=== design 1 ===
Fig. 1: design 1, signal wires on met1
Scale bar: 50 um. Supply wires on this layer in grey. Cells faint in the background.
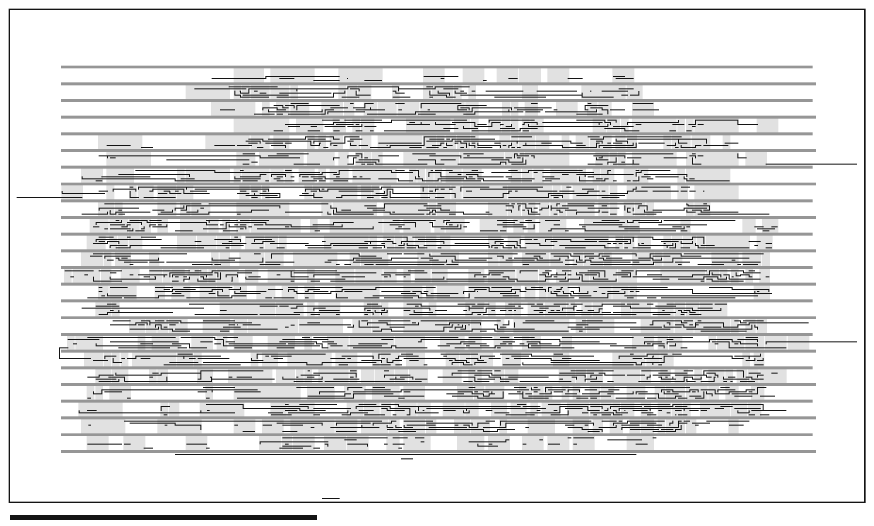

### src/rtl/mmcm_ps_sequencer_if.sv
// Request/status bundle between a phase-move requester and mmcm_ps_sequencer.
interface mmcm_ps_sequencer_if #(
    parameter int PS_WIDTH = 12
);
    logic                       req_valid;
    logic                       req_ready;
    logic                       req_rel;
    logic signed [PS_WIDTH-1:0] req_target;
    logic                       busy;
    logic                       done;
    logic [1:0]                 err;
    logic signed [PS_WIDTH-1:0] cur_pos;

    modport master (
        output req_valid, req_rel, req_target,
        input  req_ready, busy, done, err, cur_pos
    );

    modport slave (
        input  req_valid, req_rel, req_target,
        output req_ready, busy, done, err, cur_pos
    );
endinterface

### src/rtl/mmcm_ps_sequencer.sv
// MMCM fine-phase-shift sequencer: steps PSEN/PSINCDEC one tap at a time toward a clamped target.
// Optional statistics counters are enabled by defining MMCM_PS_SEQ_STATS_EN.
module mmcm_ps_sequencer #(
    parameter int TCQ      = 100,
    parameter int PS_WIDTH = 12,
    parameter int PS_MAX   = 1023,
    parameter int PS_MIN   = -1024,
    parameter int TIMEOUT  = 255,
    parameter int SETTLE   = 4
) (
    input  logic                clk,
    input  logic                rst,
    input  logic                pll_lock,
    mmcm_ps_sequencer_if.slave  req,
    output logic                PSEN,
    output logic                PSINCDEC,
    input  logic                PSDONE
`ifdef MMCM_PS_SEQ_STATS_EN
    ,
    output logic [31:0]         stat_steps,
    output logic [15:0]         stat_timeouts
`endif
);

    localparam int CNT_MAX = (TIMEOUT > SETTLE) ? TIMEOUT : SETTLE;
    localparam int CNT_W   = $clog2(CNT_MAX + 1);
    localparam logic signed [PS_WIDTH:0] MAX_X   = (PS_WIDTH + 1)'(PS_MAX);
    localparam logic signed [PS_WIDTH:0] MIN_X   = (PS_WIDTH + 1)'(PS_MIN);
    localparam logic [CNT_W-1:0]         TO_LAST = CNT_W'(TIMEOUT - 1);
    localparam logic [CNT_W-1:0]         ST_LAST = CNT_W'(SETTLE - 1);

    if (PS_MIN >= 0 || PS_MAX <= 0 || PS_MAX >= 2 ** (PS_WIDTH - 1) ||
        PS_MIN < -(2 ** (PS_WIDTH - 1)) || TIMEOUT < 12 || SETTLE < 0 || TCQ < 0) begin : g_bad_params
        $error("mmcm_ps_sequencer: illegal parameter combination");
    end

    typedef enum logic [2:0] {
        S_LOCKWAIT,
        S_IDLE,
        S_STEP,
        S_WAIT,
        S_SETTLE,
        S_FINISH
    } state_t;

    state_t                     state_q, state_d;
    logic signed [PS_WIDTH-1:0] pos_q, pos_d, tgt_q, tgt_d, pos_step;
    logic [1:0]                 err_q, err_d, pend_q, pend_d;
    logic [CNT_W-1:0]           cnt_q, cnt_d;
    logic                       busy_q, busy_d, done_q, done_d;
    logic                       psen_q, psen_d, inc_q, inc_d;
    logic signed [PS_WIDTH:0]   req_wide, req_sum, req_clamped;
    logic                       req_clip;

    // Relative targets are summed one bit wider so overflow is caught by the clamp.
    always_comb begin
        req_wide    = {req.req_target[PS_WIDTH-1], req.req_target};
        req_sum     = req.req_rel ? ({pos_q[PS_WIDTH-1], pos_q} + req_wide) : req_wide;
        req_clip    = 1'b1;
        req_clamped = req_sum;
        if (req_sum > MAX_X) begin
            req_clamped = MAX_X;
        end else if (req_sum < MIN_X) begin
            req_clamped = MIN_X;
        end else begin
            req_clip = 1'b0;
        end
    end

    assign pos_step = inc_q ? (pos_q + PS_WIDTH'(1)) : (pos_q - PS_WIDTH'(1));

    always_comb begin
        state_d = state_q;
        pos_d   = pos_q;
        tgt_d   = tgt_q;
        err_d   = err_q;
        pend_d  = pend_q;
        cnt_d   = cnt_q;
        busy_d  = busy_q;
        inc_d   = inc_q;
        done_d  = 1'b0;
        psen_d  = 1'b0;

        unique case (state_q)
            S_LOCKWAIT: begin
                if (pll_lock) state_d = S_IDLE;
            end
            S_IDLE: begin
                if (!pll_lock) begin
                    pos_d   = '0;
                    state_d = S_LOCKWAIT;
                end else if (req.req_valid) begin
                    tgt_d   = req_clamped[PS_WIDTH-1:0];
                    err_d   = '0;
                    pend_d  = req_clip ? 2'b01 : 2'b00;
                    busy_d  = 1'b1;
                    state_d = (req_clamped == {pos_q[PS_WIDTH-1], pos_q}) ? S_FINISH : S_STEP;
                end
            end
            S_STEP: begin
                psen_d  = 1'b1;
                inc_d   = tgt_q > pos_q;
                cnt_d   = '0;
                state_d = S_WAIT;
            end
            S_WAIT: begin
                if (PSDONE) begin
                    pos_d = pos_step;
                    cnt_d = '0;
                    if (pos_step == tgt_q) begin
                        state_d = S_FINISH;
                    end else if (SETTLE == 0) begin
                        // Re-issue from WAIT so a step costs PSDONE latency + 1.
                        psen_d = 1'b1;
                        inc_d  = tgt_q > pos_step;
                    end else begin
                        state_d = S_SETTLE;
                    end
                end else if (cnt_q == TO_LAST) begin
                    pend_d  = 2'b10;
                    state_d = S_FINISH;
                end else begin
                    cnt_d = cnt_q + CNT_W'(1);
                end
            end
            S_SETTLE: begin
                if (cnt_q == ST_LAST) begin
                    psen_d  = 1'b1;
                    inc_d   = tgt_q > pos_q;
                    cnt_d   = '0;
                    state_d = S_WAIT;
                end else begin
                    cnt_d = cnt_q + CNT_W'(1);
                end
            end
            S_FINISH: begin
                done_d  = 1'b1;
                busy_d  = 1'b0;
                err_d   = pend_q;
                state_d = S_IDLE;
            end
            default: state_d = S_LOCKWAIT;
        endcase

        // Losing lock mid-move overrides everything: the MMCM resets, so phase returns to 0.
        if (!pll_lock && (state_q inside {S_STEP, S_WAIT, S_SETTLE, S_FINISH})) begin
            psen_d  = 1'b0;
            done_d  = 1'b1;
            err_d   = 2'b11;
            pos_d   = '0;
            busy_d  = 1'b0;
            state_d = S_LOCKWAIT;
        end
    end

    always_ff @(posedge clk) begin
        if (rst) begin
            state_q <= S_LOCKWAIT;
            pos_q   <= '0;
            tgt_q   <= '0;
            err_q   <= '0;
            pend_q  <= '0;
            cnt_q   <= '0;
            busy_q  <= 1'b0;
            done_q  <= 1'b0;
            psen_q  <= 1'b0;
            inc_q   <= 1'b0;
        end else begin
            state_q <= state_d;
            pos_q   <= pos_d;
            tgt_q   <= tgt_d;
            err_q   <= err_d;
            pend_q  <= pend_d;
            cnt_q   <= cnt_d;
            busy_q  <= busy_d;
            done_q  <= done_d;
            psen_q  <= psen_d;
            inc_q   <= inc_d;
        end
    end

    assign req.req_ready = (state_q == S_IDLE) && pll_lock;
    assign req.busy      = busy_q;
    assign req.done      = done_q;
    assign req.err       = err_q;
    assign req.cur_pos   = pos_q;
    assign PSEN          = psen_q;
    assign PSINCDEC      = inc_q;

`ifdef MMCM_PS_SEQ_STATS_EN
    always_ff @(posedge clk) begin
        if (rst) begin
            stat_steps    <= '0;
            stat_timeouts <= '0;
        end else begin
            if (state_q == S_WAIT && PSDONE && pll_lock)
                stat_steps <= stat_steps + 32'd1;
            if (state_q == S_WAIT && !PSDONE && pll_lock && cnt_q == TO_LAST &&
                stat_timeouts != 16'hFFFF)
                stat_timeouts <= stat_timeouts + 16'd1;
        end
    end
`endif

endmodule
### src/flat_wrapper.sv
// flat-port wrapper written by rule: the top's interface ports become plain ports
module mmcm_ps_sequencer_flat 
#(
    parameter int TCQ      = 100,
    parameter int PS_WIDTH = 12,
    parameter int PS_MAX   = 1023,
    parameter int PS_MIN   = -1024,
    parameter int TIMEOUT  = 255,
    parameter int SETTLE   = 4
)
  (clk, rst, pll_lock, PSEN, PSINCDEC, PSDONE, req_req_valid, req_req_rel, req_req_target, req_req_ready, req_busy, req_done, req_err, req_cur_pos);
  mmcm_ps_sequencer_if #(.PS_WIDTH(PS_WIDTH)) req_i ();
  input  logic clk;
  input  logic rst;
  input  logic pll_lock;
  output logic PSEN;
  output logic PSINCDEC;
  input  logic PSDONE;
  input wire logic [$bits(req_i.req_valid)-1:0] req_req_valid;
  input wire logic [$bits(req_i.req_rel)-1:0] req_req_rel;
  input wire logic [$bits(req_i.req_target)-1:0] req_req_target;
  output wire logic [$bits(req_i.req_ready)-1:0] req_req_ready;
  output wire logic [$bits(req_i.busy)-1:0] req_busy;
  output wire logic [$bits(req_i.done)-1:0] req_done;
  output wire logic [$bits(req_i.err)-1:0] req_err;
  output wire logic [$bits(req_i.cur_pos)-1:0] req_cur_pos;
  assign req_i.req_valid = req_req_valid;
  assign req_i.req_rel = req_req_rel;
  assign req_i.req_target = req_req_target;
  assign req_req_ready = req_i.req_ready;
  assign req_busy = req_i.busy;
  assign req_done = req_i.done;
  assign req_err = req_i.err;
  assign req_cur_pos = req_i.cur_pos;
  mmcm_ps_sequencer #(.TCQ(TCQ), .PS_WIDTH(PS_WIDTH), .PS_MAX(PS_MAX), .PS_MIN(PS_MIN), .TIMEOUT(TIMEOUT), .SETTLE(SETTLE)) u_core (.clk(clk), .rst(rst), .pll_lock(pll_lock), .req(req_i), .PSEN(PSEN), .PSINCDEC(PSINCDEC), .PSDONE(PSDONE));
endmodule
### config.mk
export PLATFORM = sky130hd
export DESIGN_NAME = mmcm_ps_sequencer_flat
export DESIGN_NICKNAME = d
export VERILOG_FILES = /design/src/rtl/mmcm_ps_sequencer_if.sv /design/src/rtl/mmcm_ps_sequencer.sv /design/src/flat_wrapper.sv
export SDC_FILE = /design/constraint.sdc
export NUM_CORES = 1
export LEC_CHECK = 0
export CAP_MARGIN = 15
export CORE_AREA = 8 8 131 72
export CTS_CLUSTER_DIAMETER = 120
export DETAILED_ROUTE_END_ITERATION = 8
export DIE_AREA = 0 0 139 80
export GPL_TIMING_DRIVEN = 0
export PLACE_DENSITY = 0.81
export SYNTH_ARGS = -nofsm -noshare
export SYNTH_HDL_FRONTEND = slang
export SYNTH_SLANG_ARGS = --single-unit
### constraint.sdc
create_clock -name clk -period 6.4 [get_ports clk]
set_clock_uncertainty 0.1 [all_clocks]
set_input_delay 0.96 -clock clk [delete_from_list [all_inputs] [get_ports clk]]
set_output_delay 0.96 -clock clk [all_outputs]
set_load 0.05 [all_outputs]
=== design 2 ===
## config.mk

```make
export PLATFORM = sky130hd
export DESIGN_NAME = mini_cpu_datapath
export DESIGN_NICKNAME = d
export VERILOG_FILES = /design/src/rtl/mini_cpu_datapath.sv
export SDC_FILE = /design/constraint.sdc
export NUM_CORES = 2
export LEC_CHECK = 0
export CAP_MARGIN = 20
export CORE_MARGIN = 2
export CORE_UTILIZATION = 35
export CTS_BUF_LIST = sky130_fd_sc_hd__clkbuf_4
export CTS_CLUSTER_DIAMETER = 150
export DETAILED_ROUTE_END_ITERATION = 7
export SYNTH_ARGS = -nofsm -noshare
export SYNTH_HDL_FRONTEND = slang
export SYNTH_SLANG_ARGS = --single-unit
```

## constraint.sdc

```tcl
create_clock -name clk -period 3.02 [get_ports clk]
set_clock_uncertainty 0.05 [all_clocks]
set_input_delay 0.453 -clock clk [delete_from_list [all_inputs] [get_ports clk]]
set_output_delay 0.453 -clock clk [all_outputs]
set_load 0.02 [all_outputs]
```

## src/rtl/mini_cpu_datapath.sv

```systemverilog
// Execution datapath of the mini CPU: instruction memory, instruction register,
// 4x8-bit register file, ALU and flags, driven by externally supplied phase strobes.
module mini_cpu_datapath #(
  parameter int IMEM_DEPTH = 256
) (
  input  logic        clk,
  input  logic        reset,
  input  logic [7:0]  pc,
  input  logic        fetch_en,
  input  logic        decode_en,
  input  logic        exec_en,
  input  logic        wb_en,
  input  logic        prog_we,
  input  logic [7:0]  prog_addr,
  input  logic [15:0] prog_data,
  input  logic [1:0]  dbg_sel,
  output logic [7:0]  dbg_data,
  output logic [15:0] instr,
  output logic        zero,
  output logic        carry,
  output logic        wb_valid,
  output logic        illegal_op,
  output logic        seq_err
);

  typedef enum logic [1:0] {
    EXP_FETCH,
    EXP_DECODE,
    EXP_EXEC,
    EXP_WB
  } phase_t;

  localparam logic [3:0] OP_NOP  = 4'd0;
  localparam logic [3:0] OP_ADD  = 4'd1;
  localparam logic [3:0] OP_SUB  = 4'd2;
  localparam logic [3:0] OP_AND  = 4'd3;
  localparam logic [3:0] OP_OR   = 4'd4;
  localparam logic [3:0] OP_XOR  = 4'd5;
  localparam logic [3:0] OP_LDI  = 4'd6;
  localparam logic [3:0] OP_ADDI = 4'd7;
  localparam logic [3:0] OP_MOV  = 4'd8;

  logic [15:0] imem [IMEM_DEPTH];

  phase_t      phase_q, phase_d;
  logic [15:0] instr_q;
  logic [7:0]  rf_q [4];
  logic [3:0]  opcode_q;
  logic [1:0]  rd_q;
  logic [7:0]  opA_q, opB_q;
  logic        wrIntent_q;
  logic [7:0]  result_q;
  logic        resCarry_q;
  logic        zero_q, carry_q, wbValid_q, illegal_q, seqErr_q;

  logic [2:0]  strobeCount;
  logic        expectedHit;
  logic        strobeLegal, protocolErr;
  logic        fetchGo, decodeGo, execGo, wbGo;

  logic [3:0]  decOp;
  logic [1:0]  decRd, decRs;
  logic [7:0]  decB;
  logic        decIntent;
  logic [8:0]  aluResult;
  logic        execIllegal;

  // A cycle is accepted only when exactly one strobe fires and it is the one the tracker expects.
  always_comb begin
    strobeCount = 3'(fetch_en) + 3'(decode_en) + 3'(exec_en) + 3'(wb_en);
    expectedHit = 1'b0;
    case (phase_q)
      EXP_FETCH:  expectedHit = fetch_en;
      EXP_DECODE: expectedHit = decode_en;
      EXP_EXEC:   expectedHit = exec_en;
      EXP_WB:     expectedHit = wb_en;
      default:    expectedHit = 1'b0;
    endcase
    strobeLegal = (strobeCount == 3'd1) && expectedHit;
    protocolErr = (strobeCount > 3'd1) || ((strobeCount == 3'd1) && !expectedHit);
    fetchGo     = strobeLegal && fetch_en;
    decodeGo    = strobeLegal && decode_en;
    execGo      = strobeLegal && exec_en;
    wbGo        = strobeLegal && wb_en;
  end

  always_comb begin
    phase_d = phase_q;
    if (strobeLegal) begin
      case (phase_q)
        EXP_FETCH:  phase_d = EXP_DECODE;
        EXP_DECODE: phase_d = EXP_EXEC;
        EXP_EXEC:   phase_d = EXP_WB;
        default:    phase_d = EXP_FETCH;
      endcase
    end
  end

  // Operand selection: register-register ops read rs, the immediate forms take imm.
  always_comb begin
    decOp     = instr_q[15:12];
    decRd     = instr_q[11:10];
    decRs     = instr_q[9:8];
    decB      = 8'h00;
    decIntent = (decOp >= OP_ADD) && (decOp <= OP_MOV);
    case (decOp)
      OP_ADD, OP_SUB, OP_AND, OP_OR, OP_XOR, OP_MOV: decB = rf_q[decRs];
      OP_LDI, OP_ADDI:                               decB = instr_q[7:0];
      default:                                       decB = 8'h00;
    endcase
  end

  // Bit 8 of the 9-bit subtraction is set exactly when A < B, which is the borrow.
  always_comb begin
    aluResult   = 9'h000;
    execIllegal = opcode_q > OP_MOV;
    case (opcode_q)
      OP_ADD, OP_ADDI: aluResult = {1'b0, opA_q} + {1'b0, opB_q};
      OP_SUB:          aluResult = {1'b0, opA_q} - {1'b0, opB_q};
      OP_AND:          aluResult = {1'b0, opA_q & opB_q};
      OP_OR:           aluResult = {1'b0, opA_q | opB_q};
      OP_XOR:          aluResult = {1'b0, opA_q ^ opB_q};
      OP_LDI, OP_MOV:  aluResult = {1'b0, opB_q};
      default:         aluResult = 9'h000;
    endcase
  end

  // Program memory has no reset; a same-cycle fetch sees the word before this write.
  always_ff @(posedge clk) begin
    if (prog_we) begin
      imem[prog_addr] <= prog_data;
    end
  end

  always_ff @(posedge clk or posedge reset) begin
    if (reset) begin
      phase_q    <= EXP_FETCH;
      instr_q    <= 16'h0000;
      opcode_q   <= OP_NOP;
      rd_q       <= 2'd0;
      opA_q      <= 8'h00;
      opB_q      <= 8'h00;
      wrIntent_q <= 1'b0;
      result_q   <= 8'h00;
      resCarry_q <= 1'b0;
      zero_q     <= 1'b0;
      carry_q    <= 1'b0;
      wbValid_q  <= 1'b0;
      illegal_q  <= 1'b0;
      seqErr_q   <= 1'b0;
      for (int i = 0; i < 4; i++) begin
        rf_q[i] <= 8'h00;
      end
    end else begin
      phase_q   <= phase_d;
      wbValid_q <= 1'b0;
      if (protocolErr) begin
        seqErr_q <= 1'b1;
      end
      if (fetchGo) begin
        instr_q <= imem[pc];
      end
      if (decodeGo) begin
        opcode_q   <= decOp;
        rd_q       <= decRd;
        opA_q      <= rf_q[decRd];
        opB_q      <= decB;
        wrIntent_q <= decIntent;
      end
      if (execGo) begin
        result_q   <= aluResult[7:0];
        resCarry_q <= aluResult[8];
        if (execIllegal) begin
          illegal_q <= 1'b1;
        end
      end
      if (wbGo && wrIntent_q) begin
        rf_q[rd_q] <= result_q;
        zero_q     <= (result_q == 8'h00);
        carry_q    <= resCarry_q;
        wbValid_q  <= 1'b1;
      end
    end
  end

  assign dbg_data   = rf_q[dbg_sel];
  assign instr      = instr_q;
  assign zero       = zero_q;
  assign carry      = carry_q;
  assign wb_valid   = wbValid_q;
  assign illegal_op = illegal_q;
  assign seq_err    = seqErr_q;

endmodule

```

=== design 3 ===
$ cat src/rtl/mem_arb_pkg.sv
// mem_arb_pkg: shared types and default sizing for the unified-memory arbiter.
package mem_arb_pkg;
    typedef enum logic [1:0] {ARB_IDLE, ARB_IF_RD, ARB_D_RD, ARB_D_WR} arb_state_t;
    localparam int ADDR_W_DEF   = 10;
    localparam int DATA_W_DEF   = 32;
    localparam int MAX_WAIT_DEF = 4;
endpackage

$ cat src/rtl/mem_arbiter_if.sv
// mem_arbiter_if: core request/response ports and RAM bus shared by core, arbiter and memory.
interface mem_arbiter_if
    import mem_arb_pkg::*;
#(
    parameter int ADDR_W = ADDR_W_DEF,
    parameter int DATA_W = DATA_W_DEF
);
    logic              if_req;
    logic [ADDR_W-1:0] if_addr;
    logic              if_gnt;
    logic              if_rvalid;
    logic [DATA_W-1:0] if_rdata;
    logic              d_req;
    logic              d_we;
    logic [ADDR_W-1:0] d_addr;
    logic [DATA_W-1:0] d_wdata;
    logic              d_gnt;
    logic              d_rvalid;
    logic [DATA_W-1:0] d_rdata;
    logic              mem_en;
    logic              mem_we;
    logic [ADDR_W-1:0] mem_addr;
    logic [DATA_W-1:0] mem_wdata;
    logic [DATA_W-1:0] mem_rdata;

    modport master (
        output if_req, if_addr, d_req, d_we, d_addr, d_wdata,
        input  if_gnt, if_rvalid, if_rdata, d_gnt, d_rvalid, d_rdata
    );
    modport slave (
        input  if_req, if_addr, d_req, d_we, d_addr, d_wdata, mem_rdata,
        output if_gnt, if_rvalid, if_rdata, d_gnt, d_rvalid, d_rdata,
        output mem_en, mem_we, mem_addr, mem_wdata
    );
    modport ram (
        input  mem_en, mem_we, mem_addr, mem_wdata,
        output mem_rdata
    );
endinterface

$ cat src/rtl/mem_arbiter.sv
// mem_arbiter: shares one single-port RAM between fetch and data ports; data has priority,
// a bounded starvation counter forces a fetch through.
module mem_arbiter
    import mem_arb_pkg::*;
#(
    parameter int ADDR_W   = ADDR_W_DEF,
    parameter int DATA_W   = DATA_W_DEF,
    parameter int MAX_WAIT = MAX_WAIT_DEF
) (
    input  logic           CLK,
    input  logic           RSTn,
    mem_arbiter_if.slave   bus
);
    localparam logic [3:0] MAX_CNT = 4'(MAX_WAIT);

    arb_state_t state, state_nx;
    logic [3:0] starve, starve_nx;
    logic       force_if;

    always_comb begin
        force_if      = bus.if_req && starve == MAX_CNT;
        bus.if_gnt    = force_if || (bus.if_req && !bus.d_req);
        bus.d_gnt     = bus.d_req && !force_if;
        bus.mem_en    = bus.if_gnt || bus.d_gnt;
        bus.mem_we    = bus.d_gnt && bus.d_we;
        bus.mem_addr  = bus.if_gnt ? bus.if_addr : bus.d_gnt ? bus.d_addr : {ADDR_W{1'b0}};
        bus.mem_wdata = bus.d_gnt ? bus.d_wdata : {DATA_W{1'b0}};
        state_nx      = bus.if_gnt ? ARB_IF_RD : !bus.d_gnt ? ARB_IDLE : bus.d_we ? ARB_D_WR : ARB_D_RD;
        starve_nx     = (!bus.if_req || bus.if_gnt) ? 4'd0 : starve == MAX_CNT ? starve : starve + 4'd1;
        bus.if_rvalid = state == ARB_IF_RD;
        bus.d_rvalid  = state == ARB_D_RD;
        bus.if_rdata  = bus.if_rvalid ? bus.mem_rdata : {DATA_W{1'b0}};
        bus.d_rdata   = bus.d_rvalid ? bus.mem_rdata : {DATA_W{1'b0}};
    end

    always_ff @(posedge CLK or negedge RSTn) begin
        if (!RSTn) begin
            state  <= ARB_IDLE;
            starve <= 4'd0;
        end else begin
            state  <= state_nx;
            starve <= starve_nx;
        end
    end
endmodule

$ cat src/flat_wrapper.sv
// flat-port wrapper written by rule: the top's interface ports become plain ports
module mem_arbiter_flat import mem_arb_pkg::*;
#(
    parameter int ADDR_W   = ADDR_W_DEF,
    parameter int DATA_W   = DATA_W_DEF,
    parameter int MAX_WAIT = MAX_WAIT_DEF
)
  (CLK, RSTn, bus_if_req, bus_if_addr, bus_d_req, bus_d_we, bus_d_addr, bus_d_wdata, bus_mem_rdata, bus_if_gnt, bus_if_rvalid, bus_if_rdata, bus_d_gnt, bus_d_rvalid, bus_d_rdata, bus_mem_en, bus_mem_we, bus_mem_addr, bus_mem_wdata);
  mem_arbiter_if #(.ADDR_W(ADDR_W), .DATA_W(DATA_W)) bus_i ();
  input  logic CLK;
  input  logic RSTn;
  input wire logic [$bits(bus_i.if_req)-1:0] bus_if_req;
  input wire logic [$bits(bus_i.if_addr)-1:0] bus_if_addr;
  input wire logic [$bits(bus_i.d_req)-1:0] bus_d_req;
  input wire logic [$bits(bus_i.d_we)-1:0] bus_d_we;
  input wire logic [$bits(bus_i.d_addr)-1:0] bus_d_addr;
  input wire logic [$bits(bus_i.d_wdata)-1:0] bus_d_wdata;
  input wire logic [$bits(bus_i.mem_rdata)-1:0] bus_mem_rdata;
  output wire logic [$bits(bus_i.if_gnt)-1:0] bus_if_gnt;
  output wire logic [$bits(bus_i.if_rvalid)-1:0] bus_if_rvalid;
  output wire logic [$bits(bus_i.if_rdata)-1:0] bus_if_rdata;
  output wire logic [$bits(bus_i.d_gnt)-1:0] bus_d_gnt;
  output wire logic [$bits(bus_i.d_rvalid)-1:0] bus_d_rvalid;
  output wire logic [$bits(bus_i.d_rdata)-1:0] bus_d_rdata;
  output wire logic [$bits(bus_i.mem_en)-1:0] bus_mem_en;
  output wire logic [$bits(bus_i.mem_we)-1:0] bus_mem_we;
  output wire logic [$bits(bus_i.mem_addr)-1:0] bus_mem_addr;
  output wire logic [$bits(bus_i.mem_wdata)-1:0] bus_mem_wdata;
  assign bus_i.if_req = bus_if_req;
  assign bus_i.if_addr = bus_if_addr;
  assign bus_i.d_req = bus_d_req;
  assign bus_i.d_we = bus_d_we;
  assign bus_i.d_addr = bus_d_addr;
  assign bus_i.d_wdata = bus_d_wdata;
  assign bus_i.mem_rdata = bus_mem_rdata;
  assign bus_if_gnt = bus_i.if_gnt;
  assign bus_if_rvalid = bus_i.if_rvalid;
  assign bus_if_rdata = bus_i.if_rdata;
  assign bus_d_gnt = bus_i.d_gnt;
  assign bus_d_rvalid = bus_i.d_rvalid;
  assign bus_d_rdata = bus_i.d_rdata;
  assign bus_mem_en = bus_i.mem_en;
  assign bus_mem_we = bus_i.mem_we;
  assign bus_mem_addr = bus_i.mem_addr;
  assign bus_mem_wdata = bus_i.mem_wdata;
  mem_arbiter #(.ADDR_W(ADDR_W), .DATA_W(DATA_W), .MAX_WAIT(MAX_WAIT)) u_core (.CLK(CLK), .RSTn(RSTn), .bus(bus_i));
endmodule
$ cat config.mk
export PLATFORM = sky130hd
export DESIGN_NAME = mem_arbiter_flat
export DESIGN_NICKNAME = d
export VERILOG_FILES = /design/src/rtl/mem_arb_pkg.sv /design/src/rtl/mem_arbiter_if.sv /design/src/rtl/mem_arbiter.sv /design/src/flat_wrapper.sv
export SDC_FILE = /design/constraint.sdc
export NUM_CORES = 1
export LEC_CHECK = 0
export CORE_AREA = 2 2 77 79
export DETAILED_ROUTE_END_ITERATION = 10
export DIE_AREA = 0 0 79 81
export PLACE_DENSITY = 0.79
export RECOVER_POWER = 100
export SLEW_MARGIN = 25
export SYNTH_ARGS = -nofsm -noshare
export SYNTH_HDL_FRONTEND = slang
export SYNTH_SLANG_ARGS = --single-unit
$ cat constraint.sdc
create_clock -name CLK -period 4.22 [get_ports CLK]
set_input_delay 1.055 -clock CLK [delete_from_list [all_inputs] [get_ports CLK]]
set_output_delay 1.055 -clock CLK [all_outputs]
set_load 0.005 [all_outputs]
Fig. 2: design 1, wiring by layer
Two of the layers only.
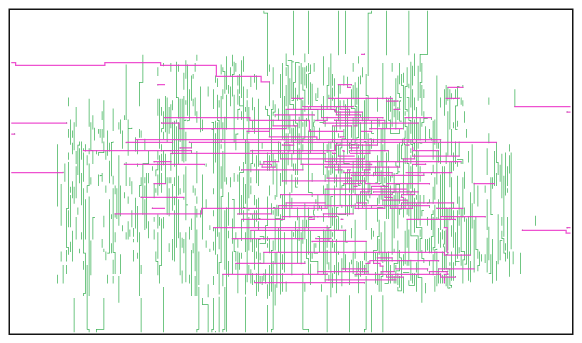
[green] met2 | wire length: 5,240 um
[magenta] met3 | wire length: 1,560 um

About Fig. 1:
share of all routed wire: 46%
longest straight run: 75.0 um
main direction: horizontal
total number of vias: 4,307
DRT Wirelength: 13,000 um

==> results.json, design 1 <==
{
  "num_io_pins": 37,
  "maxSlewViolCount": 0,
  "grt_max_degree": 14,
  "tap_cells": 100,
  "insertion_delay_ns": 0.30,
  "drtIter0Drc": 524,
  "die_h_um": 80,
  "n_fill_cell": 655,
  "xor_share_pct": 7.695,
  "min_period_ns": 6.189,
  "status": "finished, final reports clean",
  "wl_met2_um": 5244,
  "yosys.area_share.adder_pct": 12.42,
  "clock_area_share_pct": 3.682,
  "postSynthSeqShare_pct": 21.26,
  "r2r_cells": 18,
  "critical_path_class": "input pin to register",
  "slowest_delay_ns": 0.49,
  "holdBufCountCts": 0,
  "critPathMaxFanout": 8,
  "peakVddDrop_uv": 106.2,
  "dp_hpwl_um": 10140,
  "htreeDepth": 2,
  "clkSlewWorstSetupHoldPaths_ns": 0.07,
  "cp-end-kind": "register",
  "use_met3_pct": 7.220,
  "synthTopCellsByCount": "nor2_1 (59), dfxtp_1 (43), ha_1 (37)",
  "synth-simple-area-share_pct": 26.51,
  "area_growth_pct": 16.66,
  "compound_area_share_pct": 25.71,
  "clockRootBuffer": "clkbuf_16",
  "wl_per_cell_um": 19.73,
  "area_leaders": "dfxtp_1 (21%), ha_1 (11%), nor2_1 (5.5%)",
  "numSynthFlops": 43,
  "grt_usage_pct": 23.01
}
-- design 1: flip-flops by register name, summed over array words and instances, names as in the netlist --
signal	cells
u_core.pend_q	2
u_core.PSINCDEC	1
u_core.req.done	1
u_core.cnt_q	8
u_core.req.err	2
u_core.PSEN	1
u_core.req.cur_pos	12
u_core.tgt_q	12
u_core.state_q	3
u_core.req.busy	1
-- design 1: stage by stage --
stage | util (%) | hold WS [ns] | cells | instance area, um^2 | TNS (ns)
after floorplan | - | 0.3322 | 514 | 4049 | 0
after global placement | 59.24 | 0.3460 | 650 | 4534 | 0
after detailed placement | 59.24 | 0.3525 | 650 | 4534 | -0.01148
after CTS | 61.51 | 0.3614 | 658 | 4708 | 0
after global routing | 61.70 | 0.3948 | 659 | 4723 | -0.004938
final | 61.70 | 0.3603 | 659 | 4723 | 0
-- design 1: where the power goes --
part | switching, uW | internal, uW
Sequential | 14.7 | 279
Combinational | 163 | 114
Clock | 115 | 194
Total | 292 | 587
-- design 1: worst max-delay path: cells and delay by family --
| kind | cells | cell delay [ns] |
|---|---|---|
| adders and majority gates | 2 | 0.75 |
| and+or+nand+nor | 7 | 1.45 |
| AOI/OAI and AO/OA | 9 | 2.63 |
| buffers and inverters | 1 | 0.47 |
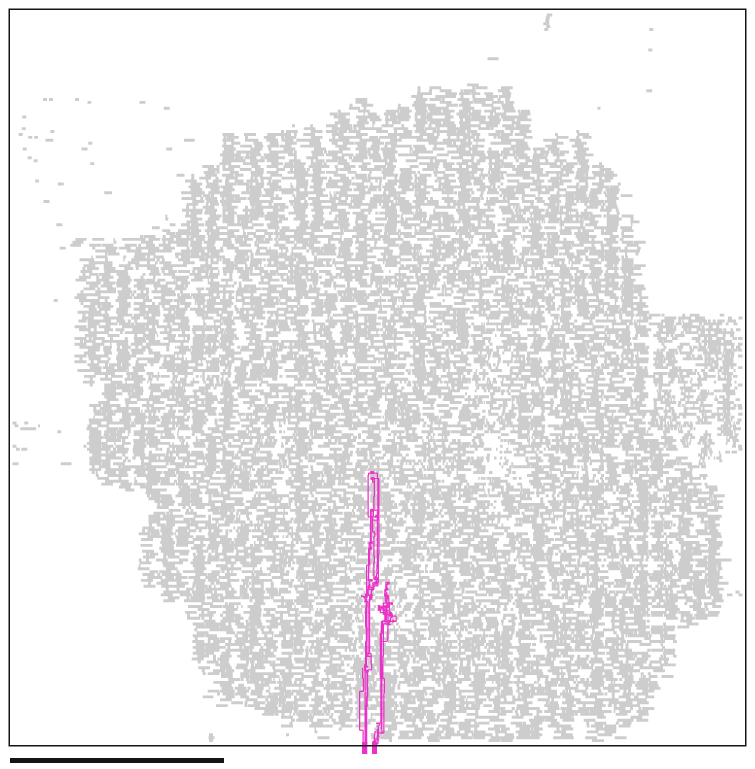
Fig. 3. Nets reached from selected ports (design 2).
Scale bar: 200 um.
[magenta] prog_addr | direction: input | edge: bottom | end cells: 33 | buffers: 22 | wire: 2,010 um
IO Pins: 70
number of I/O port buffers: 69

==> results.json, design 2 <==
{
  "crit_buf_inv": 1,
  "p_sw_uw": 29200,
  "netlist_area_um2": 162800,
  "min_period_ns": 3.237,
  "setup_violations": 8,
  "clkSlewWorstSetupHoldPaths_ns": 0.06,
  "cp_num_cells": 2,
  "critical_path_class": "register to output pin",
  "met3WireLength_um": 51120,
  "insertion_delay_ns": 1.70,
  "grt_max_degree": 96,
  "netSwitchingFraction_pct": 23.79,
  "status": "complete, but fails checks",
  "ff_type": "edfxtp_1",
  "slowest_delay_ns": 0.53,
  "die-area_um2": 470600,
  "numCtsBuffers": 1158,
  "violations": "setup timing",
  "clkbuf_count": 1609,
  "powerDensity_nw_per_um2": 621.9,
  "wl_met2_um": 231200,
  "dieWidth_um": 686.0,
  "setup_tns_ns": -1.437,
  "max_freq_mhz": 309.0,
  "hold_depth": 7,
  "num_rows": 250,
  "finalWorstSetupSlack_ns": -0.2167,
  "rr_endpoint": "instr[15]",
  "tightest_slew_ns": 1.099
}
design 2: metrics by stage:
step | cell area, um^2 | hold WS, ns | util [%]
after floorplan | 163000 | 0.3891 | -
final | 197300 | 0.1939 | 42.60
after detailed placement | 182500 | 0.4329 | 39.39
after CTS | 197100 | 0.01519 | 42.55
after global routing | 197300 | 0.1470 | 42.59
after global placement | 182500 | 0.4173 | 39.39
design 2: logic make-up (layout without fill, tap and decap cells):
group                      count (synthesis)  in the layout  synth area share, %
other                                      0             23                    0
buffers and inverters                    472           3279                1.873
AOI/OAI and AO/OA                        607            607                2.629
DFF                                     4183           4183                76.89
and+or+nand+nor                          850            850                2.268
xor gates and xnor gates                  12             12              0.06456
muxes                                   1341           1341                15.99
adders and majority gates                 35             35               0.2782
design 2: synthesized netlist by cell type, types with 52 or more instances:
library cell,number
a211oi_1,52
a21oi_1,81
buf_2,122
buf_6,79
clkbuf_1,150
dfrtp_1,87
edfxtp_1,4096
mux2_2,61
mux2i_1,280
mux4_2,994
nand2_1,263
nand3_1,76
nor2_1,343
o21ai_0,68
o22ai_1,122
Fig. 4: design 3, routing congestion map
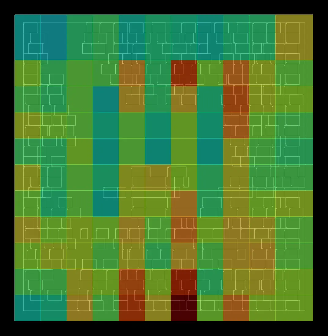
layer with the highest usage: met2
met3 usage: 5.333%
drt wl/cell: 12.81 um
met1 Usage GRT: 16.11%

Fig. 5: design 3, nets reached from selected ports
Scale bar: 20 um.
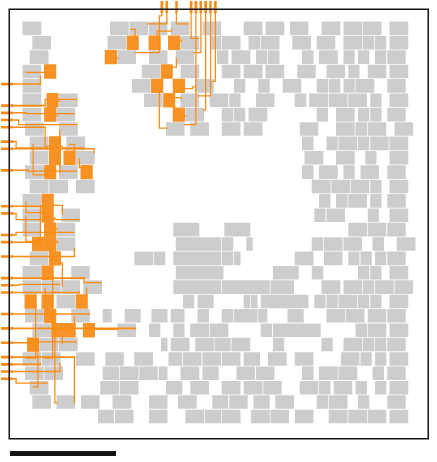
[orange] bus_mem_wdata | direction: output | edge: 23 left, 9 top | end cells: 32 | buffers: 32 | wire: 551 um

==> results.json, design 3 <==
{
  "setup_tns_ns": 0,
  "grt_max_degree": 35,
  "die-area_um2": 6399,
  "ys_cells": 148,
  "min_from": "u_core.starve[0]",
  "numSynthFlops": 6,
  "combinationalPower_uw": 245,
  "tightest_slew_ns": 1.022,
  "area_growth_pct": 195.6,
  "layout.cells.most_common_list": "clkdlybuf4s50_1 (122), dlygate4sd3_1 (78), and3_1 (37)",
  "netSwitchingFraction_pct": 24.43,
  "holdPathEnd": "u_core.starve[0]",
  "hold_viol_final": 0,
  "critPathMaxFanout": 15,
  "htreeDepth": 1,
  "vias_per_cell": 4.175,
  "holdBufCountCts": 0,
  "dp_slack_ns": 0.3654,
  "layout_top_cell": "clkdlybuf4s50_1",
  "ys_async_sr_fraction_pct": 100.0,
  "logic_family": "simple AND/OR/NAND/NOR gates",
  "power.leakage_uw": 0.001473,
  "dr.pass1.iters": 4,
  "drcViolationCount": 0,
  "pg_clk_uw": 84.2,
  "status": "finished, final reports clean",
  "cts_setup_buffers": 0,
  "port_buffers": 200
}
## design 3: cell families after synthesis
family	after synthesis
AND-OR/OR-AND	11
buffers and inverters	18
XOR/XNOR	2
flip-flops	6
adder cells (fa/ha/maj)	2
AND/OR/NAND/NOR	109
## design 3: layer usage
metal,track usage [%],part of all wire (%),vias up
met5,0,0,-
met4,3.448,0.68,0
met3,5.333,12,2
met2,31.02,54,110
met1,16.11,34,748
li1,-,-,877
## design 3: worst max-delay path by stage
stage | from | to | slack, ns | cells past startpoint
4_1_cts | bus_if_req | bus_mem_addr[2] | 0.36 | 6
6_report | bus_if_req | bus_mem_addr[7] | 0.21 | 5
5_1_grt | bus_if_req | bus_mem_addr[2] | 0.12 | 6
3_5_place_dp | bus_if_req | bus_mem_addr[2] | 0.37 | 6
2_1_floorplan | bus_if_req | bus_mem_addr[4] | 1.34 | 5
3_3_place_gp | bus_if_req | bus_mem_addr[4] | 0.45 | 6
## design 3: area by class of cell
type                    count  area [um^2]  area share (%)
inverters                   3        11.26          0.3562
repair buffers            205         2029           64.19
flip-flops and latches      6        150.1           4.749
well taps                  75        93.84           2.968
clock buffers               3        41.29           1.306
multi-input cells         124        835.8           26.43

==> layout pictures side by side <==
Where the registers sit.
panel A
Scale bar: 200 um.
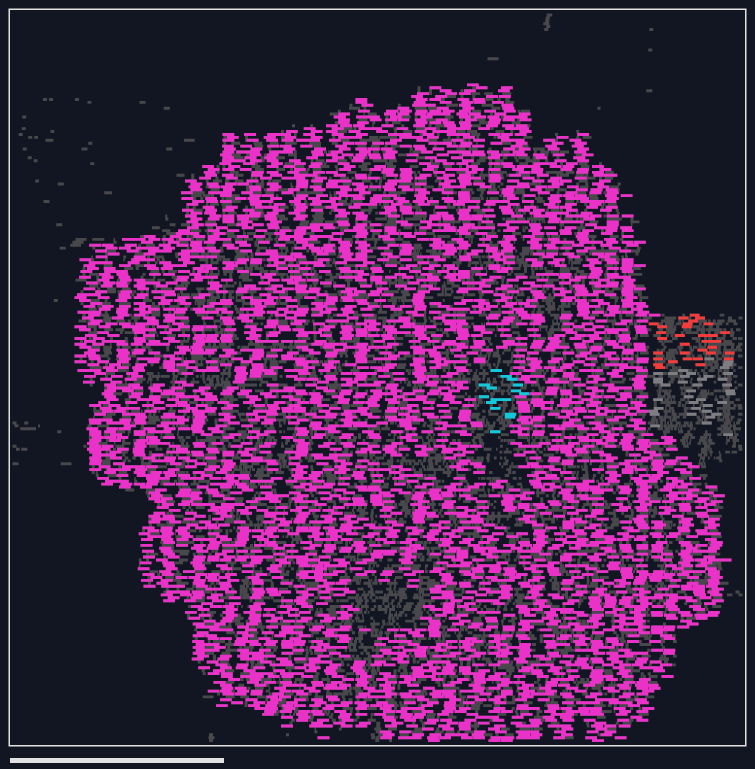
panel B
Scale bar: 50 um.
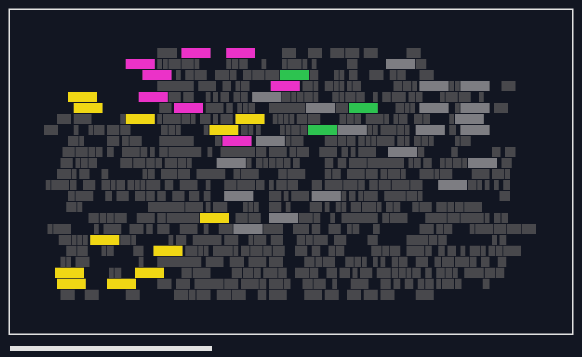
panel C
Scale bar: 20 um.
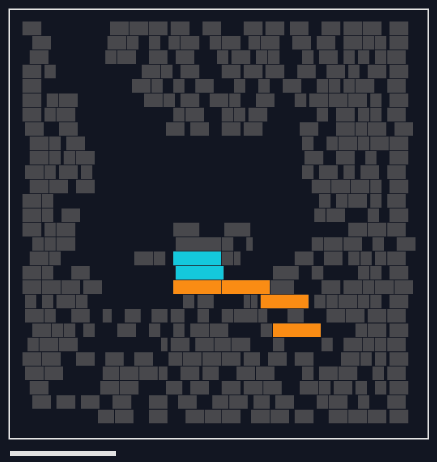
Design 2 is panel A.
Design 3 is panel C.
Design 1 is panel B.
- smallest die: panel C

Key to panel B:
[yellow] u_core.req.cur_pos | flops: 12
[magenta] u_core.cnt_q | flops: 8
[green] u_core.state_q | flops: 3
not coloured: 20


=== design 4 ===
Fig. 6: design 4, nets reached from selected ports
Scale bar: 20 um.
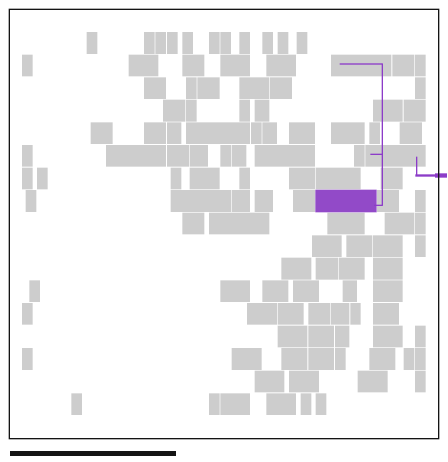

[src/rtl/pipeline_hazard_ctrl.sv]
// Pipeline latch/PC sequencer: memory-wait stalls, load-use bubbles, branch squash, halt.
// Optional perf counters enabled by defining PIPE_PERF_CNT_EN.
module pipeline_hazard_ctrl #(
    parameter int REG_W = 5,
    parameter int CNT_W = 16
) (
    input  logic             i_clk,
    input  logic             i_rst,
    input  logic             i_ihit,
    input  logic             i_dhit,
    input  logic             i_mem_dreq,
    input  logic [REG_W-1:0] i_id_rs,
    input  logic [REG_W-1:0] i_id_rt,
    input  logic [REG_W-1:0] i_ex_rd,
    input  logic             i_ex_dREN,
    input  logic             i_br_taken,
    input  logic             i_mem_halt,
    output logic             o_pc_en,
    output logic             o_ifid_en,
    output logic             o_ifid_flush,
    output logic             o_idex_en,
    output logic             o_idex_flush,
    output logic             o_exmem_en,
    output logic             o_exmem_flush,
    output logic             o_memwb_en,
    output logic             o_imem_ren,
    output logic             o_dmem_req_en,
    output logic             o_halted,
    output logic [CNT_W-1:0] o_stall_cycles,
    output logic [CNT_W-1:0] o_flush_count
);

    typedef enum logic [1:0] {S_RUN, S_WAIT, S_HALT} state_t;

    state_t r_state;
    logic   r_ihit_seen;
    logic   r_dhit_seen;

    logic w_ifetch_ok;
    logic w_dmem_ok;
    logic w_advance;
    logic w_load_use;
    logic w_not_halt;

    assign w_not_halt  = (r_state != S_HALT);
    assign w_ifetch_ok = i_ihit | r_ihit_seen;
    assign w_dmem_ok   = !i_mem_dreq | i_dhit | r_dhit_seen;
    assign w_advance   = w_ifetch_ok & w_dmem_ok & w_not_halt;
    assign w_load_use  = i_ex_dREN && (i_ex_rd != '0) &&
                         ((i_ex_rd == i_id_rs) || (i_ex_rd == i_id_rt));

    // Seen bits remember a half-finished I/D access so it is not re-requested while stalled.
    always_ff @(posedge i_clk) begin
        if (i_rst) begin
            r_state     <= S_RUN;
            r_ihit_seen <= 1'b0;
            r_dhit_seen <= 1'b0;
        end else if (w_not_halt) begin
            if (w_advance) begin
                r_ihit_seen <= 1'b0;
                r_dhit_seen <= 1'b0;
                r_state     <= i_mem_halt ? S_HALT : S_RUN;
            end else begin
                r_state <= S_WAIT;
                if (i_ihit) r_ihit_seen <= 1'b1;
                if (i_dhit) r_dhit_seen <= 1'b1;
            end
        end
    end

    always_comb begin
        o_pc_en       = 1'b0;
        o_ifid_en     = 1'b0;
        o_ifid_flush  = 1'b0;
        o_idex_en     = 1'b0;
        o_idex_flush  = 1'b0;
        o_exmem_en    = 1'b0;
        o_exmem_flush = 1'b0;
        o_memwb_en    = 1'b0;
        o_imem_ren    = 1'b0;
        o_dmem_req_en = 1'b0;
        o_halted      = 1'b0;
        if (!i_rst) begin
            o_halted      = !w_not_halt;
            o_imem_ren    = !r_ihit_seen & w_not_halt;
            o_dmem_req_en = i_mem_dreq & !r_dhit_seen & w_not_halt;
            // Priority: halt drains only MEM/WB, then branch squash, then load-use bubble.
            if (w_advance) begin
                if (i_mem_halt) begin
                    o_memwb_en = 1'b1;
                end else if (i_br_taken) begin
                    o_pc_en       = 1'b1;
                    o_memwb_en    = 1'b1;
                    o_ifid_flush  = 1'b1;
                    o_idex_flush  = 1'b1;
                    o_exmem_flush = 1'b1;
                end else if (w_load_use) begin
                    o_idex_flush = 1'b1;
                    o_exmem_en   = 1'b1;
                    o_memwb_en   = 1'b1;
                end else begin
                    o_pc_en    = 1'b1;
                    o_ifid_en  = 1'b1;
                    o_idex_en  = 1'b1;
                    o_exmem_en = 1'b1;
                    o_memwb_en = 1'b1;
                end
            end
        end
    end

`ifdef PIPE_PERF_CNT_EN
    logic [CNT_W-1:0] r_stall_cycles;
    logic [CNT_W-1:0] r_flush_count;

    always_ff @(posedge i_clk) begin
        if (i_rst) begin
            r_stall_cycles <= '0;
            r_flush_count  <= '0;
        end else begin
            if (w_not_halt && !w_advance && (r_stall_cycles != {CNT_W{1'b1}}))
                r_stall_cycles <= r_stall_cycles + 1'b1;
            if (w_advance && i_br_taken && (r_flush_count != {CNT_W{1'b1}}))
                r_flush_count <= r_flush_count + 1'b1;
        end
    end

    assign o_stall_cycles = r_stall_cycles;
    assign o_flush_count  = r_flush_count;
`else
    assign o_stall_cycles = '0;
    assign o_flush_count  = '0;
`endif

endmodule

[config.mk]
export PLATFORM = sky130hd
export DESIGN_NAME = pipeline_hazard_ctrl
export DESIGN_NICKNAME = d
export VERILOG_FILES = /design/src/rtl/pipeline_hazard_ctrl.sv
export SDC_FILE = /design/constraint.sdc
export NUM_CORES = 1
export LEC_CHECK = 0
export CAP_MARGIN = 20
export CORE_UTILIZATION = 25
export DETAILED_ROUTE_END_ITERATION = 12
export PLACE_DENSITY = 0.79
export SYNTH_ARGS = -nofsm -noshare
export SYNTH_HDL_FRONTEND = slang
export SYNTH_SLANG_ARGS = --single-unit
[constraint.sdc]
create_clock -name i_clk -period 3.36 [get_ports i_clk]
set_input_delay 0.336 -clock i_clk [delete_from_list [all_inputs] [get_ports i_clk]]
set_output_delay 0.336 -clock i_clk [all_outputs]
set_load 0.1 [all_outputs]
=== design 5 ===
### src/rtl/branch_resolve_unit.sv
// Branch resolution: detects mispredicts, drives a one-shot fetch redirect plus a
// multi-cycle flush, and queues BTB update feedback with drop accounting.
module branch_resolve_unit #(
  parameter int PC_SIZE      = 16,
  parameter int FIFO_DEPTH   = 4,
  parameter int FLUSH_CYCLES = 2
) (
  input  logic               clk,
  input  logic               n_rst,
  input  logic               res_valid,
  input  logic [PC_SIZE-1:0] res_pc,
  input  logic               res_is_branch,
  input  logic               res_taken,
  input  logic [PC_SIZE-1:0] res_target,
  input  logic               pred_hit,
  input  logic               pred_taken,
  input  logic [PC_SIZE-1:0] pred_target,
  output logic               redirect_valid,
  output logic [PC_SIZE-1:0] redirect_pc,
  output logic               flush,
  output logic               fb_valid,
  input  logic               fb_ready,
  output logic [PC_SIZE-1:0] fb_pc,
  output logic               fb_branch,
  output logic [PC_SIZE-1:0] fb_target,
  output logic               fifo_full,
  output logic [7:0]         drop_count,
  output logic [15:0]        branch_count,
  output logic [15:0]        mispredict_count
);
  localparam int AW = $clog2(FIFO_DEPTH);
  localparam int CW = AW + 1;
  localparam int FW = (FLUSH_CYCLES > 1) ? $clog2(FLUSH_CYCLES) : 1;

  typedef struct packed {
    logic [PC_SIZE-1:0] pc;
    logic               branch;
    logic [PC_SIZE-1:0] target;
  } fb_entry_t;

  typedef enum logic {IDLE, FLUSH} state_t;

  state_t             state, state_nxt;
  logic [FW-1:0]      fl_cnt, fl_cnt_nxt;
  logic               accept, pred_tk, mispred, do_redirect;
  logic [PC_SIZE-1:0] fall_pc, correct_pc;

  assign accept      = res_valid & (state == IDLE);
  assign pred_tk     = pred_hit & pred_taken;
  assign fall_pc     = res_pc + PC_SIZE'(1);
  assign mispred     = res_is_branch
                     ? ((res_taken != pred_tk) | (res_taken & pred_tk & (pred_target != res_target)))
                     : pred_tk;
  assign correct_pc  = (res_is_branch & res_taken) ? res_target : fall_pc;
  assign do_redirect = accept & mispred;

  // fl_cnt counts remaining flush cycles after the current one
  always_comb begin
    state_nxt  = state;
    fl_cnt_nxt = fl_cnt;
    case (state)
      IDLE: if (do_redirect) begin
        state_nxt  = FLUSH;
        fl_cnt_nxt = FW'(FLUSH_CYCLES - 1);
      end
      FLUSH: begin
        if (fl_cnt == '0) state_nxt = IDLE;
        else              fl_cnt_nxt = fl_cnt - FW'(1);
      end
      default: state_nxt = IDLE;
    endcase
  end

  always_ff @(posedge clk) begin
    if (!n_rst) begin
      state          <= IDLE;
      fl_cnt         <= '0;
      redirect_valid <= 1'b0;
      redirect_pc    <= '0;
    end else begin
      state          <= state_nxt;
      fl_cnt         <= fl_cnt_nxt;
      redirect_valid <= do_redirect;
      if (do_redirect) redirect_pc <= correct_pc;
    end
  end

  assign flush = (state == FLUSH);

  // feedback queue
  fb_entry_t       mem [FIFO_DEPTH];
  fb_entry_t       new_entry, head;
  logic [AW-1:0]   wr_ptr, rd_ptr;
  logic [CW-1:0]   count;
  logic            empty, push_req, push, pop, drop;

  assign empty     = (count == '0);
  assign fifo_full = (count == CW'(FIFO_DEPTH));
  assign push_req  = accept & (res_is_branch | pred_hit);
  assign pop       = ~empty & fb_ready;
  // when full, a same-cycle pop frees the head slot that wr_ptr points at
  assign push      = push_req & (~fifo_full | pop);
  assign drop      = push_req & fifo_full & ~pop;

  assign new_entry.pc     = res_pc;
  assign new_entry.branch = res_is_branch & res_taken;
  assign new_entry.target = res_is_branch ? res_target : fall_pc;

  always_ff @(posedge clk) begin
    if (push) mem[wr_ptr] <= new_entry;
  end

  always_ff @(posedge clk) begin
    if (!n_rst) begin
      wr_ptr <= '0;
      rd_ptr <= '0;
      count  <= '0;
    end else begin
      if (push) wr_ptr <= wr_ptr + AW'(1);
      if (pop)  rd_ptr <= rd_ptr + AW'(1);
      case ({push, pop})
        2'b10:   count <= count + CW'(1);
        2'b01:   count <= count - CW'(1);
        default: count <= count;
      endcase
    end
  end

  // storage is not reset, so data is masked until an entry is present
  assign head      = mem[rd_ptr];
  assign fb_valid  = ~empty;
  assign fb_pc     = fb_valid ? head.pc     : '0;
  assign fb_branch = fb_valid ? head.branch : 1'b0;
  assign fb_target = fb_valid ? head.target : '0;

  always_ff @(posedge clk) begin
    if (!n_rst) begin
      drop_count       <= '0;
      branch_count     <= '0;
      mispredict_count <= '0;
    end else begin
      if (drop && drop_count != 8'hFF) drop_count <= drop_count + 8'd1;
      if (accept && res_is_branch && branch_count != 16'hFFFF)
        branch_count <= branch_count + 16'd1;
      if (do_redirect && mispredict_count != 16'hFFFF)
        mispredict_count <= mispredict_count + 16'd1;
    end
  end
endmodule

### config.mk
export PLATFORM = sky130hd
export DESIGN_NAME = branch_resolve_unit
export DESIGN_NICKNAME = d
export VERILOG_FILES = /design/src/rtl/branch_resolve_unit.sv
export SDC_FILE = /design/constraint.sdc
export NUM_CORES = 1
export LEC_CHECK = 0
export ABC_AREA = 1
export ABC_CLOCK_PERIOD_IN_PS = 2900
export CAP_MARGIN = 5
export CORE_MARGIN = 2
export CORE_UTILIZATION = 49
export DETAILED_ROUTE_END_ITERATION = 10
export PLACE_DENSITY_LB_ADDON = 0.12
export SYNTH_ARGS = -nofsm -noshare
export SYNTH_HDL_FRONTEND = slang
export SYNTH_SLANG_ARGS = --single-unit
### constraint.sdc
create_clock -name clk -period 2.9 [get_ports clk]
set_clock_uncertainty 0.15 [all_clocks]
set_input_delay 0.29 -clock clk [delete_from_list [all_inputs] [get_ports clk]]
set_output_delay 0.29 -clock clk [all_outputs]
set_load 0.05 [all_outputs]
=== design 6 ===
<file path="config.mk">
export PLATFORM = sky130hd
export DESIGN_NAME = regfile_2w2r
export DESIGN_NICKNAME = d
export VERILOG_FILES = /design/src/rtl/regfile_2w2r_pkg.sv /design/src/rtl/regfile_bypass_mux.sv /design/src/rtl/regfile_2w2r.sv
export SDC_FILE = /design/constraint.sdc
export NUM_CORES = 2
export LEC_CHECK = 0
export CORE_ASPECT_RATIO = 2
export CORE_MARGIN = 5
export CORE_UTILIZATION = 45
export DETAILED_ROUTE_END_ITERATION = 12
export GPL_TIMING_DRIVEN = 0
export HOLD_SLACK_MARGIN = 0.06
export PLACE_DENSITY = 0.69
export SETUP_SLACK_MARGIN = 0.5
export SLEW_MARGIN = 20
export SYNTH_ARGS = -nofsm -noshare
export SYNTH_HDL_FRONTEND = slang
export SYNTH_SLANG_ARGS = --single-unit
</file>
<file path="constraint.sdc">
create_clock -name clk -period 51.3 [get_ports clk]
set_clock_uncertainty 0.05 [all_clocks]
set_input_delay 10.26 -clock clk [delete_from_list [all_inputs] [get_ports clk]]
set_output_delay 10.26 -clock clk [all_outputs]
set_load 0.01 [all_outputs]
</file>
<file path="src/rtl/regfile_2w2r_pkg.sv">
// Shared defaults and reset constant for the dual-write register file.
package regfile_2w2r_pkg;

  localparam int DEFAULT_DATA_W = 32;
  localparam int DEFAULT_ADDR_W = 5;

  // Every stored bit (data and pending) resets to this value.
  localparam logic RESET_BIT = 1'b0;

endpackage

</file>
<file path="src/rtl/regfile_bypass_mux.sv">
// Per-read-port output selection: reset/zero-register forcing, same-cycle write
// bypass (port 1 over port 0) and pending-bit bypass.
module regfile_bypass_mux
  import regfile_2w2r_pkg::*;
#(
  parameter int DATA_W   = DEFAULT_DATA_W,
  parameter int ADDR_W   = DEFAULT_ADDR_W,
  parameter bit ZERO_REG = 1'b1,
  parameter bit BYPASS   = 1'b1
) (
  input  logic              rst,
  input  logic [ADDR_W-1:0] rd_addr,
  input  logic [DATA_W-1:0] stored_data,
  input  logic              stored_pend,
  input  logic              wr_en0,
  input  logic [ADDR_W-1:0] wr_addr0,
  input  logic [DATA_W-1:0] wr_data0,
  input  logic              wr_en1,
  input  logic [ADDR_W-1:0] wr_addr1,
  input  logic [DATA_W-1:0] wr_data1,
  input  logic              alloc_en,
  input  logic [ADDR_W-1:0] alloc_addr,
  output logic [DATA_W-1:0] rd_data,
  output logic              rd_pend
);

  logic is_zero;
  logic hit0;
  logic hit1;
  logic alloc_hit;

  assign is_zero   = ZERO_REG && (rd_addr == '0);
  assign hit0      = wr_en0 && (wr_addr0 == rd_addr);
  assign hit1      = wr_en1 && (wr_addr1 == rd_addr);
  assign alloc_hit = alloc_en && (alloc_addr == rd_addr);

  // Pick the visible word and pending flag for this port.
  always_comb begin
    // NOTE: default every output first so no path leaves it unassigned (no latch).
    rd_data = stored_data;
    rd_pend = stored_pend;
    if (rst || is_zero) begin
      rd_data = {DATA_W{RESET_BIT}};
      rd_pend = RESET_BIT;
    end else if (BYPASS) begin
      if (hit1)      rd_data = wr_data1;
      else if (hit0) rd_data = wr_data0;
      // A retiring write clears the flag early unless a new producer claims it.
      if ((hit0 || hit1) && !alloc_hit) rd_pend = 1'b0;
    end
  end

endmodule

</file>
<file path="src/rtl/regfile_2w2r.sv">
// Register file with two synchronous write ports, two combinational read ports
// and a per-register pending scoreboard.
module regfile_2w2r
  import regfile_2w2r_pkg::*;
#(
  parameter int DATA_W   = DEFAULT_DATA_W,
  parameter int ADDR_W   = DEFAULT_ADDR_W,
  parameter bit ZERO_REG = 1'b1,
  parameter bit BYPASS   = 1'b1
) (
  input  logic              clk,
  input  logic              rst,
  input  logic [ADDR_W-1:0] rd_addr_a,
  output logic [DATA_W-1:0] rd_data_a,
  output logic              rd_pend_a,
  input  logic [ADDR_W-1:0] rd_addr_b,
  output logic [DATA_W-1:0] rd_data_b,
  output logic              rd_pend_b,
  input  logic              wr_en0,
  input  logic [ADDR_W-1:0] wr_addr0,
  input  logic [DATA_W-1:0] wr_data0,
  input  logic              wr_en1,
  input  logic [ADDR_W-1:0] wr_addr1,
  input  logic [DATA_W-1:0] wr_data1,
  input  logic              alloc_en,
  input  logic [ADDR_W-1:0] alloc_addr
);

  localparam int DEPTH = 2 ** ADDR_W;

  logic [DATA_W-1:0] mem [DEPTH];
  logic [DEPTH-1:0]  pending;

  // Commit writes, port 1 taking priority on an address collision.
  always_ff @(posedge clk or posedge rst) begin
    if (rst) begin
      // NOTE: the whole array is reset because reads must return 0 after reset;
      // this rules out a RAM macro and builds the storage from flops.
      for (int i = 0; i < DEPTH; i++) mem[i] <= {DATA_W{RESET_BIT}};
    end else begin
      for (int i = 0; i < DEPTH; i++) begin
        if (!(ZERO_REG && i == 0)) begin
          // NOTE: non-blocking so every register samples pre-edge inputs.
          if (wr_en1 && wr_addr1 == ADDR_W'(i))      mem[i] <= wr_data1;
          else if (wr_en0 && wr_addr0 == ADDR_W'(i)) mem[i] <= wr_data0;
        end
      end
    end
  end

  // Scoreboard: alloc sets, any write clears, alloc wins when both hit.
  always_ff @(posedge clk or posedge rst) begin
    if (rst) begin
      pending <= {DEPTH{RESET_BIT}};
    end else begin
      for (int i = 0; i < DEPTH; i++) begin
        if (!(ZERO_REG && i == 0)) begin
          if (alloc_en && alloc_addr == ADDR_W'(i))
            pending[i] <= 1'b1;
          else if ((wr_en0 && wr_addr0 == ADDR_W'(i)) ||
                   (wr_en1 && wr_addr1 == ADDR_W'(i)))
            pending[i] <= 1'b0;
        end
      end
    end
  end

  regfile_bypass_mux #(
    .DATA_W(DATA_W), .ADDR_W(ADDR_W), .ZERO_REG(ZERO_REG), .BYPASS(BYPASS)
  ) u_mux_a (
    .rst        (rst),
    .rd_addr    (rd_addr_a),
    .stored_data(mem[rd_addr_a]),
    .stored_pend(pending[rd_addr_a]),
    .wr_en0     (wr_en0),
    .wr_addr0   (wr_addr0),
    .wr_data0   (wr_data0),
    .wr_en1     (wr_en1),
    .wr_addr1   (wr_addr1),
    .wr_data1   (wr_data1),
    .alloc_en   (alloc_en),
    .alloc_addr (alloc_addr),
    .rd_data    (rd_data_a),
    .rd_pend    (rd_pend_a)
  );

  regfile_bypass_mux #(
    .DATA_W(DATA_W), .ADDR_W(ADDR_W), .ZERO_REG(ZERO_REG), .BYPASS(BYPASS)
  ) u_mux_b (
    .rst        (rst),
    .rd_addr    (rd_addr_b),
    .stored_data(mem[rd_addr_b]),
    .stored_pend(pending[rd_addr_b]),
    .wr_en0     (wr_en0),
    .wr_addr0   (wr_addr0),
    .wr_data0   (wr_data0),
    .wr_en1     (wr_en1),
    .wr_addr1   (wr_addr1),
    .wr_data1   (wr_data1),
    .alloc_en   (alloc_en),
    .alloc_addr (alloc_addr),
    .rd_data    (rd_data_b),
    .rd_pend    (rd_pend_b)
  );

endmodule

</file>
=== design 7 ===
## src/rtl/score_ctrl_pkg.sv

```systemverilog
// score_ctrl_pkg: session states and scoring-unit control codes shared by the session controller.
package score_ctrl_pkg;
  typedef enum logic [2:0] {IDLE, SETUP, PLAY, REPORT, DONE, TOP, TOPHOLD} sessState;
  localparam logic [2:0] CTRL_IDLE = 3'd0;
  localparam logic [2:0] CTRL_PLAY = 3'd1;
  localparam logic [2:0] CTRL_REPORT = 3'd3;
  localparam logic [2:0] CTRL_TOP = 3'd4;
  function automatic logic [2:0] ctrlOf(sessState s);
    return s == PLAY ? CTRL_PLAY :
           (s == REPORT || s == DONE) ? CTRL_REPORT :
           (s == TOP || s == TOPHOLD) ? CTRL_TOP : CTRL_IDLE;
  endfunction
endpackage

```

## src/rtl/bcd_sat_add.sv

```systemverilog
// bcd_sat_add: adds 0..9 to a two-digit BCD value, saturating at 99.
module bcd_sat_add (
  input  logic [3:0] onesIn,
  input  logic [3:0] tensIn,
  input  logic [3:0] pts,
  output logic [3:0] onesOut,
  output logic [3:0] tensOut
);
  logic [4:0] sum;
  logic carry, sat;
  assign sum = {1'b0, onesIn} + {1'b0, pts};
  assign carry = sum > 5'd9;
  assign sat = carry && tensIn == 4'd9;
  // sum is 10..18 on carry, so the low nibble minus 10 wraps to the right digit
  assign onesOut = sat ? 4'd9 : carry ? sum[3:0] - 4'd10 : sum[3:0];
  assign tensOut = sat ? 4'd9 : tensIn + {3'b0, carry};
endmodule

```

## src/rtl/score_session_ctrl.sv

```systemverilog
// score_session_ctrl: session sequencer driving the scoring unit with a saturating BCD score.
// Define SCORE_TIMEOUT_EN to end a round with 0 points after TIMEOUT_CYC cycles without round_done.
module score_session_ctrl
  import score_ctrl_pkg::*;
#(
  parameter int unsigned NUM_ROUNDS = 5,
  parameter int unsigned HOLD_CYC = 8,
  parameter int unsigned TOP_CYC = 8
`ifdef SCORE_TIMEOUT_EN
  ,
  parameter int unsigned TIMEOUT_CYC = 1000
`endif
) (
  input  logic       clk,
  input  logic       rst,
  input  logic       start,
  input  logic       abort,
  input  logic       guest_in,
  input  logic [2:0] user_id_in,
  input  logic       round_done,
  input  logic [3:0] round_pts,
  input  logic       show_top,
  output logic [2:0] ctrl_sig,
  output logic       is_guest,
  output logic [2:0] int_id,
  output logic [3:0] score_ones,
  output logic [3:0] score_tens,
  output logic [3:0] round_idx,
  output logic       busy,
  output logic       session_done,
  output logic       top_valid,
  output logic       timeout_o
);
  localparam logic [3:0] LAST_ROUND = 4'(NUM_ROUNDS);
  localparam logic [15:0] HOLD_LAST = 16'(HOLD_CYC - 1);
  localparam logic [15:0] TOP_LAST = 16'(TOP_CYC - 1);
  sessState state, stateNext;
  logic [15:0] holdCnt;
  logic [3:0] ptsClamped, onesSum, tensSum;
  logic timeoutHit, roundEnd;
  assign ptsClamped = !round_done ? 4'd0 : round_pts > 4'd9 ? 4'd9 : round_pts;
  assign roundEnd = state == PLAY && (round_done || timeoutHit);
  bcd_sat_add addU (
    .onesIn(score_ones),
    .tensIn(score_tens),
    .pts(ptsClamped),
    .onesOut(onesSum),
    .tensOut(tensSum)
  );
`ifdef SCORE_TIMEOUT_EN
  logic [31:0] toCnt;
  assign timeoutHit = state == PLAY && !round_done && toCnt == 32'(TIMEOUT_CYC - 1);
  always_ff @(posedge clk or negedge rst) begin
    if (!rst) begin
      toCnt <= '0;
      timeout_o <= 1'b0;
    end else begin
      toCnt <= (state != PLAY || round_done || timeoutHit) ? '0 : toCnt + 32'd1;
      timeout_o <= timeoutHit && !abort;
    end
  end
`else
  assign timeoutHit = 1'b0;
  assign timeout_o = 1'b0;
`endif
  always_comb begin
    stateNext = state;
    case (state)
      IDLE:    stateNext = start ? SETUP : IDLE;
      SETUP:   stateNext = PLAY;
      PLAY:    stateNext = (roundEnd && round_idx + 4'd1 == LAST_ROUND) ? REPORT : PLAY;
      REPORT:  stateNext = holdCnt == HOLD_LAST ? DONE : REPORT;
      DONE:    stateNext = start ? SETUP : show_top ? TOP : DONE;
      TOP:     stateNext = holdCnt == TOP_LAST ? TOPHOLD : TOP;
      TOPHOLD: stateNext = start ? SETUP : TOPHOLD;
      default: stateNext = IDLE;
    endcase
    if (abort) stateNext = IDLE;
  end
  always_ff @(posedge clk or negedge rst) begin
    if (!rst) begin
      state <= IDLE;
      holdCnt <= '0;
      ctrl_sig <= CTRL_IDLE;
      is_guest <= 1'b0;
      int_id <= '0;
      score_ones <= '0;
      score_tens <= '0;
      round_idx <= '0;
      busy <= 1'b0;
      session_done <= 1'b0;
      top_valid <= 1'b0;
    end else begin
      state <= stateNext;
      holdCnt <= stateNext != state ? '0 : holdCnt + 16'd1;
      // outputs follow the next state so they are registered yet aligned with it
      ctrl_sig <= ctrlOf(stateNext);
      busy <= stateNext inside {SETUP, PLAY, REPORT, TOP};
      session_done <= stateNext == DONE;
      top_valid <= stateNext == TOPHOLD;
      if (abort) begin
        score_ones <= '0;
        score_tens <= '0;
        round_idx <= '0;
      end else if (stateNext == SETUP && state != SETUP) begin
        is_guest <= guest_in;
        int_id <= user_id_in;
        score_ones <= '0;
        score_tens <= '0;
        round_idx <= '0;
      end else if (roundEnd) begin
        score_ones <= onesSum;
        score_tens <= tensSum;
        round_idx <= round_idx + 4'd1;
      end
    end
  end
endmodule
```

## config.mk

```make
export PLATFORM = sky130hd
export DESIGN_NAME = score_session_ctrl
export DESIGN_NICKNAME = d
export VERILOG_FILES = /design/src/rtl/score_ctrl_pkg.sv /design/src/rtl/bcd_sat_add.sv /design/src/rtl/score_session_ctrl.sv
export SDC_FILE = /design/constraint.sdc
export NUM_CORES = 1
export LEC_CHECK = 0
export ABC_CLOCK_PERIOD_IN_PS = 5100
export CELL_PAD_IN_SITES_DETAIL_PLACEMENT = 1
export CELL_PAD_IN_SITES_GLOBAL_PLACEMENT = 2
export CORE_MARGIN = 10
export CORE_UTILIZATION = 43
export DETAILED_ROUTE_END_ITERATION = 10
export DONT_BUFFER_PORTS = 1
export PLACE_DENSITY_LB_ADDON = 0.08
export SYNTH_ARGS = -nofsm -noshare
export SYNTH_HDL_FRONTEND = slang
export SYNTH_SLANG_ARGS = --single-unit
```

## constraint.sdc

```tcl
create_clock -name clk -period 5.1 [get_ports clk]
set_input_delay 0.51 -clock clk [delete_from_list [all_inputs] [get_ports clk]]
set_output_delay 0.51 -clock clk [all_outputs]
set_load 0.1 [all_outputs]
```

Fig. 7: design 6, wiring by layer
Two of the layers only.
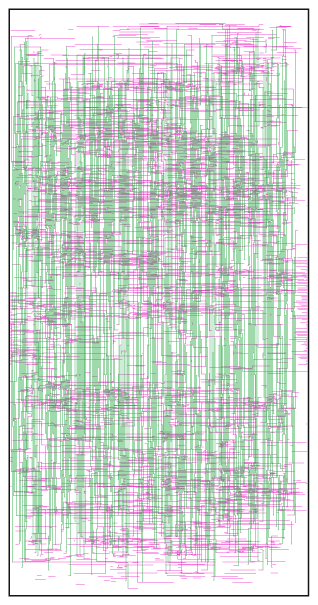
[magenta] met3 | wire length: 51.9 mm
[green] met4 | wire length: 75.7 mm

Fig. 8: design 6, nets reached from selected ports
Scale bar: 100 um.
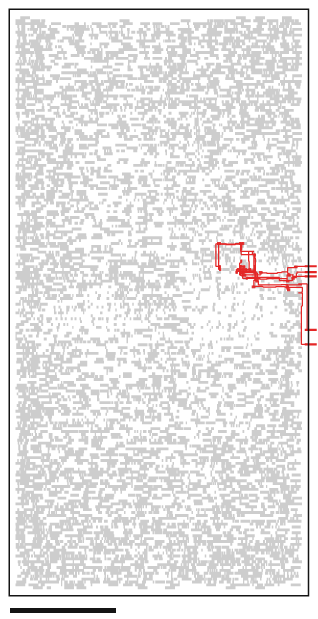
[red] wr_addr0 | direction: input | edge: right | end cells: 30 | buffers: 7 | wire: 784 um
IO Pins: 160
number of I/O port buffers: 87

==> results.json, design 6 <==
{
  "warnings": 37,
  "numSynthFlops": 1023,
  "buffers": 919,
  "crit_buf_inv": 4,
  "die-area_um2": 154000,
  "clockRootBuffer": "clkbuf_16",
  "cp-end-kind": "output pin",
  "hold_ws_ns": 0.5033,
  "place_inst": 8524,
  "cp-start-kind": "input pin",
  "core_um2": 145200,
  "dieWidth_um": 280.0,
  "yosysUniqueCellTypes": 62,
  "edf_count": 0,
  "clkbuf_count": 151,
  "syn-num-nets": 6613,
  "hold_viol_final": 0,
  "status": "finished, final reports clean",
  "netlist_area_um2": 65610,
  "cp_cell_sequence": "clkbuf_1, buf_2, nor2b_1, nand2_1, clkbuf_2, o22ai_1, nor2_1, nand3_1, o22ai_1, clkdlybuf4s50_1",
  "slew_headroom_pct": 4.326,
  "compound_area_share_pct": 13.34,
  "cts_resized": 0,
  "xor_share_pct": 0.4005,
  "logic_area_um2": 36240,
  "grt_pass1_wl_um": 593200,
  "holdPathEnd": "pending[15]",
  "ys_async_sr_fraction_pct": 100.0,
  "yosysMostFrequentCell": "mux2i_1",
  "maxSlewViolCount": 0,
  "cp.required_ns": 40.99,
  "syn-instance-count": 6519,
  "final-nonclk-buf-share_pct": 7.187,
  "synthTopCellsByCount": "mux2i_1 (1,073), dfrtp_1 (1,023), nor2_1 (715)",
  "seq-cell-share_pct": 35.01,
  "yosys.area_share.adder_pct": 0,
  "clock-sinks": 1023,
  "die_h_um": 550.0
}
-- design 6: report_power, final --
group	switching, uW	total (uW)	internal (uW)
clock	390	831	441
sequential	248	1270	1020
combinational	482	853	371
-- design 6: registers in the layout, summed over array words and instances, names as in the netlist --
name and count:
mem 992, pending 31
-- design 6: layout by cell type (no fill, tap or decap), types with 61 or more instances in the layout --
cell / instances
o22ai_1: 161
mux4_2: 412
dfrtp_1: 1023
mux2_2: 61
clkbuf_16: 103
nor2_1: 712
a21oi_1: 630
clkdlybuf4s50_1: 87
buf_1: 71
clkbuf_2: 88
o21ai_0: 510
nand2_1: 626
buf_2: 137
clkbuf_1: 434
mux2i_1: 1073
-- design 6: metal layers --
layer / up-vias / GRT usage, % / share of wire [%]
li1: 24160 / - / -
met1: 32880 / 55.57 / 29
met3: 3101 / 24.50 / 12
met2: 6761 / 83.25 / 43
met4: 8 / 69.34 / 17
met5: - / 1.845 / 0.038
-- design 6: worst min-delay path: cells and delay by family (launching register included) --
kind             cells  cell delay [ns]
AND/OR/NAND/NOR      1             0.06
AND-OR/OR-AND        1             0.06
flip-flops           1             0.39
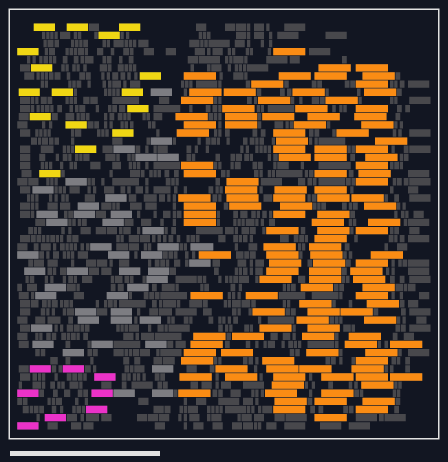
Fig. 9. Where the registers sit (design 5).
Scale bar: 50 um.
[magenta] drop_count | flops: 8 | where: bottom left
[orange] mem | flops: 132
[yellow] mispredict_count | flops: 16 | where: top left
not coloured: 44

==> results.json, design 5 <==
{
  "p_sw_uw": 3596,
  "n_fill_cell": 1523,
  "status": "finished, final reports clean",
  "numCtsBuffers": 17,
  "comb_power_share_pct": 41.1,
  "powerDensity_nw_per_um2": 783.1,
  "power.leakage_uw": 0.004725,
  "grt_pass1_vias": 7230,
  "cp-start-kind": "register",
  "p_clk_share_pct": 24.2,
  "post-route-util_pct": 64.94,
  "compound_area_share_pct": 10.04,
  "rsz0062_at_grt": "no",
  "holdBufCountCts": 0,
  "met1_length_um": 10060,
  "cp.required_ns": 2.46,
  "vias_per_cell": 5.068,
  "layout.cells.most_common_list": "nand2_1 (208), nor2_1 (207), edfxtp_1 (132)"
}
-- design 5: through the flow --
step / power [uW] / TNS [ns] / std cells / hold slack, ns
2_1_floorplan: 5492 / -16.74 / 1110 / 0.2389
6_report: 9576 / 0 / 1527 / 0.09163
5_1_grt: 9984 / 0 / 1527 / 0.1349
3_3_place_gp: 7312 / 0 / 1495 / 0.2870
3_5_place_dp: 7343 / 0 / 1495 / 0.2991
4_1_cts: 9638 / 0 / 1527 / 0.08323
-- design 5: power groups by stage --
| stage | Clock [uW] | Sequential (uW) | Combinational [uW] |
|---|---|---|---|
| 2_1_floorplan | 0 | 3450 | 2040 |
| 3_3_place_gp | 0 | 3380 | 3930 |
| 3_5_place_dp | 0 | 3390 | 3960 |
| 4_1_cts | 2350 | 3320 | 3970 |
| 5_1_grt | 2470 | 3340 | 4170 |
| 6_report | 2320 | 3320 | 3940 |
-- design 5: flip-flops by register name (all words and copies together) (netlist names), named ones only --
name / flops
branch_count: 16
count: 3
drop_count: 8
fl_cnt: 1
flush: 1
mem: 132
mispredict_count: 16
rd_ptr: 2
redirect_pc: 16
redirect_valid: 1
wr_ptr: 2
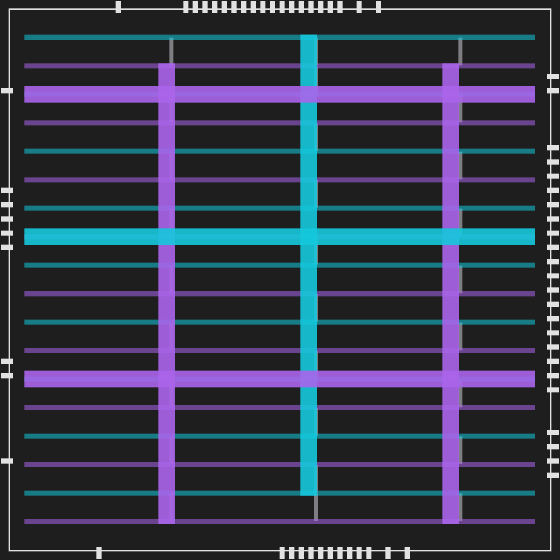
Fig. 10. PDN straps and rails (design 4).
Pins as bars on the die edge. Tap cells in grey.
[purple] VSS
[cyan] VDD
rows: 17
tap cells: 28
signal pins: 66
Die X: 51.57 um
Die Y: 51.57 um
Core ar.: 2255 um^2
VDD IR max: 171.2 uV

Notes on Fig. 6 above:
[purple] o_ifid_en | direction: output | edge: right | end cells: 1 | buffers: 1 | wire: 28.6 um

==> results.json, design 4 <==
{
  "num_io_pins": 66,
  "cp-start-kind": "input pin",
  "top_area_cell": "buf_4",
  "xor_share_pct": 14.26,
  "wl_met2_um": 635,
  "slew_headroom_pct": 62.65,
  "layout_top_cell": "conb_1",
  "cts_setup_buffers": 0,
  "grt_usage_pct": 9.926,
  "yosysMostFrequentCell": "buf_4",
  "critPathTopFamily": "buffers and inverters",
  "yosys.area.top_type_share_pct": 41.55,
  "crit_buf_inv": 2,
  "area_leaders": "buf_4 (42%), xnor2_1 (14%), dfxtp_1 (13%)",
  "maxSlewViolCount": 0,
  "status": "finished, final reports clean",
  "drive_above_1_share_pct": 17.39,
  "rsz0062_at_grt": "no",
  "tritoncts": "yes",
  "postSynthSeqShare_pct": 13.03,
  "top_layer_used": "met4",
  "cp-startpoint": "i_ex_rd[1]",
  "finalNetCount": 140,
  "finalWorstSetupSlack_ns": 0.8582,
  "critical_path_class": "input pin to output pin",
  "dp_hpwl_um": 1064,
  "finalPower_uw": 394.5,
  "holdPathEnd": "r_dhit_seen",
  "power.leakage_uw": 0.0003935,
  "critPathMaxFanout": 3,
  "netlist_area_um2": 614.3,
  "cp_cell_sequence": "clkdlybuf4s50_1, or4_1, o21a_1, a211oi_4, buf_12",
  "num_rows": 17,
  "mux_share_pct": 0,
  "synthTopCellsByCount": "buf_4 (34), xnor2_1 (10), nor2_1 (9)",
  "clock_skew_ns": 0.004074,
  "hold_viol_final": 0,
  "holdBufCountCts": 0,
  "gp_congestion": 0.6655
}
-- design 4: logic make-up (layout without fill, tap and decap cells) --
logic type,Yosys count,count (layout)
other,1,32
and+or+nand+nor,23,23
buffers and inverters,35,37
AOI/OAI and AO/OA,9,9
DFF,4,4
xor gates and xnor gates,10,10
-- design 4: sequential cells by signal, summed over array words and instances (netlist names) --
register     count
r_state          2
r_dhit_seen      1
r_ihit_seen      1
-- design 4: cell type report --
type,instances,area (um^2)
repair buffers,33,327.8
clock buffers,3,22.52
well taps,28,35.03
flip-flops and latches,4,80.08
fillers,245,1350
multi-input cells,74,435.4
inverters,1,3.754
-- design 4: per-layer routing --
| layer | up-vias | global-route usage (%) |
|---|---|---|
| met5 | - | 0 |
| met4 | 0 | 4.054 |
| met3 | 3 | 6.433 |
| met2 | 36 | 17.32 |
| met1 | 223 | 9.043 |
| li1 | 267 | - |
-- design 4: power by group --
group | internal [uW] | leakage [uW] | switching, uW
logic | 49.9 | 0.000347 | 230
registers | 51.3 | 0.0000330 | 1.88
clock network | 40.1 | 0.0000138 | 21.6
total | 141 | 0.000394 | 253
Fig. 11: design 7, nets reached from selected ports
Scale bar: 20 um.
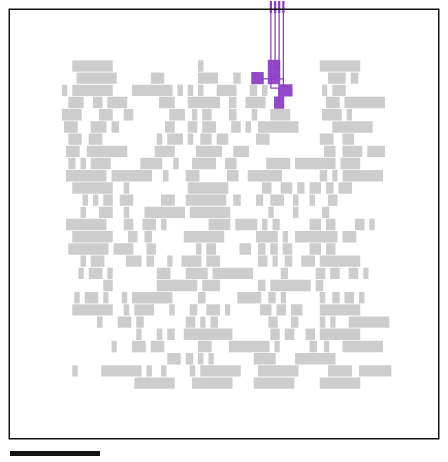
[purple] round_pts | direction: input | edge: top | end cells: 5 | buffers: 0 | wire: 75.2 um
IO Pins: 37
number of I/O port buffers: 0

==> results.json, design 7 <==
{
  "cap_violations": 0,
  "p_clk_share_pct": 27.7,
  "status": "finished, final reports clean",
  "clock_skew_ns": 0.003044,
  "antenna_found_initial": 0,
  "antennaDiodeCount": 0,
  "die-area_um2": 9109,
  "edf_count": 0,
  "via_count": 1858,
  "ys_warn_count": 0,
  "netlist_area_um2": 2447,
  "maxSlewViolCount": 0,
  "combinationalPower_uw": 140,
  "yosys.area_share.adder_pct": 5.930,
  "xor_share_pct": 6.084,
  "numCtsBuffers": 5,
  "dr.pass1.iters": 4,
  "yosys.area.top_type_share_pct": 41.92,
  "cts_setup_buffers": 0,
  "dp_hpwl_um": 4581,
  "area_leaders": "dfrtp_1 (42%), ha_1 (5.1%), nor2_1 (5.1%)",
  "htreeDepth": 2,
  "setup_violations": 0,
  "ant_nets": 0,
  "finalWorstSetupSlack_ns": 1.004,
  "critical_path_class": "register to register",
  "tightest_slew_ns": 1.056,
  "min_period_ns": 4.096,
  "holdBufCountCts": 1,
  "post-route-util_pct": 48.10,
  "warnings": 27,
  "clkSlewWorstSetupHoldPaths_ns": 0.08,
  "ys_async_sr_fraction_pct": 100.0,
  "setup_tns_ns": 0,
  "powerDensity_nw_per_um2": 343.8,
  "peakVddDrop_uv": 167.8,
  "max_freq_mhz": 244.2,
  "hold_path_class": "input pin to asynchronous set/reset pin",
  "r2r_cells": 14,
  "postSynthSeqShare_pct": 41.92,
  "yosysUniqueCellTypes": 56
}
==> design 7: sequential cells by signal, summed over array words and instances, names as in the netlist, 3 cells and up <==
register	count
holdCnt	16
score_ones	4
ctrl_sig	3
state	3
int_id	3
round_idx	4
score_tens	4
==> design 7: how the worst min path moves through the flow <==
stage	endpoint
after global placement	ctrl_sig[2]
final	ctrl_sig[2]
after detailed placement	ctrl_sig[2]
after floorplan	busy
after CTS	ctrl_sig[2]
after global routing	int_id[1]
==> design 7: kinds of logic after synthesis <==
kind of cell    count (synthesis)
simple gates                   98
compound gates                 49
flops                          41
buf+inv                        23
xor+xnor                       17
fa+ha+maj                      11
mux                             8
other cells                     1
==> design 7: cell type report <==
class | count | area [um^2] | share of cell area, %
clock buffers | 5 | 68.82 | 2.598
clock inverters | 2 | 35.03 | 1.323
inverters | 15 | 56.30 | 2.126
multi-input cells | 184 | 1323 | 49.93
flip-flops and latches | 41 | 1026 | 38.73
well taps | 72 | 90.09 | 3.401
repair buffers | 5 | 50.05 | 1.889
==> design 7: metal layers <==
layer  vias up  share of wire [%]  global-route usage, %
met5         -                  0                      0
met4         0                1.2                  4.914
met3         7                6.3                  4.006
met2        37                 51                  24.03
met1       925                 41                  16.09
li1        889                  -                      -

==> screenshots <==
Signal wires on met1.
image #1
Scale bar: 100 um. Supply wires on this layer in grey. Cells faint in the background.
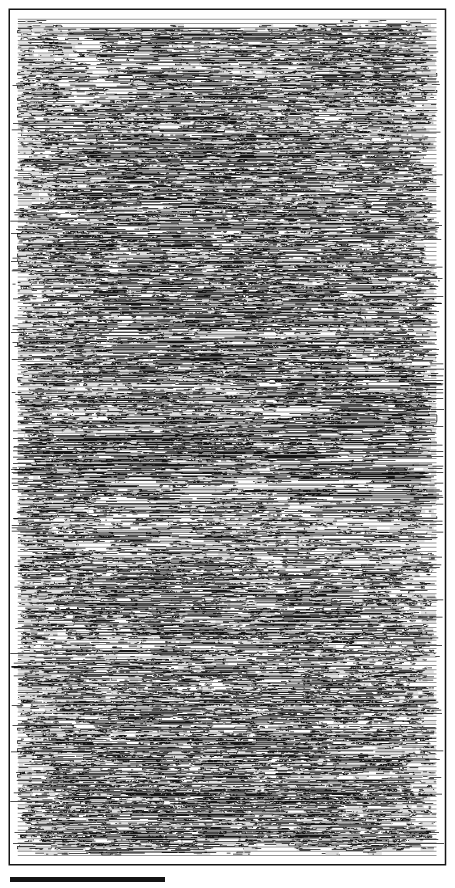
image #2
Scale bar: 20 um. Supply wires on this layer in grey. Cells faint in the background.
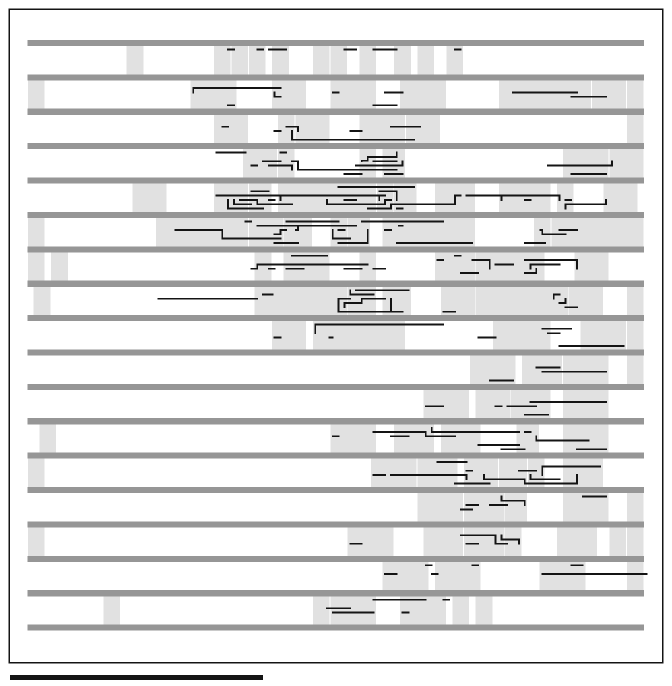
image #3
Scale bar: 20 um. Supply wires on this layer in grey. Cells faint in the background.
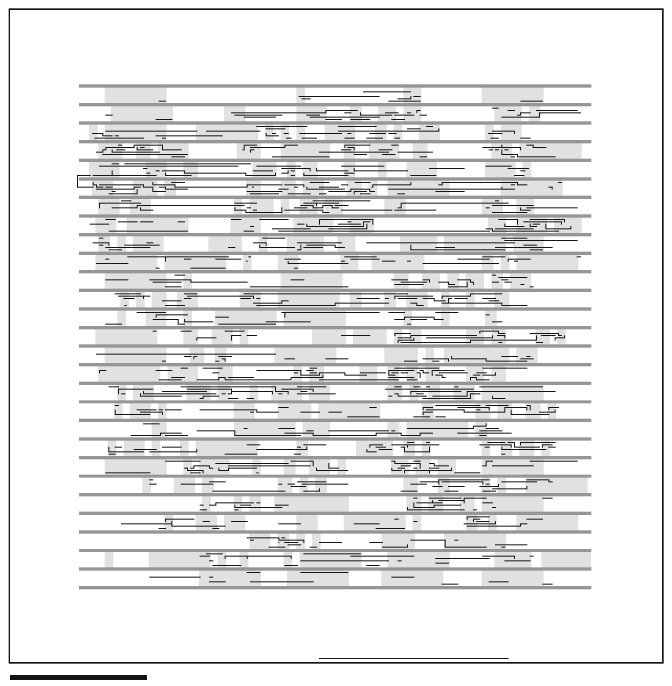
image #4
Scale bar: 50 um. Supply wires on this layer in grey. Cells faint in the background.
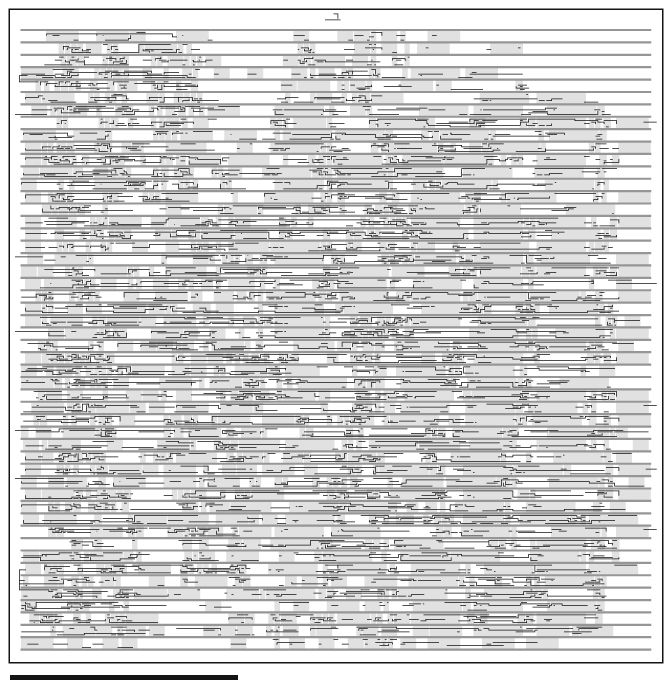
design 6 -> image #1
design 4 -> image #2
design 5 -> image #4
design 7 -> image #3



==> gallery <==
Routing congestion map.
picture 1
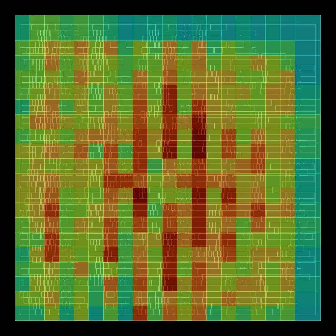
picture 2
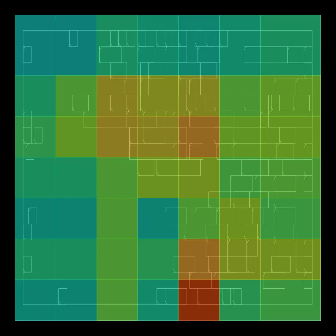
picture 3
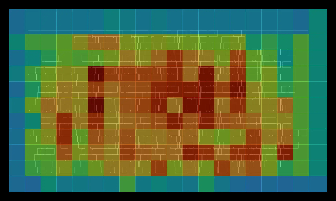
picture 4
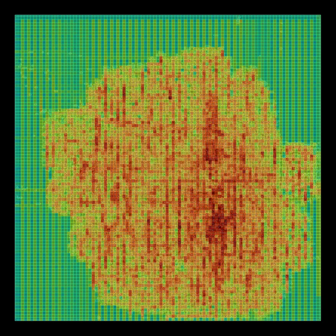
picture 5
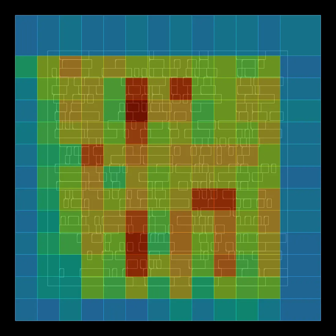
picture 6
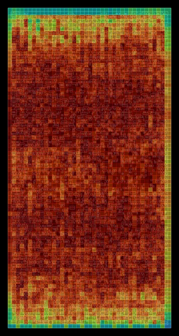
- least wire per cell: picture 2
picture 1 -> design 5
picture 5 -> design 7
picture 4 -> design 2
picture 2 -> design 4
picture 6 -> design 6
picture 3 -> design 1


==> layout pictures side by side <==
Wiring by layer.
Two of the layers only.
shot_01.png
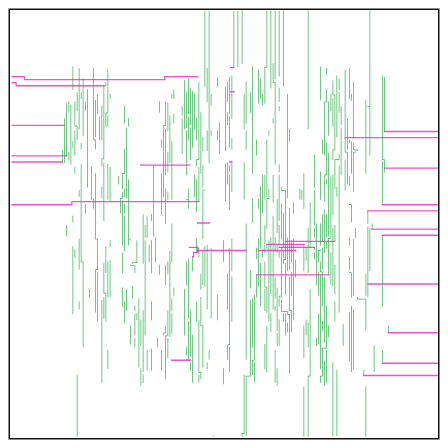
shot_02.png
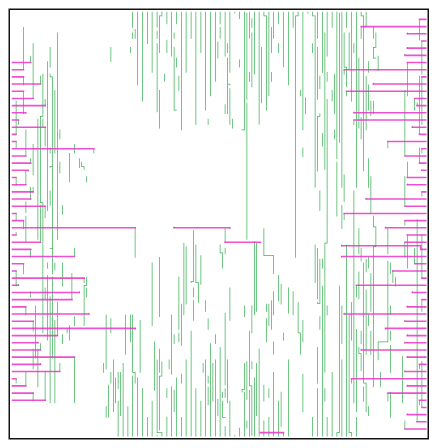
shot_03.png
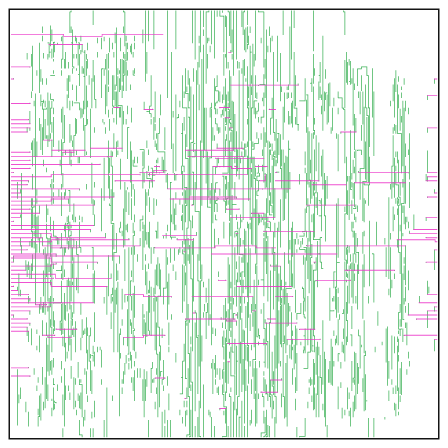
shot_04.png
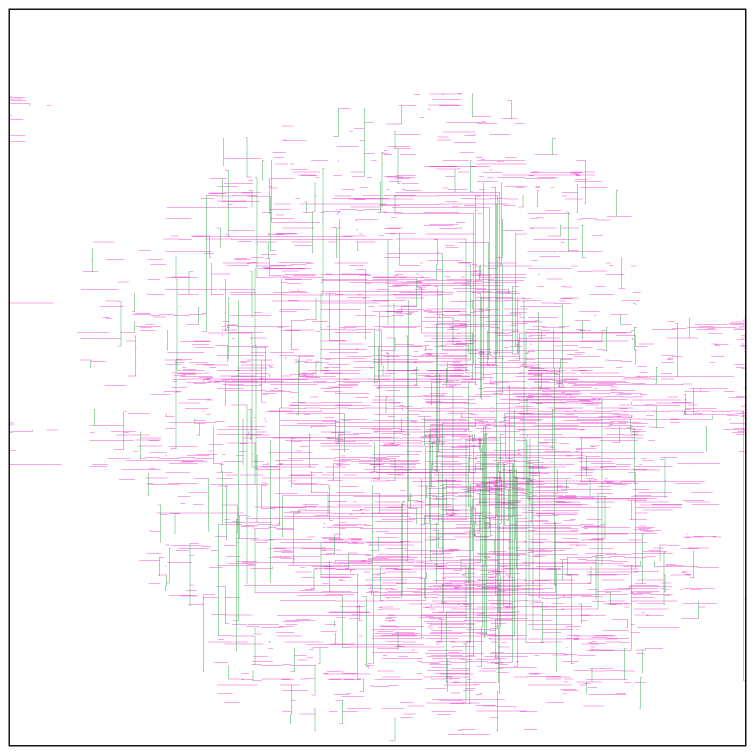
shot_05.png
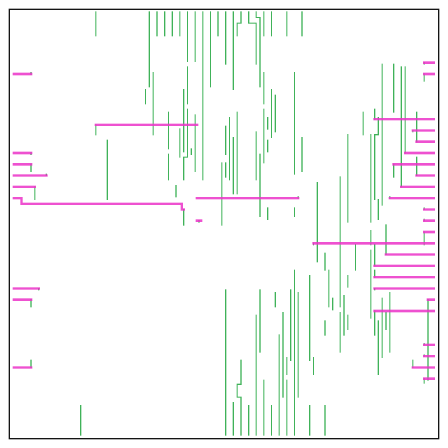
shot_03.png -> design 5
shot_05.png -> design 4
shot_02.png -> design 3
shot_01.png -> design 7
shot_04.png -> design 2
- least wire: shot_05.png
- most wire: shot_04.png

Key to shot_01.png:
[magenta] met3 | wire length: 381 um
[green] met2 | wire length: 3,060 um

Power figures rest on the tool's default switching activity, not on a simulated workload.
